==================== design 1
$ cat src/rtl/comm_pkg.sv
// Shared link-quality constants and helpers: frame width and a population count
// used by the BER monitor and later BER/SNR blocks.
package comm_pkg;

  localparam int FRAME_W = 16;
  localparam int POP_W   = $clog2(FRAME_W) + 1;

  function automatic logic [POP_W-1:0] popcount(input logic [FRAME_W-1:0] v);
    logic [POP_W-1:0] n;
    n = '0;
    for (int i = 0; i < FRAME_W; i++) begin
      n = n + POP_W'(v[i]);
    end
    return n;
  endfunction

endpackage

$ cat src/rtl/ber_ref_fifo.sv
// Reference-word FIFO for the BER monitor: synchronous write/read, show-ahead head,
// explicit level counter so full/empty never depend on pointer wrap.
module ber_ref_fifo #(
  parameter  int DATA_W = 16,
  parameter  int DEPTH  = 4,
  localparam int PTR_W  = $clog2(DEPTH),
  localparam int LVL_W  = PTR_W + 1
) (
  input  logic              clk,
  input  logic              rst,
  input  logic              push,
  input  logic [DATA_W-1:0] wdata,
  input  logic              pop,
  output logic [DATA_W-1:0] head,
  output logic              full,
  output logic              empty,
  output logic [LVL_W-1:0]  level
);

  logic [DATA_W-1:0] mem [DEPTH];
  logic [PTR_W-1:0]  wr_ptr;
  logic [PTR_W-1:0]  rd_ptr;

  always_ff @(posedge clk) begin
    if (push) mem[wr_ptr] <= wdata;
  end

  always_ff @(posedge clk) begin
    if (rst) begin
      wr_ptr <= '0;
      rd_ptr <= '0;
      level  <= '0;
    end else begin
      if (push) wr_ptr <= wr_ptr + PTR_W'(1);
      if (pop)  rd_ptr <= rd_ptr + PTR_W'(1);
      case ({push, pop})
        2'b10:   level <= level + LVL_W'(1);
        2'b01:   level <= level - LVL_W'(1);
        default: level <= level;
      endcase
    end
  end

  assign head  = mem[rd_ptr];
  assign full  = (level == LVL_W'(DEPTH));
  assign empty = (level == '0);

endmodule

$ cat src/rtl/ber_monitor.sv
// End-of-chain link checker: compares each decoded word with its buffered reference
// and keeps saturating error statistics. Burst tracking built with BER_MONITOR_BURST_EN.
module ber_monitor
  import comm_pkg::*;
#(
  parameter  int DATA_W = FRAME_W,
  parameter  int DEPTH  = 4,
  parameter  int CNT_W  = 32,
  localparam int LVL_W  = $clog2(DEPTH) + 1
) (
  input  logic              clk,
  input  logic              rst,
  input  logic              tx_valid,
  input  logic [DATA_W-1:0] tx_data,
  output logic              tx_ready,
  input  logic              rx_valid,
  input  logic [DATA_W-1:0] rx_data,
  input  logic              clear,
  output logic [CNT_W-1:0]  frame_cnt,
  output logic [CNT_W-1:0]  bit_err_cnt,
  output logic [CNT_W-1:0]  frame_err_cnt,
  output logic [DATA_W-1:0] last_err_mask,
  output logic              overflow,
  output logic              orphan,
`ifdef BER_MONITOR_BURST_EN
  output logic [CNT_W-1:0]  burst_cur,
  output logic [CNT_W-1:0]  burst_max,
`endif
  output logic [LVL_W-1:0]  fifo_level
);

  localparam logic [CNT_W-1:0] CNT_MAX = '1;

  if (DATA_W != FRAME_W) begin : g_width_check
    $error("ber_monitor: DATA_W must equal comm_pkg::FRAME_W");
  end

  logic              push, pop, full, empty;
  logic [DATA_W-1:0] head, m;
  logic [POP_W-1:0]  m_ones;
  logic [CNT_W:0]    bit_sum;

  ber_ref_fifo #(.DATA_W(DATA_W), .DEPTH(DEPTH)) u_ref_fifo (
    .clk   (clk),
    .rst   (rst),
    .push  (push),
    .wdata (tx_data),
    .pop   (pop),
    .head  (head),
    .full  (full),
    .empty (empty),
    .level (fifo_level)
  );

  assign tx_ready = ~full;
  assign push     = tx_valid & ~full;
  // Pop decision uses the pre-push level, so a push into an empty FIFO never satisfies the same rx.
  assign pop      = rx_valid & ~empty;
  assign m        = head ^ rx_data;
  assign m_ones   = popcount(m);
  assign bit_sum  = {1'b0, bit_err_cnt} + (CNT_W+1)'(m_ones);

  always_ff @(posedge clk) begin
    if (rst || clear) begin
      frame_cnt     <= '0;
      bit_err_cnt   <= '0;
      frame_err_cnt <= '0;
      last_err_mask <= '0;
      overflow      <= 1'b0;
      orphan        <= 1'b0;
    end else begin
      if (tx_valid && full)  overflow <= 1'b1;
      if (rx_valid && empty) orphan   <= 1'b1;
      if (pop) begin
        if (frame_cnt != CNT_MAX) frame_cnt <= frame_cnt + CNT_W'(1);
        bit_err_cnt <= bit_sum[CNT_W] ? CNT_MAX : bit_sum[CNT_W-1:0];
        if (m != '0) begin
          if (frame_err_cnt != CNT_MAX) frame_err_cnt <= frame_err_cnt + CNT_W'(1);
          last_err_mask <= m;
        end
      end
    end
  end

`ifdef BER_MONITOR_BURST_EN
  logic [CNT_W-1:0] burst_inc;
  assign burst_inc = (burst_cur == CNT_MAX) ? CNT_MAX : burst_cur + CNT_W'(1);

  always_ff @(posedge clk) begin
    if (rst || clear) begin
      burst_cur <= '0;
      burst_max <= '0;
    end else if (pop) begin
      if (m != '0) begin
        burst_cur <= burst_inc;
        if (burst_inc > burst_max) burst_max <= burst_inc;
      end else begin
        burst_cur <= '0;
      end
    end
  end
`endif

endmodule

$ cat config.mk
export PLATFORM = sky130hd
export DESIGN_NAME = ber_monitor
export DESIGN_NICKNAME = d
export VERILOG_FILES = /design/src/rtl/comm_pkg.sv /design/src/rtl/ber_ref_fifo.sv /design/src/rtl/ber_monitor.sv
export SDC_FILE = /design/constraint.sdc
export NUM_CORES = 1
export LEC_CHECK = 0
export CAP_MARGIN = 20
export CELL_PAD_IN_SITES_DETAIL_PLACEMENT = 1
export CELL_PAD_IN_SITES_GLOBAL_PLACEMENT = 2
export CORE_MARGIN = 2
export CORE_UTILIZATION = 34
export DETAILED_ROUTE_END_ITERATION = 10
export GPL_TIMING_DRIVEN = 0
export PLACE_DENSITY = 0.89
export SYNTH_ARGS = -nofsm -noshare
export SYNTH_HDL_FRONTEND = slang
export SYNTH_SLANG_ARGS = --single-unit
$ cat constraint.sdc
create_clock -name clk -period 6.9 [get_ports clk]
set_input_delay 1.38 -clock clk [delete_from_list [all_inputs] [get_ports clk]]
set_output_delay 1.38 -clock clk [all_outputs]
set_load 0.01 [all_outputs]
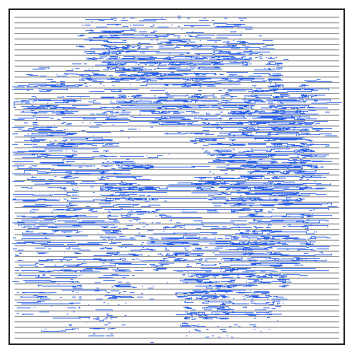
Figure 1: design 1, M1 wires.
Drawn at 2 px/um. Supply wires on this layer in grey.
main direction: horizontal
share of all routed wire: 45%
wire length on this layer: 12900 um

==> flow_summary.json <==
{
  "warnings": 29,
  "status": "finished, final reports clean",
  "clock_power_share_pct": 23.9,
  "synthAdderAreaFrac_pct": 4.97,
  "min_path_type": "register to register",
  "switching_share_pct": 39.7,
  "dp.cells": 1365,
  "leakage_nw": 3.84,
  "clockNetworkAreaShare_pct": 5.35,
  "synth.yosys.warnings": 0,
  "flops": 187,
  "p_per_area_nw_per_um2": 371,
  "fillers": 2875,
  "synth-edff-count": 64,
  "fp_util_pct": 34.6,
  "post_drt_wl_per_cell_um": 20.6,
  "top_cells_by_area": "dfxtp_1 27%, edfxtp_1 21%, xnor2_1 4.4%",
  "cts_buffer_depth": 2,
  "final_area_um2": 11600,
  "synthXorXnorAreaFrac_pct": 5.71,
  "irDropWorstVdd_uv": 458,
  "layout.nets": 1115,
  "cp-end-kind": "register",
  "postCtsSetupRepairBufs": 0
}

==================== design 2
### src/rtl/generator_arbiter.sv
// generator_arbiter: round-robin front end sharing one generated generator
// among N requesters; routes yields back to the owner, releases on done.
module generator_arbiter #(
  parameter int N = 4,
  parameter int W = 32
) (
  input  logic                _clock,
  input  logic                _reset_n,
  input  logic [N-1:0]        req,
  input  logic [N*W-1:0]      arg,
  output logic [N-1:0]        grant,
  output logic [N-1:0]        rsp_valid,
  output logic signed [W-1:0] rsp_data,
  output logic [N-1:0]        rsp_last,
  output logic                busy,
  output logic                gen_start,
  output logic signed [W-1:0] gen_n,
  input  logic signed [W-1:0] gen_out0,
  input  logic                gen_valid,
  input  logic                gen_done
);

  localparam int PW = $clog2(N);

  typedef enum logic [1:0] {
    S_IDLE,
    S_START,
    S_RUN,
    S_RELEASE
  } state_t;

  state_t        r_state;
  logic [PW-1:0] r_ptr;
  logic [PW-1:0] r_owner;

  logic [PW-1:0] w_idx;
  logic [PW-1:0] w_win;
  logic          w_any;
  logic [N-1:0]  w_win_oh;
  logic [N-1:0]  w_own_oh;

  // first requester at or after the pointer, searching cyclically
  always_comb begin
    w_idx = '0;
    w_win = '0;
    w_any = 1'b0;
    for (int i = 0; i < N; i++) begin
      w_idx = PW'((int'(r_ptr) + i) % N);
      if (!w_any && req[w_idx]) begin
        w_win = w_idx;
        w_any = 1'b1;
      end
    end
  end

  always_comb begin
    w_win_oh = '0;
    w_win_oh[w_win] = 1'b1;
    w_own_oh = '0;
    w_own_oh[r_owner] = 1'b1;
  end

  always_ff @(posedge _clock or negedge _reset_n) begin
    if (!_reset_n) begin
      r_state   <= S_IDLE;
      r_ptr     <= '0;
      r_owner   <= '0;
      grant     <= '0;
      rsp_valid <= '0;
      rsp_data  <= '0;
      rsp_last  <= '0;
      busy      <= 1'b0;
      gen_start <= 1'b0;
      gen_n     <= '0;
    end else begin
      case (r_state)
        S_IDLE: begin
          if (w_any) begin
            grant     <= w_win_oh;
            r_owner   <= w_win;
            gen_n     <= arg[w_win*W +: W];
            gen_start <= 1'b1;
            busy      <= 1'b1;
            r_state   <= S_START;
          end
        end
        S_START: begin
          gen_start <= 1'b0;
          r_state   <= S_RUN;
        end
        S_RUN: begin
          rsp_valid <= gen_valid ? w_own_oh : '0;
          if (gen_valid) begin
            rsp_data <= gen_out0;
          end
          if (gen_done) begin
            rsp_last <= w_own_oh;
            r_state  <= S_RELEASE;
          end
        end
        S_RELEASE: begin
          rsp_valid <= '0;
          rsp_last  <= '0;
          grant     <= '0;
          busy      <= 1'b0;
          r_ptr     <= (r_owner == PW'(N-1)) ? '0 : r_owner + PW'(1);
          r_state   <= S_IDLE;
        end
        default: r_state <= S_IDLE;
      endcase
    end
  end

endmodule

### config.mk
export PLATFORM = sky130hd
export DESIGN_NAME = generator_arbiter
export DESIGN_NICKNAME = d
export VERILOG_FILES = /design/src/rtl/generator_arbiter.sv
export SDC_FILE = /design/constraint.sdc
export NUM_CORES = 1
export LEC_CHECK = 0
export CAP_MARGIN = 0
export CORE_MARGIN = 4
export CORE_UTILIZATION = 39
export DETAILED_ROUTE_END_ITERATION = 7
export HOLD_SLACK_MARGIN = 0.08
export PLACE_DENSITY = 0.84
export SLEW_MARGIN = 25
export SYNTH_ARGS = -nofsm -noshare
export SYNTH_HDL_FRONTEND = slang
export SYNTH_SLANG_ARGS = --single-unit
### constraint.sdc
create_clock -name _clock -period 2.4 [get_ports _clock]
set_input_delay 0.48 -clock _clock [delete_from_list [all_inputs] [get_ports _clock]]
set_output_delay 0.48 -clock _clock [all_outputs]
set_load 0.02 [all_outputs]
==> flow_summary.json <==
{
  "top_cells_by_area": "dfrtp_1 47%, mux2_2 8.3%, mux2i_1 7.4%",
  "cts_buffers": 9,
  "crit_type": "primary input to register",
  "cts_tree": "built",
  "simple_gate_area_share_pct": 8.88,
  "dpl_cell_area_um2": 7110,
  "layout-drive-gt1-share_pct": 13.4,
  "synth_flop_count": 84,
  "netlist_area_um2": 4470,
  "post-dp-hpwl_mm": 12.1,
  "via_per_inst": 5.52,
  "async_flop_share_pct": 100,
  "place.gp.congestion": 0.870,
  "compound_area_share_pct": 21.6,
  "ys_cells": 413,
  "status": "finished, final reports clean",
  "hold_slack_ns": 0.162,
  "io_pins": 246,
  "ys_types": 35,
  "remaining_drc_errors": 0,
  "synthXorXnorAreaFrac_pct": 0,
  "finClkSkew_ns": 0.00620,
  "grt_max_degree": 70,
  "syn2layout_area_growth_pct": 66.7,
  "wl_met2_mm": 8.39,
  "row_count": 38,
  "slowest_delay_ns": 0.57,
  "ys_top_cells_by_count": "84 x dfrtp_1, 46 x o21ai_0, 39 x nor2_1",
  "switching_share_pct": 40.3,
  "buffers_excl_clock": 266
}
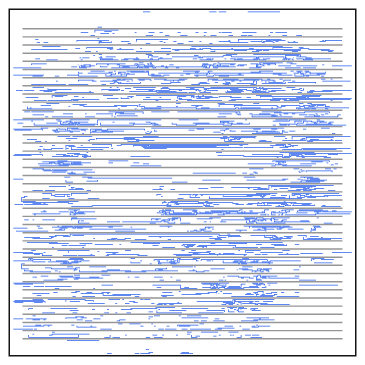
Figure 2: design 2, M1 wires.
Drawn at 3 px/um. Supply wires on this layer in grey.
main direction: horizontal
share of all routed wire: 38%
wire length on this layer: 6090 um
nets with wire on the layer: 722
longest straight run: 50.6 um
vias post-DR: 4440
final wirelength: 16.2 mm
M1 GR Usage: 27.8%

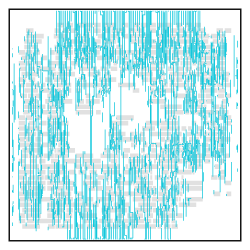
Figure 3: design 2, M2 wires.
Drawn at 2 px/um. Cells faint in the background.
wire length on this layer: 8390 um
main direction: vertical
grt met2 use: 41.4%

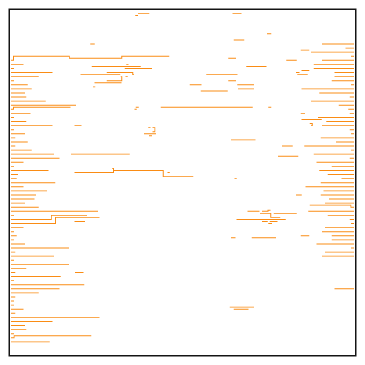
Figure 4: design 2, M3 wires.
Drawn at 3 px/um.
main direction: horizontal
longest straight run: 30.4 um
wire length on this layer: 1410 um
GR Util met3: 6.74%


==================== design 3
Figure 5. M1 wires (design 3).
Drawn at 1.5 px/um. Supply wires on this layer in grey.
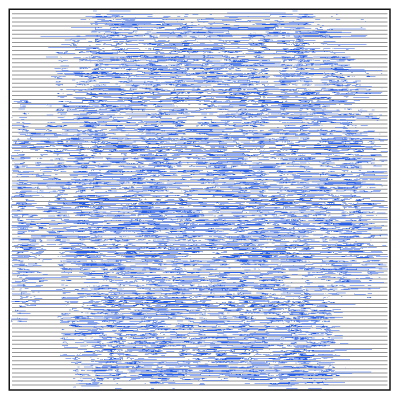
Figure 6. M2 wires (design 3).
Drawn at 1 px/um. Cells faint in the background.
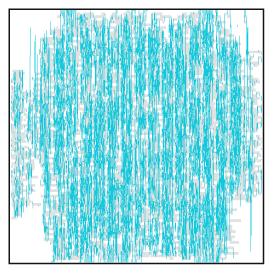
<file path="src/rtl/arm_register_file_if.sv">
// Bundle of register-file datapath signals: Rd write port, PC/CPSR write
// ports and the Rn/Rm/Rs/PC/CPSR read results.
// master drives indices, data and enables; slave (the register file)
// returns the read values.
interface arm_register_file_if #(
    parameter int WORD_SIZE  = 32,
    parameter int ADDR_WIDTH = 4
);
    logic                  rd_we;
    logic [WORD_SIZE-1:0]  rd_in;
    logic [ADDR_WIDTH-1:0] write_rd;
    logic [ADDR_WIDTH-1:0] read_rn;
    logic [ADDR_WIDTH-1:0] read_rm;
    logic [ADDR_WIDTH-1:0] read_rs;
    logic [WORD_SIZE-1:0]  pc_in;
    logic [WORD_SIZE-1:0]  cpsr_in;
    logic                  pc_we;
    logic                  cpsr_we;
    logic [WORD_SIZE-1:0]  rn_out;
    logic [WORD_SIZE-1:0]  rm_out;
    logic [WORD_SIZE-1:0]  rs_out;
    logic [WORD_SIZE-1:0]  pc_out;
    logic [WORD_SIZE-1:0]  cpsr_out;

    modport master (
        output rd_we, rd_in, write_rd,
        output read_rn, read_rm, read_rs,
        output pc_in, cpsr_in, pc_we, cpsr_we,
        input  rn_out, rm_out, rs_out, pc_out, cpsr_out
    );

    modport slave (
        input  rd_we, rd_in, write_rd,
        input  read_rn, read_rm, read_rs,
        input  pc_in, cpsr_in, pc_we, cpsr_we,
        output rn_out, rm_out, rs_out, pc_out, cpsr_out
    );
endinterface

</file>
<file path="src/rtl/arm_register_file.sv">
// ARM-style register file: 16 x 32-bit GPRs with R15 aliased to the PC,
// plus a separate CPSR. Three asynchronous read ports, one synchronous Rd
// write port, dedicated PC and CPSR write ports.
// Ports: clk, reset (sync, active-high), bus (arm_register_file_if.slave).
module arm_register_file #(
    parameter int WORD_SIZE  = 32,
    parameter int NUM_REGS   = 16,
    parameter int ADDR_WIDTH = 4,
    parameter int PC_INDEX   = 15
) (
    input logic                 clk,
    input logic                 reset,
    arm_register_file_if.slave  bus
);
    localparam logic [ADDR_WIDTH-1:0] PC_ADDR = ADDR_WIDTH'(PC_INDEX);

    // Entry PC_INDEX is the PC itself, so reads need no special aliasing.
    logic [WORD_SIZE-1:0] regs [NUM_REGS];
    logic [WORD_SIZE-1:0] cpsr;

    logic rd_hits_pc;
    assign rd_hits_pc = bus.rd_we && (bus.write_rd == PC_ADDR);

    always_ff @(posedge clk) begin
        if (reset) begin
            for (int i = 0; i < NUM_REGS; i++) begin
                regs[i] <= '0;
            end
            cpsr <= '0;
        end else begin
            if (bus.rd_we) begin
                regs[bus.write_rd] <= bus.rd_in;
            end
            // An Rd write to R15 takes precedence over the PC port.
            if (bus.pc_we && !rd_hits_pc) begin
                regs[PC_ADDR] <= bus.pc_in;
            end
            if (bus.cpsr_we) begin
                cpsr <= bus.cpsr_in;
            end
        end
    end

    assign bus.rn_out   = regs[bus.read_rn];
    assign bus.rm_out   = regs[bus.read_rm];
    assign bus.rs_out   = regs[bus.read_rs];
    assign bus.pc_out   = regs[PC_ADDR];
    assign bus.cpsr_out = cpsr;
endmodule

</file>
<file path="src/flat_wrapper.sv">
// flat-port wrapper written by rule: the top's interface ports become plain ports
module arm_register_file_flat 
#(
    parameter int WORD_SIZE  = 32,
    parameter int NUM_REGS   = 16,
    parameter int ADDR_WIDTH = 4,
    parameter int PC_INDEX   = 15
)
  (clk, reset, bus_rd_we, bus_rd_in, bus_write_rd, bus_read_rn, bus_read_rm, bus_read_rs, bus_pc_in, bus_cpsr_in, bus_pc_we, bus_cpsr_we, bus_rn_out, bus_rm_out, bus_rs_out, bus_pc_out, bus_cpsr_out);
  arm_register_file_if #(.WORD_SIZE(WORD_SIZE), .ADDR_WIDTH(ADDR_WIDTH)) bus_i ();
  input logic clk;
  input logic reset;
  input wire logic [$bits(bus_i.rd_we)-1:0] bus_rd_we;
  input wire logic [$bits(bus_i.rd_in)-1:0] bus_rd_in;
  input wire logic [$bits(bus_i.write_rd)-1:0] bus_write_rd;
  input wire logic [$bits(bus_i.read_rn)-1:0] bus_read_rn;
  input wire logic [$bits(bus_i.read_rm)-1:0] bus_read_rm;
  input wire logic [$bits(bus_i.read_rs)-1:0] bus_read_rs;
  input wire logic [$bits(bus_i.pc_in)-1:0] bus_pc_in;
  input wire logic [$bits(bus_i.cpsr_in)-1:0] bus_cpsr_in;
  input wire logic [$bits(bus_i.pc_we)-1:0] bus_pc_we;
  input wire logic [$bits(bus_i.cpsr_we)-1:0] bus_cpsr_we;
  output wire logic [$bits(bus_i.rn_out)-1:0] bus_rn_out;
  output wire logic [$bits(bus_i.rm_out)-1:0] bus_rm_out;
  output wire logic [$bits(bus_i.rs_out)-1:0] bus_rs_out;
  output wire logic [$bits(bus_i.pc_out)-1:0] bus_pc_out;
  output wire logic [$bits(bus_i.cpsr_out)-1:0] bus_cpsr_out;
  assign bus_i.rd_we = bus_rd_we;
  assign bus_i.rd_in = bus_rd_in;
  assign bus_i.write_rd = bus_write_rd;
  assign bus_i.read_rn = bus_read_rn;
  assign bus_i.read_rm = bus_read_rm;
  assign bus_i.read_rs = bus_read_rs;
  assign bus_i.pc_in = bus_pc_in;
  assign bus_i.cpsr_in = bus_cpsr_in;
  assign bus_i.pc_we = bus_pc_we;
  assign bus_i.cpsr_we = bus_cpsr_we;
  assign bus_rn_out = bus_i.rn_out;
  assign bus_rm_out = bus_i.rm_out;
  assign bus_rs_out = bus_i.rs_out;
  assign bus_pc_out = bus_i.pc_out;
  assign bus_cpsr_out = bus_i.cpsr_out;
  arm_register_file #(.WORD_SIZE(WORD_SIZE), .NUM_REGS(NUM_REGS), .ADDR_WIDTH(ADDR_WIDTH), .PC_INDEX(PC_INDEX)) u_core (.clk(clk), .reset(reset), .bus(bus_i));
endmodule
</file>
<file path="config.mk">
export PLATFORM = sky130hd
export DESIGN_NAME = arm_register_file_flat
export DESIGN_NICKNAME = d
export VERILOG_FILES = /design/src/rtl/arm_register_file_if.sv /design/src/rtl/arm_register_file.sv /design/src/flat_wrapper.sv
export SDC_FILE = /design/constraint.sdc
export NUM_CORES = 1
export LEC_CHECK = 0
export CAP_MARGIN = 20
export CORE_UTILIZATION = 50
export DETAILED_ROUTE_END_ITERATION = 8
export GPL_ROUTABILITY_DRIVEN = 0
export PLACE_DENSITY_LB_ADDON = 0.2
export SLEW_MARGIN = 10
export SYNTH_ARGS = -nofsm -noshare
export SYNTH_HDL_FRONTEND = slang
export SYNTH_SLANG_ARGS = --single-unit
</file>
<file path="constraint.sdc">
create_clock -name clk -period 3.1 [get_ports clk]
set_input_delay 0.62 -clock clk [delete_from_list [all_inputs] [get_ports clk]]
set_output_delay 0.62 -clock clk [all_outputs]
set_load 0.005 [all_outputs]
</file>
==> flow_summary.json <==
{
  "finalMaxSlewViolations": 0,
  "violations": "negative setup slack",
  "fp_util_pct": 50.8,
  "cp-end-kind": "output port",
  "nWellTaps": 837,
  "netlist_area_um2": 31500,
  "core_um2": 61900,
  "cts.sinks": 544,
  "cp-endpoint": "bus_rn_out[1]",
  "nClkBuffers": 76,
  "cp_cell_sequence": "clkdlybuf4s50_1 -> buf_4 -> nor2_4 -> buf_12 -> buf_4 -> a22oi_2 -> nand2_1 -> clkdlybuf4s50_1",
  "layout_setup_ws_ns": -0.000276,
  "postSynthSeqShare_pct": 50.9,
  "portBuffers": 276,
  "max_cap_violations": 0,
  "setup_violations": 1,
  "utilization_pct": 65.2,
  "top_power_group": "registers",
  "rsz0062_at_grt": "true",
  "grt_pass1_wl_mm": 151,
  "met3_length_mm": 11.8,
  "worstHoldEndpoint": "u_core.bus.cpsr_out[9]",
  "fin_cells": 3337,
  "layout-drive-gt1-share_pct": 33.7,
  "met1_usage_pct": 43.6,
  "synth.yosys.warnings": 0,
  "sh_seq_area_pct": 39.7,
  "top_logic_kind": "multiplexers",
  "lay_top_count": "edfxtp_1",
  "cts_resized": 37,
  "wl_met2_mm": 51.5,
  "worstSetupStartpointType": "primary input",
  "status": "finished, violations left"
}
Notes on Figure 5 above:
share of all routed wire: 36%
nets with wire on the layer: 2394
main direction: horizontal

Notes on Figure 6 above:
share of all routed wire: 48%
nets with wire on the layer: 2232
longest straight run: 91.5 um
grt met2 use: 52.7%
final wirelength: 107 mm


==================== design 4
Figure 7. M1 wires (design 4).
Drawn at 3 px/um. Supply wires on this layer in grey.
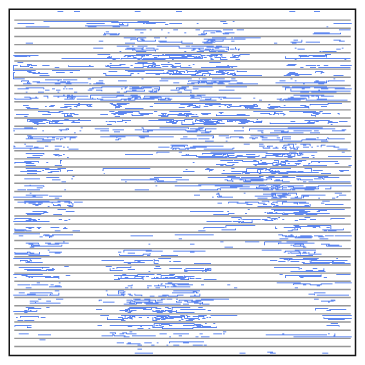
Figure 8. M2 wires (design 4).
Drawn at 2 px/um. Cells faint in the background.
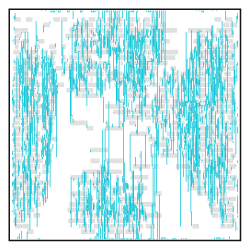
[src/rtl/ecc_bus_pkg.sv]
// Shared types and SECDED(39,32) code construction for the responder-side bus ECC.
// Codeword layout: {parity[6:0], data[31:0]}; the all-zero word is a valid codeword.
package ecc_bus_pkg;

    typedef enum logic [1:0] {
        IDLE  = 2'd0,
        DRAIN = 2'd1,
        RESP  = 2'd2
    } ecc_dec_state_e;

    localparam int DataWidth = 32;
    localparam int ErrCorr   = 0;
    localparam int ErrUncorr = 1;
    localparam logic [38:0] ZeroCodeword = 39'h0;

    // Column of data bit idx in the check matrix: the idx-th weight-3 7-bit value in
    // ascending order. Odd-weight distinct columns give single-correct/double-detect.
    function automatic logic [6:0] secded_col(input int idx);
        logic [6:0] col;
        logic [6:0] cand;
        int found;
        int ones;
        col   = '0;
        found = 0;
        for (int v = 0; v < 128; v++) begin
            cand = v[6:0];
            ones = 0;
            for (int b = 0; b < 7; b++) begin
                ones += int'(cand[b]);
            end
            if (ones == 3) begin
                if (found == idx) begin
                    col = cand;
                end
                found++;
            end
        end
        return col;
    endfunction

    // Data bits that feed parity bit row.
    function automatic logic [31:0] secded_row(input int row);
        logic [31:0] mask;
        logic [6:0]  col;
        mask = '0;
        for (int j = 0; j < 32; j++) begin
            col     = secded_col(j);
            mask[j] = col[row];
        end
        return mask;
    endfunction

endpackage

[src/rtl/xbar_demux_bus_if.sv]
// XBAR_DEMUX_BUS request/response bus; DATA_WIDTH sets wdata and r_rdata width.
interface XBAR_DEMUX_BUS #(
    parameter int DATA_WIDTH = 32,
    parameter int ADDR_WIDTH = 32,
    parameter int BE_WIDTH   = 4
);
    logic                  req;
    logic                  gnt;
    logic [ADDR_WIDTH-1:0] add;
    logic                  we;
    logic [BE_WIDTH-1:0]   be;
    logic [DATA_WIDTH-1:0] wdata;
    logic [DATA_WIDTH-1:0] r_rdata;
    logic                  r_valid;
    logic                  r_gnt;
    logic                  barrier;
    logic                  exec_cancel;
    logic                  exec_stall;
    logic                  busy;

    modport Master (
        output req, add, we, be, wdata, r_gnt, barrier, exec_cancel, exec_stall,
        input  gnt, r_rdata, r_valid, busy
    );

    modport Slave (
        input  req, add, we, be, wdata, r_gnt, barrier, exec_cancel, exec_stall,
        output gnt, r_rdata, r_valid, busy
    );
endinterface

[src/rtl/prim_secded_39_32_dec.sv]
// SECDED(39,32) decoder: syndrome, single-bit data correction, err_o = {double, single}.
module prim_secded_39_32_dec
    import ecc_bus_pkg::*;
(
    input  logic [38:0] data_i,
    output logic [31:0] data_o,
    output logic [6:0]  syndrome_o,
    output logic [1:0]  err_o
);
    for (genvar gi = 0; gi < 7; gi++) begin : g_syndrome
        localparam logic [31:0] RowMask = secded_row(gi);
        assign syndrome_o[gi] = (^(data_i[31:0] & RowMask)) ^ data_i[32 + gi];
    end

    // A parity-bit error yields a weight-1 syndrome, which matches no data column.
    for (genvar gi = 0; gi < 32; gi++) begin : g_correct
        localparam logic [6:0] Col = secded_col(gi);
        assign data_o[gi] = data_i[gi] ^ (syndrome_o == Col);
    end

    assign err_o[ErrCorr]   = ^syndrome_o;
    assign err_o[ErrUncorr] = (|syndrome_o) & ~(^syndrome_o);
endmodule

[src/rtl/prim_secded_39_32_enc.sv]
// SECDED(39,32) encoder: appends 7 parity bits above the data.
module prim_secded_39_32_enc
    import ecc_bus_pkg::*;
(
    input  logic [31:0] data_i,
    output logic [38:0] data_o
);
    logic [6:0] parity;

    for (genvar gi = 0; gi < 7; gi++) begin : g_parity
        localparam logic [31:0] RowMask = secded_row(gi);
        assign parity[gi] = ^(data_i & RowMask);
    end

    assign data_o = {parity, data_i};
endmodule

[src/rtl/xbar_demux_bus_ecc_err_cnt.sv]
// Saturating event counter; clear beats a same-cycle increment.
module xbar_demux_bus_ecc_err_cnt #(
    parameter int Width = 16
) (
    input  logic             clk_i,
    input  logic             rst_i,
    input  logic             clear_i,
    input  logic             inc_i,
    output logic [Width-1:0] cnt_o
);
    logic [Width-1:0] cnt_reg;
    logic [Width-1:0] cnt_next;

    always_comb begin
        cnt_next = cnt_reg;
        if (clear_i) begin
            cnt_next = '0;
        end else if (inc_i && (cnt_reg != '1)) begin
            cnt_next = cnt_reg + Width'(1);
        end
    end

    always_ff @(posedge clk_i or posedge rst_i) begin
        if (rst_i) begin
            cnt_reg <= '0;
        end else begin
            cnt_reg <= cnt_next;
        end
    end

    assign cnt_o = cnt_reg;
endmodule

[src/rtl/xbar_demux_bus_ecc_dec.sv]
// Responder-side ECC: corrects 39b write data to a 32b target, encodes read data back,
// and drops uncorrectable writes with a local zero response once the target is drained.
module xbar_demux_bus_ecc_dec
    import ecc_bus_pkg::*;
#(
    parameter int MaxOutstanding = 4,
    parameter int CntWidth       = 16
) (
    input  logic                clk_i,
    input  logic                rst_i,
    XBAR_DEMUX_BUS.Slave        bus_in,
    XBAR_DEMUX_BUS.Master       bus_out,
    input  logic                clear_i,
    output logic [6:0]          syndrome_o,
    output logic [1:0]          err_o,
    output logic [CntWidth-1:0] corr_cnt_o,
    output logic [CntWidth-1:0] uncorr_cnt_o,
    output logic                wr_drop_o
);
    localparam int OutW = $clog2(MaxOutstanding + 1);
    localparam logic [OutW-1:0] OutMax = OutW'(MaxOutstanding);

    ecc_dec_state_e       state_reg, state_next;
    logic [OutW-1:0]      outst_reg, outst_next;
    logic [6:0]           syndrome_reg;
    logic [1:0]           err_reg;
    logic                 wr_drop_reg;

    logic [DataWidth-1:0] dec_data;
    logic [6:0]           dec_syndrome;
    logic [1:0]           dec_err;
    logic [38:0]          enc_rdata;

    logic out_full, uncorr_req, req_fwd, in_gnt;
    logic wr_accept, corr_evt, uncorr_evt, syn_evt;
    logic out_issue, out_retire;

    prim_secded_39_32_dec u_dec (
        .data_i     (bus_in.wdata),
        .data_o     (dec_data),
        .syndrome_o (dec_syndrome),
        .err_o      (dec_err)
    );

    prim_secded_39_32_enc u_enc (
        .data_i (bus_out.r_rdata),
        .data_o (enc_rdata)
    );

    assign out_full   = (outst_reg == OutMax);
    assign uncorr_req = bus_in.req & bus_in.we & dec_err[ErrUncorr];

    // A bad write is never forwarded; it is granted locally only with nothing in flight,
    // so its local response cannot overtake a target response.
    always_comb begin
        state_next = state_reg;
        req_fwd    = 1'b0;
        in_gnt     = 1'b0;
        unique case (state_reg)
            IDLE: begin
                if (uncorr_req) begin
                    if (outst_reg == '0) begin
                        in_gnt     = 1'b1;
                        state_next = RESP;
                    end else begin
                        state_next = DRAIN;
                    end
                end else begin
                    req_fwd = bus_in.req & ~out_full;
                    in_gnt  = req_fwd & bus_out.gnt;
                end
            end
            DRAIN: begin
                if (!uncorr_req) begin
                    state_next = IDLE;
                end else if (outst_reg == '0) begin
                    in_gnt     = 1'b1;
                    state_next = RESP;
                end
            end
            RESP: begin
                if (bus_in.r_gnt) begin
                    state_next = IDLE;
                end
            end
            default: state_next = IDLE;
        endcase
    end

    assign out_issue  = req_fwd & bus_out.gnt;
    assign out_retire = bus_out.r_valid & bus_out.r_gnt;

    always_comb begin
        outst_next = outst_reg;
        case ({out_issue, out_retire})
            2'b10:   outst_next = outst_reg + OutW'(1);
            2'b01:   outst_next = outst_reg - OutW'(1);
            default: outst_next = outst_reg;
        endcase
    end

    assign wr_accept  = bus_in.req & in_gnt & bus_in.we;
    assign corr_evt   = wr_accept & dec_err[ErrCorr];
    assign uncorr_evt = wr_accept & dec_err[ErrUncorr];
    assign syn_evt    = wr_accept & (|dec_syndrome);

    always_ff @(posedge clk_i or posedge rst_i) begin
        if (rst_i) begin
            state_reg    <= IDLE;
            outst_reg    <= '0;
            syndrome_reg <= '0;
            err_reg      <= '0;
            wr_drop_reg  <= 1'b0;
        end else begin
            state_reg   <= state_next;
            outst_reg   <= outst_next;
            wr_drop_reg <= uncorr_evt;
            if (clear_i) begin
                syndrome_reg <= '0;
                err_reg      <= '0;
            end else begin
                if (syn_evt) begin
                    syndrome_reg <= dec_syndrome;
                end
                err_reg <= err_reg | {uncorr_evt, corr_evt};
            end
        end
    end

    xbar_demux_bus_ecc_err_cnt #(.Width(CntWidth)) u_corr_cnt (
        .clk_i   (clk_i),
        .rst_i   (rst_i),
        .clear_i (clear_i),
        .inc_i   (corr_evt),
        .cnt_o   (corr_cnt_o)
    );

    xbar_demux_bus_ecc_err_cnt #(.Width(CntWidth)) u_uncorr_cnt (
        .clk_i   (clk_i),
        .rst_i   (rst_i),
        .clear_i (clear_i),
        .inc_i   (uncorr_evt),
        .cnt_o   (uncorr_cnt_o)
    );

    assign bus_out.req         = req_fwd;
    assign bus_out.add         = bus_in.add;
    assign bus_out.we          = bus_in.we;
    assign bus_out.be          = bus_in.be;
    assign bus_out.wdata       = dec_data;
    assign bus_out.barrier     = bus_in.barrier;
    assign bus_out.exec_cancel = bus_in.exec_cancel;
    assign bus_out.exec_stall  = bus_in.exec_stall;
    assign bus_out.r_gnt       = bus_in.r_gnt & (state_reg != RESP);

    assign bus_in.gnt     = in_gnt;
    assign bus_in.busy    = bus_out.busy;
    assign bus_in.r_valid = (state_reg == RESP) ? 1'b1 : bus_out.r_valid;
    assign bus_in.r_rdata = (state_reg == RESP) ? ZeroCodeword : enc_rdata;

    assign syndrome_o = syndrome_reg;
    assign err_o      = err_reg;
    assign wr_drop_o  = wr_drop_reg;
endmodule

[src/flat_wrapper.sv]
// flat-port wrapper written by rule: the top's interface ports become plain ports
module xbar_demux_bus_ecc_dec_flat import ecc_bus_pkg::*;
#(
    parameter int MaxOutstanding = 4,
    parameter int CntWidth       = 16
)
  (clk_i, rst_i, clear_i, syndrome_o, err_o, corr_cnt_o, uncorr_cnt_o, wr_drop_o, bus_in_req, bus_in_add, bus_in_we, bus_in_be, bus_in_wdata, bus_in_r_gnt, bus_in_barrier, bus_in_exec_cancel, bus_in_exec_stall, bus_in_gnt, bus_in_r_rdata, bus_in_r_valid, bus_in_busy, bus_out_req, bus_out_add, bus_out_we, bus_out_be, bus_out_wdata, bus_out_r_gnt, bus_out_barrier, bus_out_exec_cancel, bus_out_exec_stall, bus_out_gnt, bus_out_r_rdata, bus_out_r_valid, bus_out_busy);
  XBAR_DEMUX_BUS #(.DATA_WIDTH(39)) bus_in_i ();
  XBAR_DEMUX_BUS #(.DATA_WIDTH(32)) bus_out_i ();
  input  logic clk_i;
  input  logic rst_i;
  input  logic clear_i;
  output logic [6:0] syndrome_o;
  output logic [1:0] err_o;
  output logic [CntWidth-1:0] corr_cnt_o;
  output logic [CntWidth-1:0] uncorr_cnt_o;
  output logic wr_drop_o;
  input wire logic [$bits(bus_in_i.req)-1:0] bus_in_req;
  input wire logic [$bits(bus_in_i.add)-1:0] bus_in_add;
  input wire logic [$bits(bus_in_i.we)-1:0] bus_in_we;
  input wire logic [$bits(bus_in_i.be)-1:0] bus_in_be;
  input wire logic [$bits(bus_in_i.wdata)-1:0] bus_in_wdata;
  input wire logic [$bits(bus_in_i.r_gnt)-1:0] bus_in_r_gnt;
  input wire logic [$bits(bus_in_i.barrier)-1:0] bus_in_barrier;
  input wire logic [$bits(bus_in_i.exec_cancel)-1:0] bus_in_exec_cancel;
  input wire logic [$bits(bus_in_i.exec_stall)-1:0] bus_in_exec_stall;
  output wire logic [$bits(bus_in_i.gnt)-1:0] bus_in_gnt;
  output wire logic [$bits(bus_in_i.r_rdata)-1:0] bus_in_r_rdata;
  output wire logic [$bits(bus_in_i.r_valid)-1:0] bus_in_r_valid;
  output wire logic [$bits(bus_in_i.busy)-1:0] bus_in_busy;
  output wire logic [$bits(bus_out_i.req)-1:0] bus_out_req;
  output wire logic [$bits(bus_out_i.add)-1:0] bus_out_add;
  output wire logic [$bits(bus_out_i.we)-1:0] bus_out_we;
  output wire logic [$bits(bus_out_i.be)-1:0] bus_out_be;
  output wire logic [$bits(bus_out_i.wdata)-1:0] bus_out_wdata;
  output wire logic [$bits(bus_out_i.r_gnt)-1:0] bus_out_r_gnt;
  output wire logic [$bits(bus_out_i.barrier)-1:0] bus_out_barrier;
  output wire logic [$bits(bus_out_i.exec_cancel)-1:0] bus_out_exec_cancel;
  output wire logic [$bits(bus_out_i.exec_stall)-1:0] bus_out_exec_stall;
  input wire logic [$bits(bus_out_i.gnt)-1:0] bus_out_gnt;
  input wire logic [$bits(bus_out_i.r_rdata)-1:0] bus_out_r_rdata;
  input wire logic [$bits(bus_out_i.r_valid)-1:0] bus_out_r_valid;
  input wire logic [$bits(bus_out_i.busy)-1:0] bus_out_busy;
  assign bus_in_i.req = bus_in_req;
  assign bus_in_i.add = bus_in_add;
  assign bus_in_i.we = bus_in_we;
  assign bus_in_i.be = bus_in_be;
  assign bus_in_i.wdata = bus_in_wdata;
  assign bus_in_i.r_gnt = bus_in_r_gnt;
  assign bus_in_i.barrier = bus_in_barrier;
  assign bus_in_i.exec_cancel = bus_in_exec_cancel;
  assign bus_in_i.exec_stall = bus_in_exec_stall;
  assign bus_in_gnt = bus_in_i.gnt;
  assign bus_in_r_rdata = bus_in_i.r_rdata;
  assign bus_in_r_valid = bus_in_i.r_valid;
  assign bus_in_busy = bus_in_i.busy;
  assign bus_out_req = bus_out_i.req;
  assign bus_out_add = bus_out_i.add;
  assign bus_out_we = bus_out_i.we;
  assign bus_out_be = bus_out_i.be;
  assign bus_out_wdata = bus_out_i.wdata;
  assign bus_out_r_gnt = bus_out_i.r_gnt;
  assign bus_out_barrier = bus_out_i.barrier;
  assign bus_out_exec_cancel = bus_out_i.exec_cancel;
  assign bus_out_exec_stall = bus_out_i.exec_stall;
  assign bus_out_i.gnt = bus_out_gnt;
  assign bus_out_i.r_rdata = bus_out_r_rdata;
  assign bus_out_i.r_valid = bus_out_r_valid;
  assign bus_out_i.busy = bus_out_busy;
  xbar_demux_bus_ecc_dec #(.MaxOutstanding(MaxOutstanding), .CntWidth(CntWidth)) u_core (.clk_i(clk_i), .rst_i(rst_i), .bus_in(bus_in_i), .bus_out(bus_out_i), .clear_i(clear_i), .syndrome_o(syndrome_o), .err_o(err_o), .corr_cnt_o(corr_cnt_o), .uncorr_cnt_o(uncorr_cnt_o), .wr_drop_o(wr_drop_o));
endmodule
[config.mk]
export PLATFORM = sky130hd
export DESIGN_NAME = xbar_demux_bus_ecc_dec_flat
export DESIGN_NICKNAME = d
export VERILOG_FILES = /design/src/rtl/ecc_bus_pkg.sv /design/src/rtl/xbar_demux_bus_if.sv /design/src/rtl/prim_secded_39_32_dec.sv /design/src/rtl/prim_secded_39_32_enc.sv /design/src/rtl/xbar_demux_bus_ecc_err_cnt.sv /design/src/rtl/xbar_demux_bus_ecc_dec.sv /design/src/flat_wrapper.sv
export SDC_FILE = /design/constraint.sdc
export NUM_CORES = 1
export LEC_CHECK = 0
export ABC_AREA = 0
export CORE_UTILIZATION = 40
export DETAILED_ROUTE_END_ITERATION = 6
export PLACE_DENSITY = 0.94
export SYNTH_ARGS = -nofsm -noshare
export SYNTH_HDL_FRONTEND = slang
export SYNTH_SLANG_ARGS = --single-unit
[constraint.sdc]
create_clock -name clk_i -period 5.14 [get_ports clk_i]
set_input_delay 0.514 -clock clk_i [delete_from_list [all_inputs] [get_ports clk_i]]
set_output_delay 0.514 -clock clk_i [all_outputs]
set_load 0.02 [all_outputs]
==> flow_summary.json <==
{
  "status": "finished, final reports clean",
  "use_met3_pct": 5.11,
  "comb_power_share_pct": 72.9,
  "dp_slack_ns": 0.0869,
  "yosys_most_used_dff": "dfrtp_1",
  "p_seq_share_pct": 15.8,
  "met3_length_mm": 1.19,
  "layout.nets": 870,
  "fin_cells": 907,
  "worstSetupStartpointType": "primary input",
  "post_drt_wl_per_cell_um": 16.2,
  "leakage_nw": 2.72,
  "crit_family": "XOR/XNOR gates",
  "ys_cells": 589,
  "fp_util_pct": 41.8,
  "min-delay-start": "u_core.err_o[0]",
  "most_common_cell": "xnor2_1",
  "largest_class": "multi-input combinational cells",
  "sh_seq_area_pct": 16.6,
  "path_buffers": 4,
  "grt_busiest_layer": "met2",
  "grt_pass1_vias": 4660,
  "nonClkBufAreaFrac_pct": 28.7,
  "relSlewSlack_pct": 32.8,
  "fp_nets": 720,
  "irDropWorstVdd_uv": 272,
  "via_per_inst": 5.06,
  "nWellTaps": 168,
  "totalPowerFinal_mw": 2.85,
  "comb.multi_input.count": 461,
  "clock.fmax_mhz": 215,
  "die_h_um": 115,
  "holdPathStages": 2,
  "finalMaxSlewViolations": 0,
  "ys_top_cells_by_count": "148 x xnor2_1, 66 x nor2_1, 47 x dfrtp_1, 41 x buf_4, 38 x and2_1",
  "synth.yosys.warnings": 0,
  "mux_share_pct": 2.23,
  "antenna_found_initial": 0,
  "buffers_excl_clock": 205,
  "cts.sinks": 47,
  "top_layer": "met4",
  "syn2layout_area_growth_pct": 39.0,
  "slowest_delay_ns": 0.48
}
## Picture notes: Figure 7
longest straight run: 28.5 um
nets with wire on the layer: 707
wire length on this layer: 5200 um
main direction: horizontal
share of all routed wire: 35%
M1 GR Usage: 22.5%
final wirelength: 14.7 mm
vias post-DR: 4589

## Picture notes: Figure 8
share of all routed wire: 52%
nets with wire on the layer: 758
main direction: vertical
longest straight run: 54.4 um


==================== design 5
$ cat config.mk
export PLATFORM = sky130hd
export DESIGN_NAME = par2serial_tx_flat
export DESIGN_NICKNAME = d
export VERILOG_FILES = /design/src/rtl/par2serial_tx_if.sv /design/src/rtl/par2serial_tx.sv /design/src/flat_wrapper.sv
export SDC_FILE = /design/constraint.sdc
export NUM_CORES = 1
export LEC_CHECK = 0
export ABC_AREA = 0
export CAP_MARGIN = 40
export CORE_MARGIN = 2
export CORE_UTILIZATION = 50
export DETAILED_ROUTE_END_ITERATION = 8
export PLACE_DENSITY = 0.75
export SETUP_SLACK_MARGIN = 0.02
export SYNTH_ARGS = -nofsm -noshare
export SYNTH_HDL_FRONTEND = slang
export SYNTH_SLANG_ARGS = --single-unit
$ cat constraint.sdc
create_clock -name clk_in -period 2.95 [get_ports clk_in]
set_input_delay 0.59 -clock clk_in [delete_from_list [all_inputs] [get_ports clk_in]]
set_output_delay 0.59 -clock clk_in [all_outputs]
set_load 0.05 [all_outputs]
$ cat src/rtl/par2serial_tx_if.sv
// Parallel-side link of par2serial_tx: word/valid/enable in, serial bit,
// consume strobe and link status out.
interface par2serial_tx_if #(
    parameter int WIDTH = 8
);
    logic             enable;
    logic             valid_in;
    logic [WIDTH-1:0] data_in;
    logic             data_out;
    logic             load_ack;
    logic             active;

    modport master (
        output enable, valid_in, data_in,
        input  data_out, load_ack, active
    );

    modport slave (
        input  enable, valid_in, data_in,
        output data_out, load_ack, active
    );
endinterface

$ cat src/rtl/par2serial_tx.sv
// MSB-first serializer with an IDLE/TRAIN/ACTIVE link FSM; one WIDTH-bit
// word per WIDTH clk_in cycles, decisions taken only at word boundaries.
module par2serial_tx #(
    parameter int               WIDTH       = 8,
    parameter logic [WIDTH-1:0] COM         = 8'hBC,
    parameter int               TRAIN_WORDS = 4
) (
    input  logic           clk_in,
    input  logic           reset,
    par2serial_tx_if.slave bus
);
    localparam int CNT_W = (WIDTH > 1) ? $clog2(WIDTH) : 1;
    localparam int TRN_W = (TRAIN_WORDS > 0) ? $clog2(TRAIN_WORDS + 1) : 1;

    typedef enum logic [1:0] {
        ST_IDLE   = 2'd0,
        ST_TRAIN  = 2'd1,
        ST_ACTIVE = 2'd2
    } state_t;

    state_t           state_q, state_d;
    logic [CNT_W-1:0] bit_cnt_q, bit_cnt_d;
    logic [TRN_W-1:0] train_cnt_q, train_cnt_d;
    logic [WIDTH-1:0] shift_q, shift_d;
    logic             data_out_q, data_out_d;
    logic             load_ack_q, load_ack_d;
    logic             active_q, active_d;
    logic [WIDTH-1:0] word;
    logic             boundary;

    always_comb begin
        boundary    = (bit_cnt_q == '0);
        bit_cnt_d   = bit_cnt_q + CNT_W'(1);
        state_d     = state_q;
        train_cnt_d = train_cnt_q;
        word        = '0;
        load_ack_d  = 1'b0;
        data_out_d  = shift_q[WIDTH-1];
        shift_d     = {shift_q[WIDTH-2:0], 1'b0};

        if (boundary) begin
            case (state_q)
                ST_IDLE: begin
                    if (bus.enable) begin
                        state_d     = ST_TRAIN;
                        train_cnt_d = '0;
                    end
                end
                ST_TRAIN: begin
                    if (!bus.enable)
                        state_d = ST_IDLE;
                    else if (train_cnt_q == TRN_W'(TRAIN_WORDS))
                        state_d = ST_ACTIVE;
                end
                ST_ACTIVE: begin
                    if (!bus.enable)
                        state_d = ST_IDLE;
                end
                default: state_d = ST_IDLE;
            endcase

            // Word is chosen for the state being entered, so a disable wins over valid_in.
            case (state_d)
                ST_TRAIN: begin
                    word        = COM;
                    train_cnt_d = train_cnt_d + TRN_W'(1);
                end
                ST_ACTIVE: begin
                    if (bus.valid_in) begin
                        word       = bus.data_in;
                        load_ack_d = 1'b1;
                    end else begin
                        word = COM;
                    end
                end
                default: word = '0;
            endcase

            data_out_d = word[WIDTH-1];
            shift_d    = {word[WIDTH-2:0], 1'b0};
        end

        active_d = (state_d == ST_ACTIVE);
    end

    always_ff @(posedge clk_in or posedge reset) begin
        if (reset) begin
            state_q     <= ST_IDLE;
            bit_cnt_q   <= '0;
            train_cnt_q <= '0;
            shift_q     <= '0;
            data_out_q  <= 1'b0;
            load_ack_q  <= 1'b0;
            active_q    <= 1'b0;
        end else begin
            state_q     <= state_d;
            bit_cnt_q   <= bit_cnt_d;
            train_cnt_q <= train_cnt_d;
            shift_q     <= shift_d;
            data_out_q  <= data_out_d;
            load_ack_q  <= load_ack_d;
            active_q    <= active_d;
        end
    end

    assign bus.data_out = data_out_q;
    assign bus.load_ack = load_ack_q;
    assign bus.active   = active_q;
endmodule

$ cat src/flat_wrapper.sv
// flat-port wrapper written by rule: the top's interface ports become plain ports
module par2serial_tx_flat 
#(
    parameter int               WIDTH       = 8,
    parameter logic [WIDTH-1:0] COM         = 8'hBC,
    parameter int               TRAIN_WORDS = 4
)
  (clk_in, reset, bus_enable, bus_valid_in, bus_data_in, bus_data_out, bus_load_ack, bus_active);
  par2serial_tx_if #(.WIDTH(WIDTH)) bus_i ();
  input  logic clk_in;
  input  logic reset;
  input wire logic [$bits(bus_i.enable)-1:0] bus_enable;
  input wire logic [$bits(bus_i.valid_in)-1:0] bus_valid_in;
  input wire logic [$bits(bus_i.data_in)-1:0] bus_data_in;
  output wire logic [$bits(bus_i.data_out)-1:0] bus_data_out;
  output wire logic [$bits(bus_i.load_ack)-1:0] bus_load_ack;
  output wire logic [$bits(bus_i.active)-1:0] bus_active;
  assign bus_i.enable = bus_enable;
  assign bus_i.valid_in = bus_valid_in;
  assign bus_i.data_in = bus_data_in;
  assign bus_data_out = bus_i.data_out;
  assign bus_load_ack = bus_i.load_ack;
  assign bus_active = bus_i.active;
  par2serial_tx #(.WIDTH(WIDTH), .COM(COM), .TRAIN_WORDS(TRAIN_WORDS)) u_core (.clk_in(clk_in), .reset(reset), .bus(bus_i));
endmodule
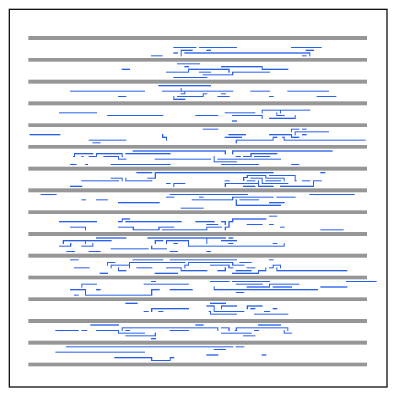
Figure 9: design 5, M1 wires.
Drawn at 8 px/um. Supply wires on this layer in grey.
nets with wire on the layer: 109
longest straight run: 20.8 um
main direction: horizontal
share of all routed wire: 46%
wire length on this layer: 750 um
final wirelength: 1.64 mm
vias post-DR: 671

==> flow_summary.json <==
{
  "comb_power_share_pct": 17.4,
  "final_hold_viol_count": 0,
  "slowest_delay_ns": 0.58,
  "synth.avg_cell_area_um2": 10.2,
  "buffers_excl_clock": 14,
  "cts.sinks": 18,
  "largest_register": "u_core.shift_q",
  "finClkSkew_ns": 0.00365,
  "row_count": 15,
  "mi_logic_area_um2": 447,
  "place.gp.congestion": 0.745,
  "ant_nets": 0,
  "netlist_area_um2": 926,
  "p_seq_share_pct": 53.6,
  "status": "finished, final reports clean"
}
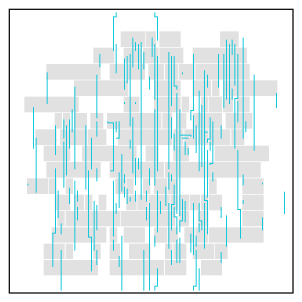
Figure 10: design 5, M2 wires.
Drawn at 6 px/um. Cells faint in the background.
share of all routed wire: 49%
main direction: vertical
longest straight run: 26.2 um
nets with wire on the layer: 105
wire length on this layer: 809 um
grt met2 use: 32.6%


==================== design 6
$ cat config.mk
export PLATFORM = sky130hd
export DESIGN_NAME = uart_program_loader
export DESIGN_NICKNAME = d
export VERILOG_FILES = /design/src/rtl/uart_program_loader.sv
export SDC_FILE = /design/constraint.sdc
export NUM_CORES = 1
export LEC_CHECK = 0
export CAP_MARGIN = 30
export CELL_PAD_IN_SITES_DETAIL_PLACEMENT = 0
export CELL_PAD_IN_SITES_GLOBAL_PLACEMENT = 1
export CORE_AREA = 2 2 135 137
export CTS_BUF_LIST = sky130_fd_sc_hd__clkbuf_16
export CTS_CLUSTER_DIAMETER = 120
export DETAILED_ROUTE_END_ITERATION = 6
export DIE_AREA = 0 0 137 139
export PLACE_DENSITY = 0.89
export SYNTH_ARGS = -nofsm -noshare
export SYNTH_HDL_FRONTEND = slang
export SYNTH_SLANG_ARGS = --single-unit
$ cat constraint.sdc
create_clock -name clk -period 6.8 [get_ports clk]
set_input_delay 1.02 -clock clk [delete_from_list [all_inputs] [get_ports clk]]
set_output_delay 1.02 -clock clk [all_outputs]
set_load 0.05 [all_outputs]
$ cat src/rtl/uart_program_loader.sv
// Boot loader: assembles a framed UART byte stream into 32-bit little-endian words, writes them
// to program memory and holds the CPU in reset until the image checksum verifies.
module uart_program_loader #(
    parameter int          MEMORY_DEPTH   = 32,
    parameter logic [31:0] BASE_ADDR      = 32'h0,
    parameter logic [7:0]  SYNC_BYTE      = 8'hA5,
    parameter int          TIMEOUT_CYCLES = 1000000
) (
    input  logic        clk,
    input  logic        reset,
    input  logic        rx_valid,
    input  logic [7:0]  rx_data,
    output logic        rx_ready,
    input  logic        start,
    output logic        imem_we,
    output logic [31:0] imem_addr,
    output logic [31:0] imem_wdata,
    output logic        cpu_hold,
    output logic        load_done,
    output logic        load_error,
    output logic [15:0] words_loaded
);

    typedef enum logic [2:0] {
        S_IDLE, S_LEN_LO, S_LEN_HI, S_DATA, S_CHECK, S_DONE, S_ERROR
    } state_t;

    state_t      state_q, state_d;
    logic [7:0]  len_lo_q, len_lo_d;
    logic [15:0] n_q, n_d;
    logic [15:0] words_q, words_d;
    logic [1:0]  byte_cnt_q, byte_cnt_d;
    logic [31:0] word_q, word_d;
    logic [7:0]  sum_q, sum_d;
    logic [31:0] tmo_q, tmo_d;
    logic        we_q, we_d;
    logic [31:0] addr_q, addr_d;
    logic [31:0] wdata_q, wdata_d;

    logic        accept;
    logic        in_frame;
    logic [31:0] n_full;
    logic [31:0] word_next;

    // The write cycle blocks the input so addr/wdata cannot move while being written.
    assign rx_ready     = (state_q inside {S_IDLE, S_LEN_LO, S_LEN_HI, S_DATA, S_CHECK}) && !we_q;
    assign accept       = rx_valid && rx_ready;
    assign in_frame     = state_q inside {S_LEN_LO, S_LEN_HI, S_DATA, S_CHECK};
    assign n_full       = {16'd0, rx_data, len_lo_q};
    assign word_next    = {rx_data, word_q[31:8]};

    assign imem_we      = we_q;
    assign imem_addr    = addr_q;
    assign imem_wdata   = wdata_q;
    assign words_loaded = words_q;
    assign load_done    = (state_q == S_DONE);
    assign load_error   = (state_q == S_ERROR);
    assign cpu_hold     = (state_q != S_DONE);

    always_comb begin
        state_d    = state_q;
        len_lo_d   = len_lo_q;
        n_d        = n_q;
        words_d    = words_q;
        byte_cnt_d = byte_cnt_q;
        word_d     = word_q;
        sum_d      = sum_q;
        tmo_d      = tmo_q;
        we_d       = 1'b0;
        addr_d     = addr_q;
        wdata_d    = wdata_q;

        case (state_q)
            S_IDLE: begin
                if (accept && rx_data == SYNC_BYTE) state_d = S_LEN_LO;
            end
            S_LEN_LO: begin
                if (accept) begin
                    len_lo_d = rx_data;
                    state_d  = S_LEN_HI;
                end
            end
            S_LEN_HI: begin
                if (accept) begin
                    n_d        = n_full[15:0];
                    words_d    = 16'd0;
                    byte_cnt_d = 2'd0;
                    sum_d      = 8'd0;
                    if (n_full == 32'd0 || n_full > 32'(MEMORY_DEPTH)) state_d = S_ERROR;
                    else                                                state_d = S_DATA;
                end
            end
            S_DATA: begin
                if (accept) begin
                    word_d     = word_next;
                    sum_d      = sum_q + rx_data;
                    byte_cnt_d = byte_cnt_q + 2'd1;
                    if (byte_cnt_q == 2'd3) begin
                        we_d    = 1'b1;
                        addr_d  = BASE_ADDR + {14'd0, words_q, 2'b00};
                        wdata_d = word_next;
                        words_d = words_q + 16'd1;
                        if (words_q + 16'd1 == n_q) state_d = S_CHECK;
                    end
                end
            end
            S_CHECK: begin
                if (accept) state_d = (sum_q + rx_data == 8'h00) ? S_DONE : S_ERROR;
            end
            S_DONE, S_ERROR: begin
                if (start) begin
                    state_d = S_IDLE;
                    words_d = 16'd0;
                end
            end
            default: state_d = S_IDLE;
        endcase

        // An accepted byte beats the timeout in the same cycle.
        if (!in_frame || accept) begin
            tmo_d = 32'd0;
        end else if (tmo_q >= 32'(TIMEOUT_CYCLES - 1)) begin
            tmo_d   = 32'd0;
            state_d = S_ERROR;
        end else begin
            tmo_d = tmo_q + 32'd1;
        end
    end

    always_ff @(posedge clk or posedge reset) begin
        if (reset) begin
            state_q    <= S_IDLE;
            len_lo_q   <= 8'd0;
            n_q        <= 16'd0;
            words_q    <= 16'd0;
            byte_cnt_q <= 2'd0;
            word_q     <= 32'd0;
            sum_q      <= 8'd0;
            tmo_q      <= 32'd0;
            we_q       <= 1'b0;
            addr_q     <= 32'd0;
            wdata_q    <= 32'd0;
        end else begin
            state_q    <= state_d;
            len_lo_q   <= len_lo_d;
            n_q        <= n_d;
            words_q    <= words_d;
            byte_cnt_q <= byte_cnt_d;
            word_q     <= word_d;
            sum_q      <= sum_d;
            tmo_q      <= tmo_d;
            we_q       <= we_d;
            addr_q     <= addr_d;
            wdata_q    <= wdata_d;
        end
    end

endmodule

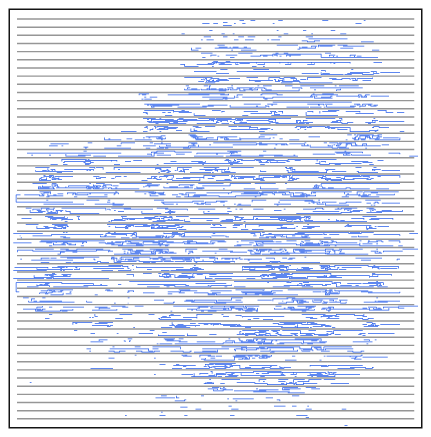
Figure 11: design 6, M1 wires.
Drawn at 3 px/um. Supply wires on this layer in grey.
nets with wire on the layer: 757
share of all routed wire: 47%
vias post-DR: 5541
M1 GR Usage: 23.9%
final wirelength: 16.1 mm

==> flow_summary.json <==
{
  "status": "finished, final reports clean",
  "flops": 158,
  "r2r-start": "state_q[1]",
  "totalPowerFinal_mw": 2.34,
  "top_cells_by_area": "dfrtp_1 53%, nand2_1 12%, mux2_2 3.8%",
  "seq_area_um2": 3950,
  "top_power_group": "registers",
  "leakage_nw": 4.28,
  "powerComb_mw": 0.330,
  "layout_setup_ws_ns": 2.96,
  "dp_slack_ns": 2.46,
  "yosysTopAreaCellShare_pct": 53.3,
  "inverters": 13,
  "min-delay-start": "word_q[14]",
  "die_x_um": 137,
  "comb_power_share_pct": 14.1,
  "postCtsSetupRepairBufs": 0,
  "ys_types": 61,
  "cp_cell_sequence": "clkdlybuf4s50_1 -> and3_1 -> a32oi_2 -> nand2b_2 -> buf_4 -> inv_2 -> nand4_1 -> o21ai_0",
  "cp.required_ns": 7.10,
  "synth.avg_cell_area_um2": 9.56,
  "synth_flop_count": 158,
  "powerSeq_mw": 1.03,
  "switching_share_pct": 29.7,
  "rrSetupSlack_ns": 3.23,
  "grt_overflow": 0,
  "grt_pass1_wl_mm": 27.1,
  "setup_violations": 0,
  "cts_buffer_depth": 2,
  "p_seq_share_pct": 44.0,
  "finalMaxSlewViolations": 0,
  "synth-edff-count": 0,
  "rr_worst_depth": 8,
  "buffers_excl_clock": 84,
  "antenna_found_initial": 0
}

==================== design 7
Figure 12. M1 wires (design 7).
Drawn at 6 px/um. Supply wires on this layer in grey.
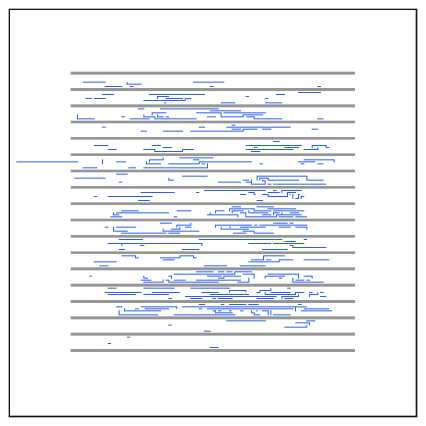
$ cat src/rtl/tl_pkg.sv
// Shared types and light encodings for the traffic light controller.
package tl_pkg;

  // Controller states; codes 6 and 7 are unused and recover to CAR_GREEN.
  typedef enum logic [2:0] {
    CAR_GREEN  = 3'd0,
    CAR_YELLOW = 3'd1,
    ALL_RED_A  = 3'd2,
    PED_WALK   = 3'd3,
    PED_FLASH  = 3'd4,
    ALL_RED_B  = 3'd5
  } tlState_e;

  // Car light encoding {red, yellow, green}.
  localparam logic [2:0] CAR_LIGHT_RED    = 3'b100;
  localparam logic [2:0] CAR_LIGHT_YELLOW = 3'b010;
  localparam logic [2:0] CAR_LIGHT_GREEN  = 3'b001;

  // Pedestrian light encoding {walk, dont_walk}.
  localparam logic [1:0] PED_LIGHT_WALK      = 2'b10;
  localparam logic [1:0] PED_LIGHT_DONT_WALK = 2'b01;
  localparam logic [1:0] PED_LIGHT_OFF       = 2'b00;

  // True when the dwell counter has reached the last tick of a state lasting 'ticks'.
  function automatic logic dwellDone(input logic [3:0] dwell, input int unsigned ticks);
    return dwell == 4'(ticks - 1);
  endfunction

endpackage

$ cat src/rtl/sync_edge.sv
// Two-flop synchronizer with a history flop and rising-edge detect.
// The detector only arms after it has seen the input low following reset,
// so an input already high when reset releases does not look like an edge.
module sync_edge (
  input  logic clk_i,
  input  logic rst_ni,
  input  logic async_i,
  output logic rise_o
);

  logic s1_q;
  logic s2_q;
  logic s3_q;
  logic seen_q;
  logic armed_q;

  // Synchronizer chain plus arming: seen_q marks that s1_q holds a real sample.
  always_ff @(posedge clk_i or negedge rst_ni) begin
    if (!rst_ni) begin
      s1_q    <= 1'b0;
      s2_q    <= 1'b0;
      s3_q    <= 1'b0;
      seen_q  <= 1'b0;
      armed_q <= 1'b0;
    end else begin
      s1_q    <= async_i;
      s2_q    <= s1_q;
      s3_q    <= s2_q;
      seen_q  <= 1'b1;
      armed_q <= armed_q | (seen_q & ~s1_q);
    end
  end

  assign rise_o = s2_q & ~s3_q & armed_q;

endmodule

$ cat src/rtl/traffic_light_fsm.sv
// Pedestrian-crossing traffic light controller driven by a prescaled tick.
module traffic_light_fsm
  import tl_pkg::*;
#(
  parameter int GREEN_TICKS  = 8,
  parameter int YELLOW_TICKS = 2,
  parameter int WALK_TICKS   = 5,
  parameter int FLASH_TICKS  = 3
) (
  input  logic       clk_in,
  input  logic       reset_n,
  input  logic       slow_clk,
  input  logic       enable,
  input  logic       ped_req,
  output logic [2:0] car_light,
  output logic [1:0] ped_light,
  output logic       ped_pending,
  output logic [2:0] state_dbg
);

  tlState_e   state_q, state_d;
  logic [3:0] dwell_q, dwell_d;
  logic       pedPending_q, pedPending_d;
  logic       flashPhase_q, flashPhase_d;
  logic       tick;
  logic       pedRise;
  logic       qualTick;

  sync_edge uTickSync (
    .clk_i   (clk_in),
    .rst_ni  (reset_n),
    .async_i (slow_clk),
    .rise_o  (tick)
  );

  sync_edge uPedSync (
    .clk_i   (clk_in),
    .rst_ni  (reset_n),
    .async_i (ped_req),
    .rise_o  (pedRise)
  );

  assign qualTick = tick & enable;

  // State, dwell counter, pending request and flash phase registers.
  always_ff @(posedge clk_in or negedge reset_n) begin
    if (!reset_n) begin
      state_q      <= CAR_GREEN;
      dwell_q      <= 4'd0;
      pedPending_q <= 1'b0;
      flashPhase_q <= 1'b0;
    end else begin
      state_q      <= state_d;
      dwell_q      <= dwell_d;
      pedPending_q <= pedPending_d;
      flashPhase_q <= flashPhase_d;
    end
  end

  // Next-state logic: each state advances on a qualified tick at the end of its dwell.
  always_comb begin
    state_d      = state_q;
    dwell_d      = dwell_q;
    pedPending_d = pedPending_q;
    flashPhase_d = flashPhase_q;

    case (state_q)
      CAR_GREEN: begin
        if (qualTick) begin
          if (!dwellDone(dwell_q, GREEN_TICKS)) begin
            dwell_d = dwell_q + 4'd1;
          end else if (pedPending_q) begin
            state_d = CAR_YELLOW;
          end
        end
      end
      CAR_YELLOW: begin
        if (qualTick) begin
          if (dwellDone(dwell_q, YELLOW_TICKS)) state_d = ALL_RED_A;
          else                                  dwell_d = dwell_q + 4'd1;
        end
      end
      ALL_RED_A: begin
        if (qualTick) begin
          if (dwellDone(dwell_q, 1)) state_d = PED_WALK;
          else                       dwell_d = dwell_q + 4'd1;
        end
      end
      PED_WALK: begin
        if (qualTick) begin
          if (dwellDone(dwell_q, WALK_TICKS)) state_d = PED_FLASH;
          else                                dwell_d = dwell_q + 4'd1;
        end
      end
      PED_FLASH: begin
        if (qualTick) begin
          if (dwellDone(dwell_q, FLASH_TICKS)) begin
            state_d = ALL_RED_B;
          end else begin
            dwell_d      = dwell_q + 4'd1;
            flashPhase_d = ~flashPhase_q;
          end
        end
      end
      ALL_RED_B: begin
        if (qualTick) begin
          if (dwellDone(dwell_q, 1)) state_d = CAR_GREEN;
          else                       dwell_d = dwell_q + 4'd1;
        end
      end
      default: begin
        state_d = CAR_GREEN;
      end
    endcase

    // Every state change starts the new state with a fresh dwell and flash phase.
    if (state_d != state_q) begin
      dwell_d      = 4'd0;
      flashPhase_d = 1'b0;
    end

    // Serving the walk consumes the request, but a simultaneous new press wins.
    if (state_d == PED_WALK && state_q != PED_WALK) pedPending_d = 1'b0;
    if (pedRise) pedPending_d = 1'b1;
  end

  // Light decode straight from the state register so outputs carry no extra latency.
  always_comb begin
    car_light = CAR_LIGHT_GREEN;
    ped_light = PED_LIGHT_DONT_WALK;
    case (state_q)
      CAR_GREEN: begin
        car_light = CAR_LIGHT_GREEN;
        ped_light = PED_LIGHT_DONT_WALK;
      end
      CAR_YELLOW: begin
        car_light = CAR_LIGHT_YELLOW;
        ped_light = PED_LIGHT_DONT_WALK;
      end
      ALL_RED_A, ALL_RED_B: begin
        car_light = CAR_LIGHT_RED;
        ped_light = PED_LIGHT_DONT_WALK;
      end
      PED_WALK: begin
        car_light = CAR_LIGHT_RED;
        ped_light = PED_LIGHT_WALK;
      end
      PED_FLASH: begin
        car_light = CAR_LIGHT_RED;
        ped_light = flashPhase_q ? PED_LIGHT_OFF : PED_LIGHT_WALK;
      end
      default: begin
        car_light = CAR_LIGHT_GREEN;
        ped_light = PED_LIGHT_DONT_WALK;
      end
    endcase
  end

  assign ped_pending = pedPending_q;
  assign state_dbg   = state_q;

endmodule

$ cat config.mk
export PLATFORM = sky130hd
export DESIGN_NAME = traffic_light_fsm
export DESIGN_NICKNAME = d
export VERILOG_FILES = /design/src/rtl/tl_pkg.sv /design/src/rtl/sync_edge.sv /design/src/rtl/traffic_light_fsm.sv
export SDC_FILE = /design/constraint.sdc
export NUM_CORES = 1
export LEC_CHECK = 0
export CELL_PAD_IN_SITES_DETAIL_PLACEMENT = 0
export CELL_PAD_IN_SITES_GLOBAL_PLACEMENT = 1
export CORE_MARGIN = 10
export CORE_UTILIZATION = 44
export CTS_CLUSTER_DIAMETER = 30
export DETAILED_ROUTE_END_ITERATION = 16
export MAX_ROUTING_LAYER = met4
export PLACE_DENSITY_LB_ADDON = 0.1
export SLEW_MARGIN = 20
export SYNTH_ARGS = -nofsm -noshare
export SYNTH_HDL_FRONTEND = slang
export SYNTH_SLANG_ARGS = --single-unit
$ cat constraint.sdc
create_clock -name clk_in -period 3.23 [get_ports clk_in]
set_input_delay 0.646 -clock clk_in [delete_from_list [all_inputs] [get_ports clk_in]]
set_output_delay 0.646 -clock clk_in [all_outputs]
set_load 0.03 [all_outputs]
==> flow_summary.json <==
{
  "synthAdderAreaFrac_pct": 5.01,
  "seq_area_um2": 450,
  "antenna_found_initial": 0,
  "layout_setup_ws_ns": 0.511,
  "comb_share_pct": 42.4,
  "mi_logic_area_um2": 492,
  "utilization_pct": 52.9,
  "powerComb_mw": 0.300,
  "grt_pass1_wl_mm": 3.42,
  "largest_area_cell": "dfrtp_1",
  "status": "finished, final reports clean",
  "powerSeq_mw": 0.336,
  "synth-edff-count": 0,
  "core_um2": 2190,
  "compound_area_share_pct": 18.3,
  "min-delay-start": "uPedSync.s2_q",
  "p_per_area_nw_per_um2": 638,
  "worstPathArrival_ns": 2.07,
  "remaining_drc_errors": 0,
  "netlist_instances": 97,
  "num_antenna_cells": 0,
  "via_per_inst": 5.71,
  "top_power_group": "registers",
  "yosys_most_used_dff": "dfrtp_1",
  "path_buffers": 1,
  "comb_power_share_pct": 40.5,
  "clock.fmax_mhz": 368,
  "timing.setup.tns_ns": 0,
  "grt_pass1_vias": 740,
  "buffers_excl_clock": 13,
  "totalPowerFinal_mw": 0.740,
  "powerClk_mw": 0.104,
  "leakage_nw": 0.497,
  "cts_resized": 0,
  "dp.cells": 134,
  "cts_buffer_depth": 2,
  "mux_share_pct": 1.00
}
## Picture notes: Figure 12
longest straight run: 20.7 um
share of all routed wire: 43%
main direction: horizontal
nets with wire on the layer: 107
final wirelength: 2.06 mm
vias post-DR: 782
M1 GR Usage: 11.1%


==================== design 8
Figure 13. M1 wires (design 8).
Drawn at 4 px/um. Supply wires on this layer in grey.
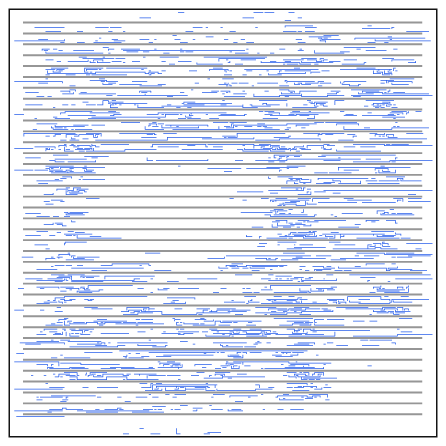
==> src/rtl/alu_rr_scheduler_if.sv <==
// Requester-side bundle for alu_rr_scheduler: per-requester request levels and
// packed operands going in, one-hot grant/ack and the captured result coming back.
// slave = scheduler side, master = requester side.
interface alu_rr_scheduler_if #(
    parameter int NREQ = 4
);
    logic [NREQ-1:0]      req;
    logic [16*NREQ-1:0]   req_a;
    logic [16*NREQ-1:0]   req_b;
    logic [NREQ-1:0]      req_cin;
    logic [3*NREQ-1:0]    req_op;
    logic [NREQ-1:0]      grant;
    logic [NREQ-1:0]      ack;
    logic [15:0]          res_w;
    logic                 res_z;
    logic                 res_n;

    modport slave (
        input  req, req_a, req_b, req_cin, req_op,
        output grant, ack, res_w, res_z, res_n
    );

    modport master (
        output req, req_a, req_b, req_cin, req_op,
        input  grant, ack, res_w, res_z, res_n
    );
endinterface

==> src/rtl/alu_rr_scheduler.sv <==
// Round-robin scheduler sharing one combinational 16-bit ALU among NREQ requesters.
// The winner's operands are registered onto the ALU, held for ALU_WAIT cycles, then
// the result/flags are captured and a one-cycle ack is returned to the winner.
// Optional macro ALU_RR_STATS_EN builds a saturating completed-operation counter on
// op_count; without it op_count is tied to zero.
module alu_rr_scheduler #(
    parameter int NREQ     = 4,
    parameter int ALU_WAIT = 1
) (
    input  logic                 clk,
    input  logic                 rst_n,
    alu_rr_scheduler_if.slave    rq,
    output logic [15:0]          alu_a,
    output logic [15:0]          alu_b,
    output logic                 alu_cin,
    output logic [2:0]           alu_op,
    input  logic [15:0]          alu_w,
    input  logic                 alu_z,
    input  logic                 alu_n,
    output logic                 busy,
    output logic [15:0]          op_count
);
    localparam int PW = (NREQ > 1) ? $clog2(NREQ) : 1;

    typedef enum logic [1:0] {IDLE, EXEC, RESP} state_t;

    state_t            state_q, state_d;
    logic [PW-1:0]     ptr_q, ptr_d;
    logic [PW-1:0]     win_q, win_d;
    logic [3:0]        cnt_q, cnt_d;
    logic [15:0]       alu_a_q, alu_a_d, alu_b_q, alu_b_d;
    logic              alu_cin_q, alu_cin_d;
    logic [2:0]        alu_op_q, alu_op_d;
    logic [NREQ-1:0]   grant_q, grant_d, ack_q, ack_d;
    logic [15:0]       res_w_q, res_w_d;
    logic              res_z_q, res_z_d, res_n_q, res_n_d;

    logic              found;
    logic [PW-1:0]     pick;
    int                idx;

    // Find the first requester at or above the pointer, wrapping past NREQ-1.
    always_comb begin
        found = 1'b0;
        pick  = '0;
        idx   = 0;
        for (int k = 0; k < NREQ; k++) begin
            idx = int'(ptr_q) + k;
            if (idx >= NREQ) idx = idx - NREQ;
            if (!found && rq.req[idx]) begin
                found = 1'b1;
                pick  = PW'(idx);
            end
        end
    end

    // Next state: grant/latch in IDLE, count down in EXEC, release in RESP.
    always_comb begin
        state_d   = state_q;
        ptr_d     = ptr_q;
        win_d     = win_q;
        cnt_d     = cnt_q;
        alu_a_d   = alu_a_q;
        alu_b_d   = alu_b_q;
        alu_cin_d = alu_cin_q;
        alu_op_d  = alu_op_q;
        grant_d   = grant_q;
        ack_d     = ack_q;
        res_w_d   = res_w_q;
        res_z_d   = res_z_q;
        res_n_d   = res_n_q;
        case (state_q)
            IDLE: begin
                if (found) begin
                    win_d     = pick;
                    alu_a_d   = rq.req_a[16*pick +: 16];
                    alu_b_d   = rq.req_b[16*pick +: 16];
                    alu_cin_d = rq.req_cin[pick];
                    alu_op_d  = rq.req_op[3*pick +: 3];
                    grant_d   = {{(NREQ-1){1'b0}}, 1'b1} << pick;
                    cnt_d     = 4'(ALU_WAIT - 1);
                    state_d   = EXEC;
                end
            end
            EXEC: begin
                if (cnt_q != 4'd0) begin
                    cnt_d = cnt_q - 4'd1;
                end else begin
                    res_w_d = alu_w;
                    res_z_d = alu_z;
                    res_n_d = alu_n;
                    ack_d   = grant_q;
                    state_d = RESP;
                end
            end
            RESP: begin
                // Pointer moves only on completion, so the next search starts past the winner.
                ack_d   = '0;
                grant_d = '0;
                ptr_d   = (win_q == PW'(NREQ - 1)) ? '0 : win_q + 1'b1;
                state_d = IDLE;
            end
            default: state_d = IDLE;
        endcase
    end

    // State and datapath registers; reset drops any in-flight operation.
    always_ff @(posedge clk or negedge rst_n) begin
        if (!rst_n) begin
            state_q   <= IDLE;
            ptr_q     <= '0;
            win_q     <= '0;
            cnt_q     <= '0;
            alu_a_q   <= '0;
            alu_b_q   <= '0;
            alu_cin_q <= 1'b0;
            alu_op_q  <= '0;
            grant_q   <= '0;
            ack_q     <= '0;
            res_w_q   <= '0;
            res_z_q   <= 1'b0;
            res_n_q   <= 1'b0;
        end else begin
            state_q   <= state_d;
            ptr_q     <= ptr_d;
            win_q     <= win_d;
            cnt_q     <= cnt_d;
            alu_a_q   <= alu_a_d;
            alu_b_q   <= alu_b_d;
            alu_cin_q <= alu_cin_d;
            alu_op_q  <= alu_op_d;
            grant_q   <= grant_d;
            ack_q     <= ack_d;
            res_w_q   <= res_w_d;
            res_z_q   <= res_z_d;
            res_n_q   <= res_n_d;
        end
    end

    assign alu_a    = alu_a_q;
    assign alu_b    = alu_b_q;
    assign alu_cin  = alu_cin_q;
    assign alu_op   = alu_op_q;
    assign rq.grant = grant_q;
    assign rq.ack   = ack_q;
    assign rq.res_w = res_w_q;
    assign rq.res_z = res_z_q;
    assign rq.res_n = res_n_q;
    assign busy     = (state_q != IDLE);

`ifdef ALU_RR_STATS_EN
    logic [15:0] op_cnt_q, op_cnt_d;

    // Count completions (EXEC->RESP), saturating at all-ones.
    always_comb begin
        op_cnt_d = op_cnt_q;
        if (state_q == EXEC && cnt_q == 4'd0 && op_cnt_q != 16'hFFFF)
            op_cnt_d = op_cnt_q + 16'd1;
    end

    // Completion counter register.
    always_ff @(posedge clk or negedge rst_n) begin
        if (!rst_n) op_cnt_q <= '0;
        else        op_cnt_q <= op_cnt_d;
    end

    assign op_count = op_cnt_q;
`else
    assign op_count = 16'h0000;
`endif
endmodule

==> src/flat_wrapper.sv <==
// flat-port wrapper written by rule: the top's interface ports become plain ports
module alu_rr_scheduler_flat 
#(
    parameter int NREQ     = 4,
    parameter int ALU_WAIT = 1
)
  (clk, rst_n, alu_a, alu_b, alu_cin, alu_op, alu_w, alu_z, alu_n, busy, op_count, rq_req, rq_req_a, rq_req_b, rq_req_cin, rq_req_op, rq_grant, rq_ack, rq_res_w, rq_res_z, rq_res_n);
  alu_rr_scheduler_if #(.NREQ(NREQ)) rq_i ();
  input  logic clk;
  input  logic rst_n;
  output logic [15:0] alu_a;
  output logic [15:0] alu_b;
  output logic alu_cin;
  output logic [2:0] alu_op;
  input  logic [15:0] alu_w;
  input  logic alu_z;
  input  logic alu_n;
  output logic busy;
  output logic [15:0] op_count;
  input wire logic [$bits(rq_i.req)-1:0] rq_req;
  input wire logic [$bits(rq_i.req_a)-1:0] rq_req_a;
  input wire logic [$bits(rq_i.req_b)-1:0] rq_req_b;
  input wire logic [$bits(rq_i.req_cin)-1:0] rq_req_cin;
  input wire logic [$bits(rq_i.req_op)-1:0] rq_req_op;
  output wire logic [$bits(rq_i.grant)-1:0] rq_grant;
  output wire logic [$bits(rq_i.ack)-1:0] rq_ack;
  output wire logic [$bits(rq_i.res_w)-1:0] rq_res_w;
  output wire logic [$bits(rq_i.res_z)-1:0] rq_res_z;
  output wire logic [$bits(rq_i.res_n)-1:0] rq_res_n;
  assign rq_i.req = rq_req;
  assign rq_i.req_a = rq_req_a;
  assign rq_i.req_b = rq_req_b;
  assign rq_i.req_cin = rq_req_cin;
  assign rq_i.req_op = rq_req_op;
  assign rq_grant = rq_i.grant;
  assign rq_ack = rq_i.ack;
  assign rq_res_w = rq_i.res_w;
  assign rq_res_z = rq_i.res_z;
  assign rq_res_n = rq_i.res_n;
  alu_rr_scheduler #(.NREQ(NREQ), .ALU_WAIT(ALU_WAIT)) u_core (.clk(clk), .rst_n(rst_n), .rq(rq_i), .alu_a(alu_a), .alu_b(alu_b), .alu_cin(alu_cin), .alu_op(alu_op), .alu_w(alu_w), .alu_z(alu_z), .alu_n(alu_n), .busy(busy), .op_count(op_count));
endmodule
==> config.mk <==
export PLATFORM = sky130hd
export DESIGN_NAME = alu_rr_scheduler_flat
export DESIGN_NICKNAME = d
export VERILOG_FILES = /design/src/rtl/alu_rr_scheduler_if.sv /design/src/rtl/alu_rr_scheduler.sv /design/src/flat_wrapper.sv
export SDC_FILE = /design/constraint.sdc
export NUM_CORES = 1
export LEC_CHECK = 0
export CORE_MARGIN = 3
export CORE_UTILIZATION = 42
export CTS_BUF_LIST = sky130_fd_sc_hd__clkbuf_16
export DETAILED_ROUTE_END_ITERATION = 8
export PLACE_DENSITY = 0.88
export SYNTH_ARGS = -nofsm -noshare
export SYNTH_HDL_FRONTEND = slang
export SYNTH_SLANG_ARGS = --single-unit
export TNS_END_PERCENT = 5
==> constraint.sdc <==
create_clock -name clk -period 4.8 [get_ports clk]
set_input_delay 0.48 -clock clk [delete_from_list [all_inputs] [get_ports clk]]
set_output_delay 0.48 -clock clk [all_outputs]
set_load 0.05 [all_outputs]
==> flow_summary.json <==
{
  "buffers_excl_clock": 235,
  "via_per_inst": 5.39,
  "worst_setup_path_startpoint": "u_core.cnt_q[0]",
  "comb_share_pct": 31.8,
  "grt_busiest_layer": "met2",
  "core_um2": 9770,
  "netlist_instances": 449,
  "cp-endpoint": "u_core.cnt_q[1]",
  "utilization_pct": 68.7,
  "io_pins": 247,
  "grt_pass1_vias": 4264,
  "die_x_um": 106,
  "layout.nets": 828,
  "status": "finished, final reports clean",
  "cpMostUsedCell": "inv_1"
}
About Figure 13:
share of all routed wire: 37%
nets with wire on the layer: 694
longest straight run: 46.9 um
M1 GR Usage: 26.0%
vias post-DR: 4284


==================== design 9
Figure 14. M1 wires (design 9).
Drawn at 4 px/um. Supply wires on this layer in grey.
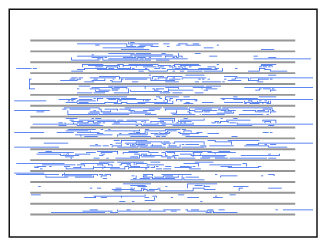
Figure 15. M2 wires (design 9).
Drawn at 4 px/um. Cells faint in the background.
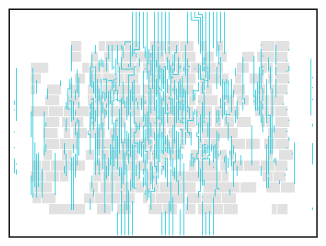
$ cat config.mk
export PLATFORM = sky130hd
export DESIGN_NAME = control_sequencer
export DESIGN_NICKNAME = d
export VERILOG_FILES = /design/src/rtl/control_sequencer_pkg.sv /design/src/rtl/control_sequencer_ir_decode.sv /design/src/rtl/control_sequencer.sv
export SDC_FILE = /design/constraint.sdc
export NUM_CORES = 1
export LEC_CHECK = 0
export ABC_AREA = 0
export CAP_MARGIN = 5
export CORE_ASPECT_RATIO = 0.7
export CORE_MARGIN = 5
export CORE_UTILIZATION = 35
export CTS_BUF_LIST = sky130_fd_sc_hd__clkbuf_4 sky130_fd_sc_hd__clkbuf_8 sky130_fd_sc_hd__clkbuf_16
export CTS_CLUSTER_DIAMETER = 120
export DETAILED_ROUTE_END_ITERATION = 16
export GPL_TIMING_DRIVEN = 0
export PLACE_DENSITY = 0.83
export SETUP_SLACK_MARGIN = 0.05
export SLEW_MARGIN = 20
export SYNTH_ARGS = -nofsm -noshare
export SYNTH_HDL_FRONTEND = slang
export SYNTH_SLANG_ARGS = --single-unit
$ cat constraint.sdc
create_clock -name Clock -period 3.75 [get_ports Clock]
set_input_delay 0.5625 -clock Clock [delete_from_list [all_inputs] [get_ports Clock]]
set_output_delay 0.5625 -clock Clock [all_outputs]
set_load 0.02 [all_outputs]
$ cat src/rtl/control_sequencer_pkg.sv
// Shared constants for the Mini SRC control sequencer: opcodes, FSM states,
// IR field positions and the opcode-class helper.
package control_sequencer_pkg;

   localparam int OPC_W   = 5;
   localparam int FIELD_W = 4;
   localparam int RA_MSB  = 26;
   localparam int RB_MSB  = 22;
   localparam int RC_MSB  = 18;
   localparam int RC_LSB  = RC_MSB - FIELD_W + 1;

   localparam logic [OPC_W-1:0] OP_ADD  = 5'b00011;
   localparam logic [OPC_W-1:0] OP_SUB  = 5'b00100;
   localparam logic [OPC_W-1:0] OP_AND  = 5'b00101;
   localparam logic [OPC_W-1:0] OP_OR   = 5'b00110;
   localparam logic [OPC_W-1:0] OP_ROR  = 5'b00111;
   localparam logic [OPC_W-1:0] OP_ROL  = 5'b01000;
   localparam logic [OPC_W-1:0] OP_SHR  = 5'b01001;
   localparam logic [OPC_W-1:0] OP_SHRA = 5'b01010;
   localparam logic [OPC_W-1:0] OP_SHL  = 5'b01011;
   localparam logic [OPC_W-1:0] OP_MUL  = 5'b01111;
   localparam logic [OPC_W-1:0] OP_DIV  = 5'b10000;
   localparam logic [OPC_W-1:0] OP_NEG  = 5'b10001;
   localparam logic [OPC_W-1:0] OP_NOT  = 5'b10010;

   typedef enum logic [3:0] {
      ST_IDLE, ST_T0, ST_T1, ST_T2, ST_T3, ST_T4, ST_T5, ST_T6, ST_HALT
   } state_e;

   typedef enum logic [1:0] {
      CLS_R3, CLS_MULDIV, CLS_UNARY, CLS_ILLEGAL
   } op_class_e;

   function automatic op_class_e classify(input logic [OPC_W-1:0] op);
      case (op)
         OP_ADD, OP_SUB, OP_AND, OP_OR, OP_ROR, OP_ROL,
         OP_SHR, OP_SHRA, OP_SHL:  return CLS_R3;
         OP_MUL, OP_DIV:           return CLS_MULDIV;
         OP_NEG, OP_NOT:           return CLS_UNARY;
         default:                  return CLS_ILLEGAL;
      endcase
   endfunction

endpackage

$ cat src/rtl/control_sequencer_ir_decode.sv
// Combinational IR decode: opcode class plus register fields. A register field
// that names a non-existent register demotes the instruction to illegal.
module control_sequencer_ir_decode
   import control_sequencer_pkg::*;
#(
   parameter int NUM_REGS = 16,
   parameter int IR_W     = 32,
   parameter int OP_W     = 5
) (
   input  logic [IR_W-1:0]    ir_i,
   output logic [1:0]         class_o,
   output logic [OP_W-1:0]    opcode_o,
   output logic [FIELD_W-1:0] ra_o,
   output logic [FIELD_W-1:0] rb_o,
   output logic [FIELD_W-1:0] rc_o
);

   op_class_e cls;
   logic      ra_bad, rb_bad, rc_bad;
   logic      unused_low_bits;

   assign opcode_o = ir_i[IR_W-1 -: OP_W];
   assign ra_o     = ir_i[RA_MSB -: FIELD_W];
   assign rb_o     = ir_i[RB_MSB -: FIELD_W];
   assign rc_o     = ir_i[RC_MSB -: FIELD_W];
   assign unused_low_bits = ^ir_i[RC_LSB-1:0];

   assign ra_bad = int'(ra_o) >= NUM_REGS;
   assign rb_bad = int'(rb_o) >= NUM_REGS;
   assign rc_bad = int'(rc_o) >= NUM_REGS;

   // Rc only matters for three-register ops; the others ignore that field.
   always_comb begin
      cls = classify(opcode_o);
      case (cls)
         CLS_R3:              if (ra_bad || rb_bad || rc_bad) cls = CLS_ILLEGAL;
         CLS_MULDIV, CLS_UNARY: if (ra_bad || rb_bad)         cls = CLS_ILLEGAL;
         default: ;
      endcase
   end

   assign class_o = cls;

endmodule

$ cat src/rtl/control_sequencer.sv
// Hardwired Mini SRC control unit: fetch (T0-T2), decode, per-state execute
// control word for ALU, MUL/DIV and NEG/NOT ops. Outputs are pure Moore decode.
module control_sequencer
   import control_sequencer_pkg::*;
#(
   parameter int NUM_REGS = 16,
   parameter int IR_W     = 32,
   parameter int OP_W     = 5
) (
   input  logic                Clock,
   input  logic                Reset_n,
   input  logic                Start,
   input  logic                Stop,
   input  logic                Mem_ready,
   input  logic [IR_W-1:0]     IR,
   output logic                PCout,
   output logic                Zlowout,
   output logic                Zhighout,
   output logic                MDRout,
   output logic                HIout,
   output logic                LOout,
   output logic                PCin,
   output logic                MARin,
   output logic                MDRin,
   output logic                IRin,
   output logic                Yin,
   output logic                Zin,
   output logic                HIin,
   output logic                LOin,
   output logic                IncPC,
   output logic                Read,
   output logic [NUM_REGS-1:0] Rin,
   output logic [NUM_REGS-1:0] Rout,
   output logic [OP_W-1:0]     Alu_op,
   output logic                Busy,
   output logic                Illegal
);

   state_e             state_q, state_d, end_state;
   logic [1:0]         class_bits;
   op_class_e          cls;
   logic [OP_W-1:0]    opcode;
   logic [FIELD_W-1:0] ra, rb, rc;
   logic [FIELD_W-1:0] rin_sel, rout_sel;
   logic               rin_en, rout_en, alu_en;

   control_sequencer_ir_decode #(
      .NUM_REGS (NUM_REGS),
      .IR_W     (IR_W),
      .OP_W     (OP_W)
   ) u_decode (
      .ir_i     (IR),
      .class_o  (class_bits),
      .opcode_o (opcode),
      .ra_o     (ra),
      .rb_o     (rb),
      .rc_o     (rc)
   );

   assign cls = op_class_e'(class_bits);

   always_ff @(posedge Clock or negedge Reset_n) begin
      if (!Reset_n) state_q <= ST_IDLE;
      else          state_q <= state_d;
   end

   // Instruction boundary: Stop has priority over starting the next fetch.
   assign end_state = Stop ? ST_IDLE : ST_T0;

   always_comb begin
      state_d = state_q;
      case (state_q)
         ST_IDLE: if (Start) state_d = ST_T0;
         ST_T0:   state_d = ST_T1;
         ST_T1:   if (Mem_ready) state_d = ST_T2;
         ST_T2:   state_d = ST_T3;
         ST_T3:   state_d = (cls == CLS_ILLEGAL) ? ST_HALT : ST_T4;
         ST_T4:   state_d = (cls == CLS_UNARY) ? end_state : ST_T5;
         ST_T5:   state_d = (cls == CLS_MULDIV) ? ST_T6 : end_state;
         ST_T6:   state_d = end_state;
         ST_HALT: state_d = ST_HALT;
         default: state_d = ST_IDLE;
      endcase
   end

   always_comb begin
      {PCout, Zlowout, Zhighout, MDRout, HIout, LOout} = '0;
      {PCin, MARin, MDRin, IRin, Yin, Zin, HIin, LOin, IncPC, Read} = '0;
      rin_en   = 1'b0;
      rin_sel  = ra;
      rout_en  = 1'b0;
      rout_sel = rb;
      alu_en   = 1'b0;
      Busy     = (state_q != ST_IDLE) && (state_q != ST_HALT);
      Illegal  = (state_q == ST_HALT);
      case (state_q)
         ST_T0: begin
            PCout = 1'b1; MARin = 1'b1; IncPC = 1'b1; Zin = 1'b1;
         end
         ST_T1: begin
            Zlowout = 1'b1; PCin = 1'b1; Read = 1'b1; MDRin = 1'b1;
         end
         ST_T2: begin
            MDRout = 1'b1; IRin = 1'b1;
         end
         ST_T3: begin
            case (cls)
               CLS_R3:     begin rout_en = 1'b1; rout_sel = rb; Yin = 1'b1; end
               CLS_MULDIV: begin rout_en = 1'b1; rout_sel = ra; Yin = 1'b1; end
               CLS_UNARY:  begin rout_en = 1'b1; rout_sel = rb; alu_en = 1'b1; Zin = 1'b1; end
               default: ;
            endcase
         end
         ST_T4: begin
            case (cls)
               CLS_R3:     begin rout_en = 1'b1; rout_sel = rc; alu_en = 1'b1; Zin = 1'b1; end
               CLS_MULDIV: begin rout_en = 1'b1; rout_sel = rb; alu_en = 1'b1; Zin = 1'b1; end
               CLS_UNARY:  begin Zlowout = 1'b1; rin_en = 1'b1; rin_sel = ra; end
               default: ;
            endcase
         end
         ST_T5: begin
            Zlowout = 1'b1;
            if (cls == CLS_MULDIV) LOin = 1'b1;
            else begin rin_en = 1'b1; rin_sel = ra; end
         end
         ST_T6: begin
            Zhighout = 1'b1; HIin = 1'b1;
         end
         default: ;
      endcase
   end

   assign Alu_op = alu_en ? opcode : '0;

   for (genvar gi = 0; gi < NUM_REGS; gi++) begin : g_onehot
      assign Rin[gi]  = rin_en  && (rin_sel  == FIELD_W'(gi));
      assign Rout[gi] = rout_en && (rout_sel == FIELD_W'(gi));
   end

endmodule

==> flow_summary.json <==
{
  "synth_flop_count": 4,
  "timing.setup.tns_ns": 0,
  "die_h_um": 56.6,
  "ys_top_cells_by_count": "24 x nor2_1, 23 x nor3_1, 11 x nand2_1, 9 x a21oi_1",
  "wl_met2_mm": 2.10,
  "use_met3_pct": 3.19,
  "cts_resized": 82,
  "core_um2": 2880,
  "dp.cells": 282,
  "relSlewSlack_pct": 55.2,
  "grt_pass1_vias": 1423,
  "clock.fmax_mhz": 277,
  "r2r_end": "state_q[2]",
  "cts_tree": "built",
  "post-dp-hpwl_mm": 3.29,
  "clk_pin_slew_ns": 0.03,
  "comb.multi_input.count": 144,
  "cts.sinks": 4,
  "ctsHoldBuffers": 0,
  "fillers": 241,
  "layout-drive-gt1-share_pct": 23.8,
  "post_drt_wl_per_cell_um": 15.7,
  "row_count": 16,
  "ys_types": 46,
  "grt_busiest_layer": "met2",
  "fp_util_pct": 37.6,
  "status": "finished, final reports clean",
  "worstSetupStartpointType": "primary input",
  "top_cells_by_area": "nor3_1 11%, dfrtp_1 9.2%, nor2_1 8.3%",
  "warnings": 43,
  "final_cell_mix": "44 x clkdlybuf4s50_1, 23 x nor2_1, 21 x nor3_1, 15 x buf_4",
  "num_antenna_cells": 0,
  "cp.required_ns": 3.19,
  "cp-end-kind": "output port",
  "layout.nets": 293,
  "met1_length_mm": 2.00,
  "insertion_delay_ns": 0.22,
  "cp_max_fo": 10,
  "top_regs": "state_q x4",
  "top_layer": "met4",
  "max_cap_violations": 0
}
About Figure 14:
wire length on this layer: 2000 um
nets with wire on the layer: 239
vias post-DR: 1682
M1 GR Usage: 26.7%
final wirelength: 4.53 mm

About Figure 15:
longest straight run: 32.3 um
wire length on this layer: 2100 um
main direction: vertical
share of all routed wire: 46%
nets with wire on the layer: 249
grt met2 use: 28.2%



==> notes/layouts.md <==
Pictures saved along the way, in no particular order.

The metal 4 layer.
shot_01.png
Drawn at 3 px/um. Supply wires on this layer in grey.
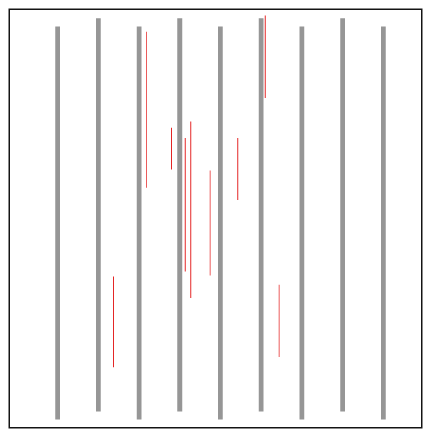
shot_02.png
Drawn at 2 px/um. Supply wires on this layer in grey.
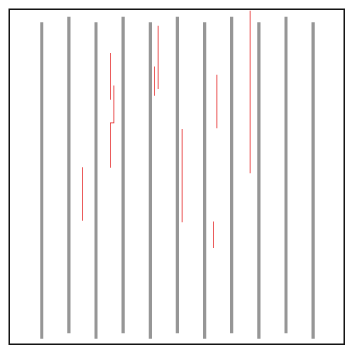
shot_03.png
Drawn at 4 px/um. Supply wires on this layer in grey.
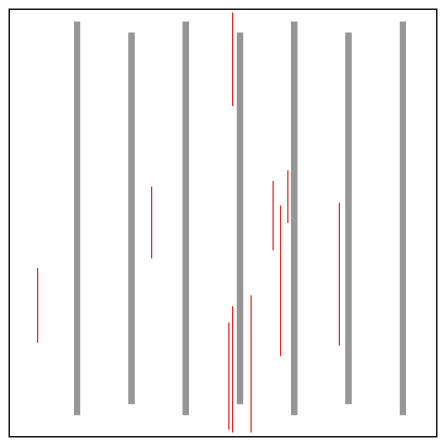
shot_04.png
Drawn at 3 px/um. Supply wires on this layer in grey.
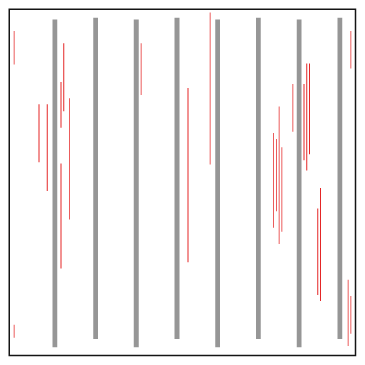
shot_05.png
Drawn at 1.5 px/um. Supply wires on this layer in grey.
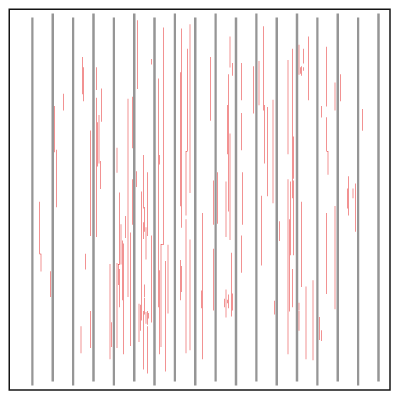
shot_06.png
Drawn at 3 px/um. Supply wires on this layer in grey.
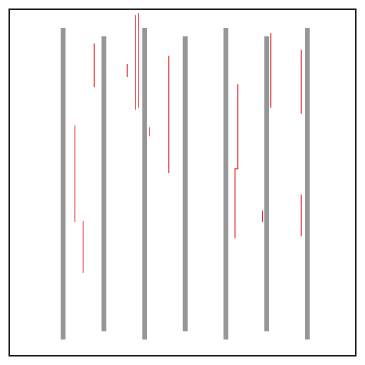
- shot_05.png = design 3
- shot_03.png = design 8
- shot_01.png = design 6
- shot_06.png = design 2
- shot_02.png = design 1
- shot_04.png = design 4
- smallest die: shot_03.png
- largest die: shot_05.png

Key to shot_04.png:
wire length on this layer: 647 um
main direction: vertical
share of all routed wire: 4.4%
longest straight run: 57.8 um


==> screenshots <==
Cell outlines without signal wires.
panel A
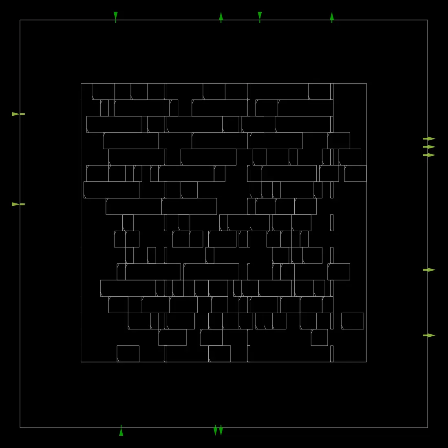
panel B
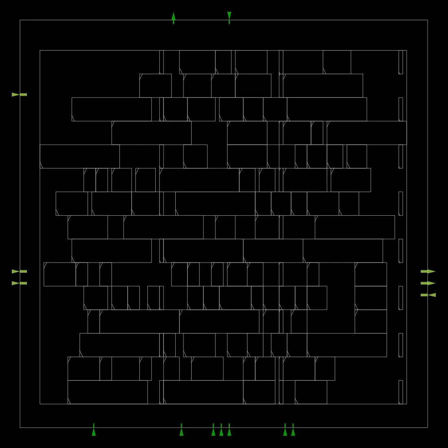
panel C
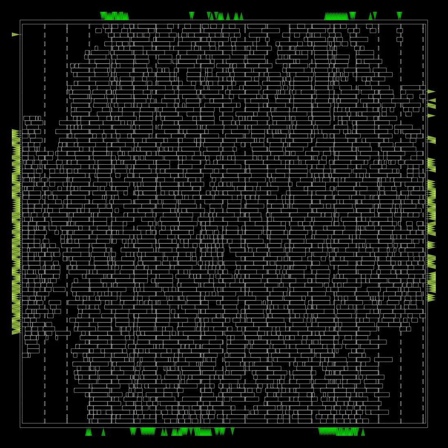
panel D
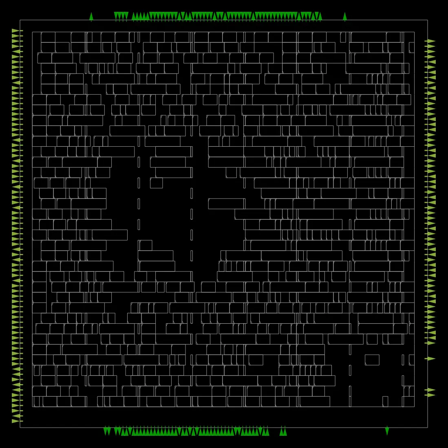
panel E
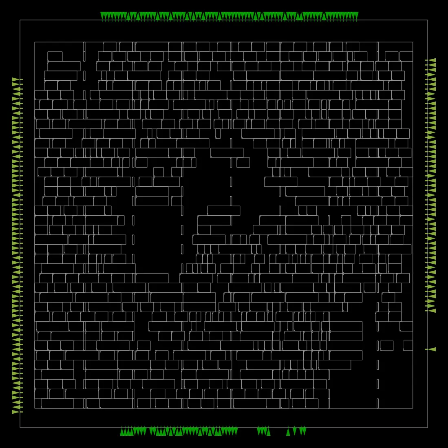
panel F
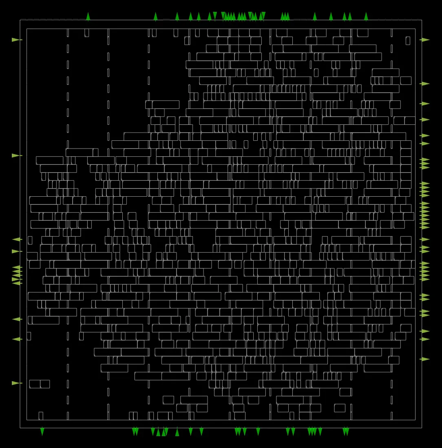
| picture | from |
|---|---|
| panel C | design 3 |
| panel A | design 7 |
| panel B | design 5 |
| panel E | design 2 |
| panel D | design 8 |
| panel F | design 6 |

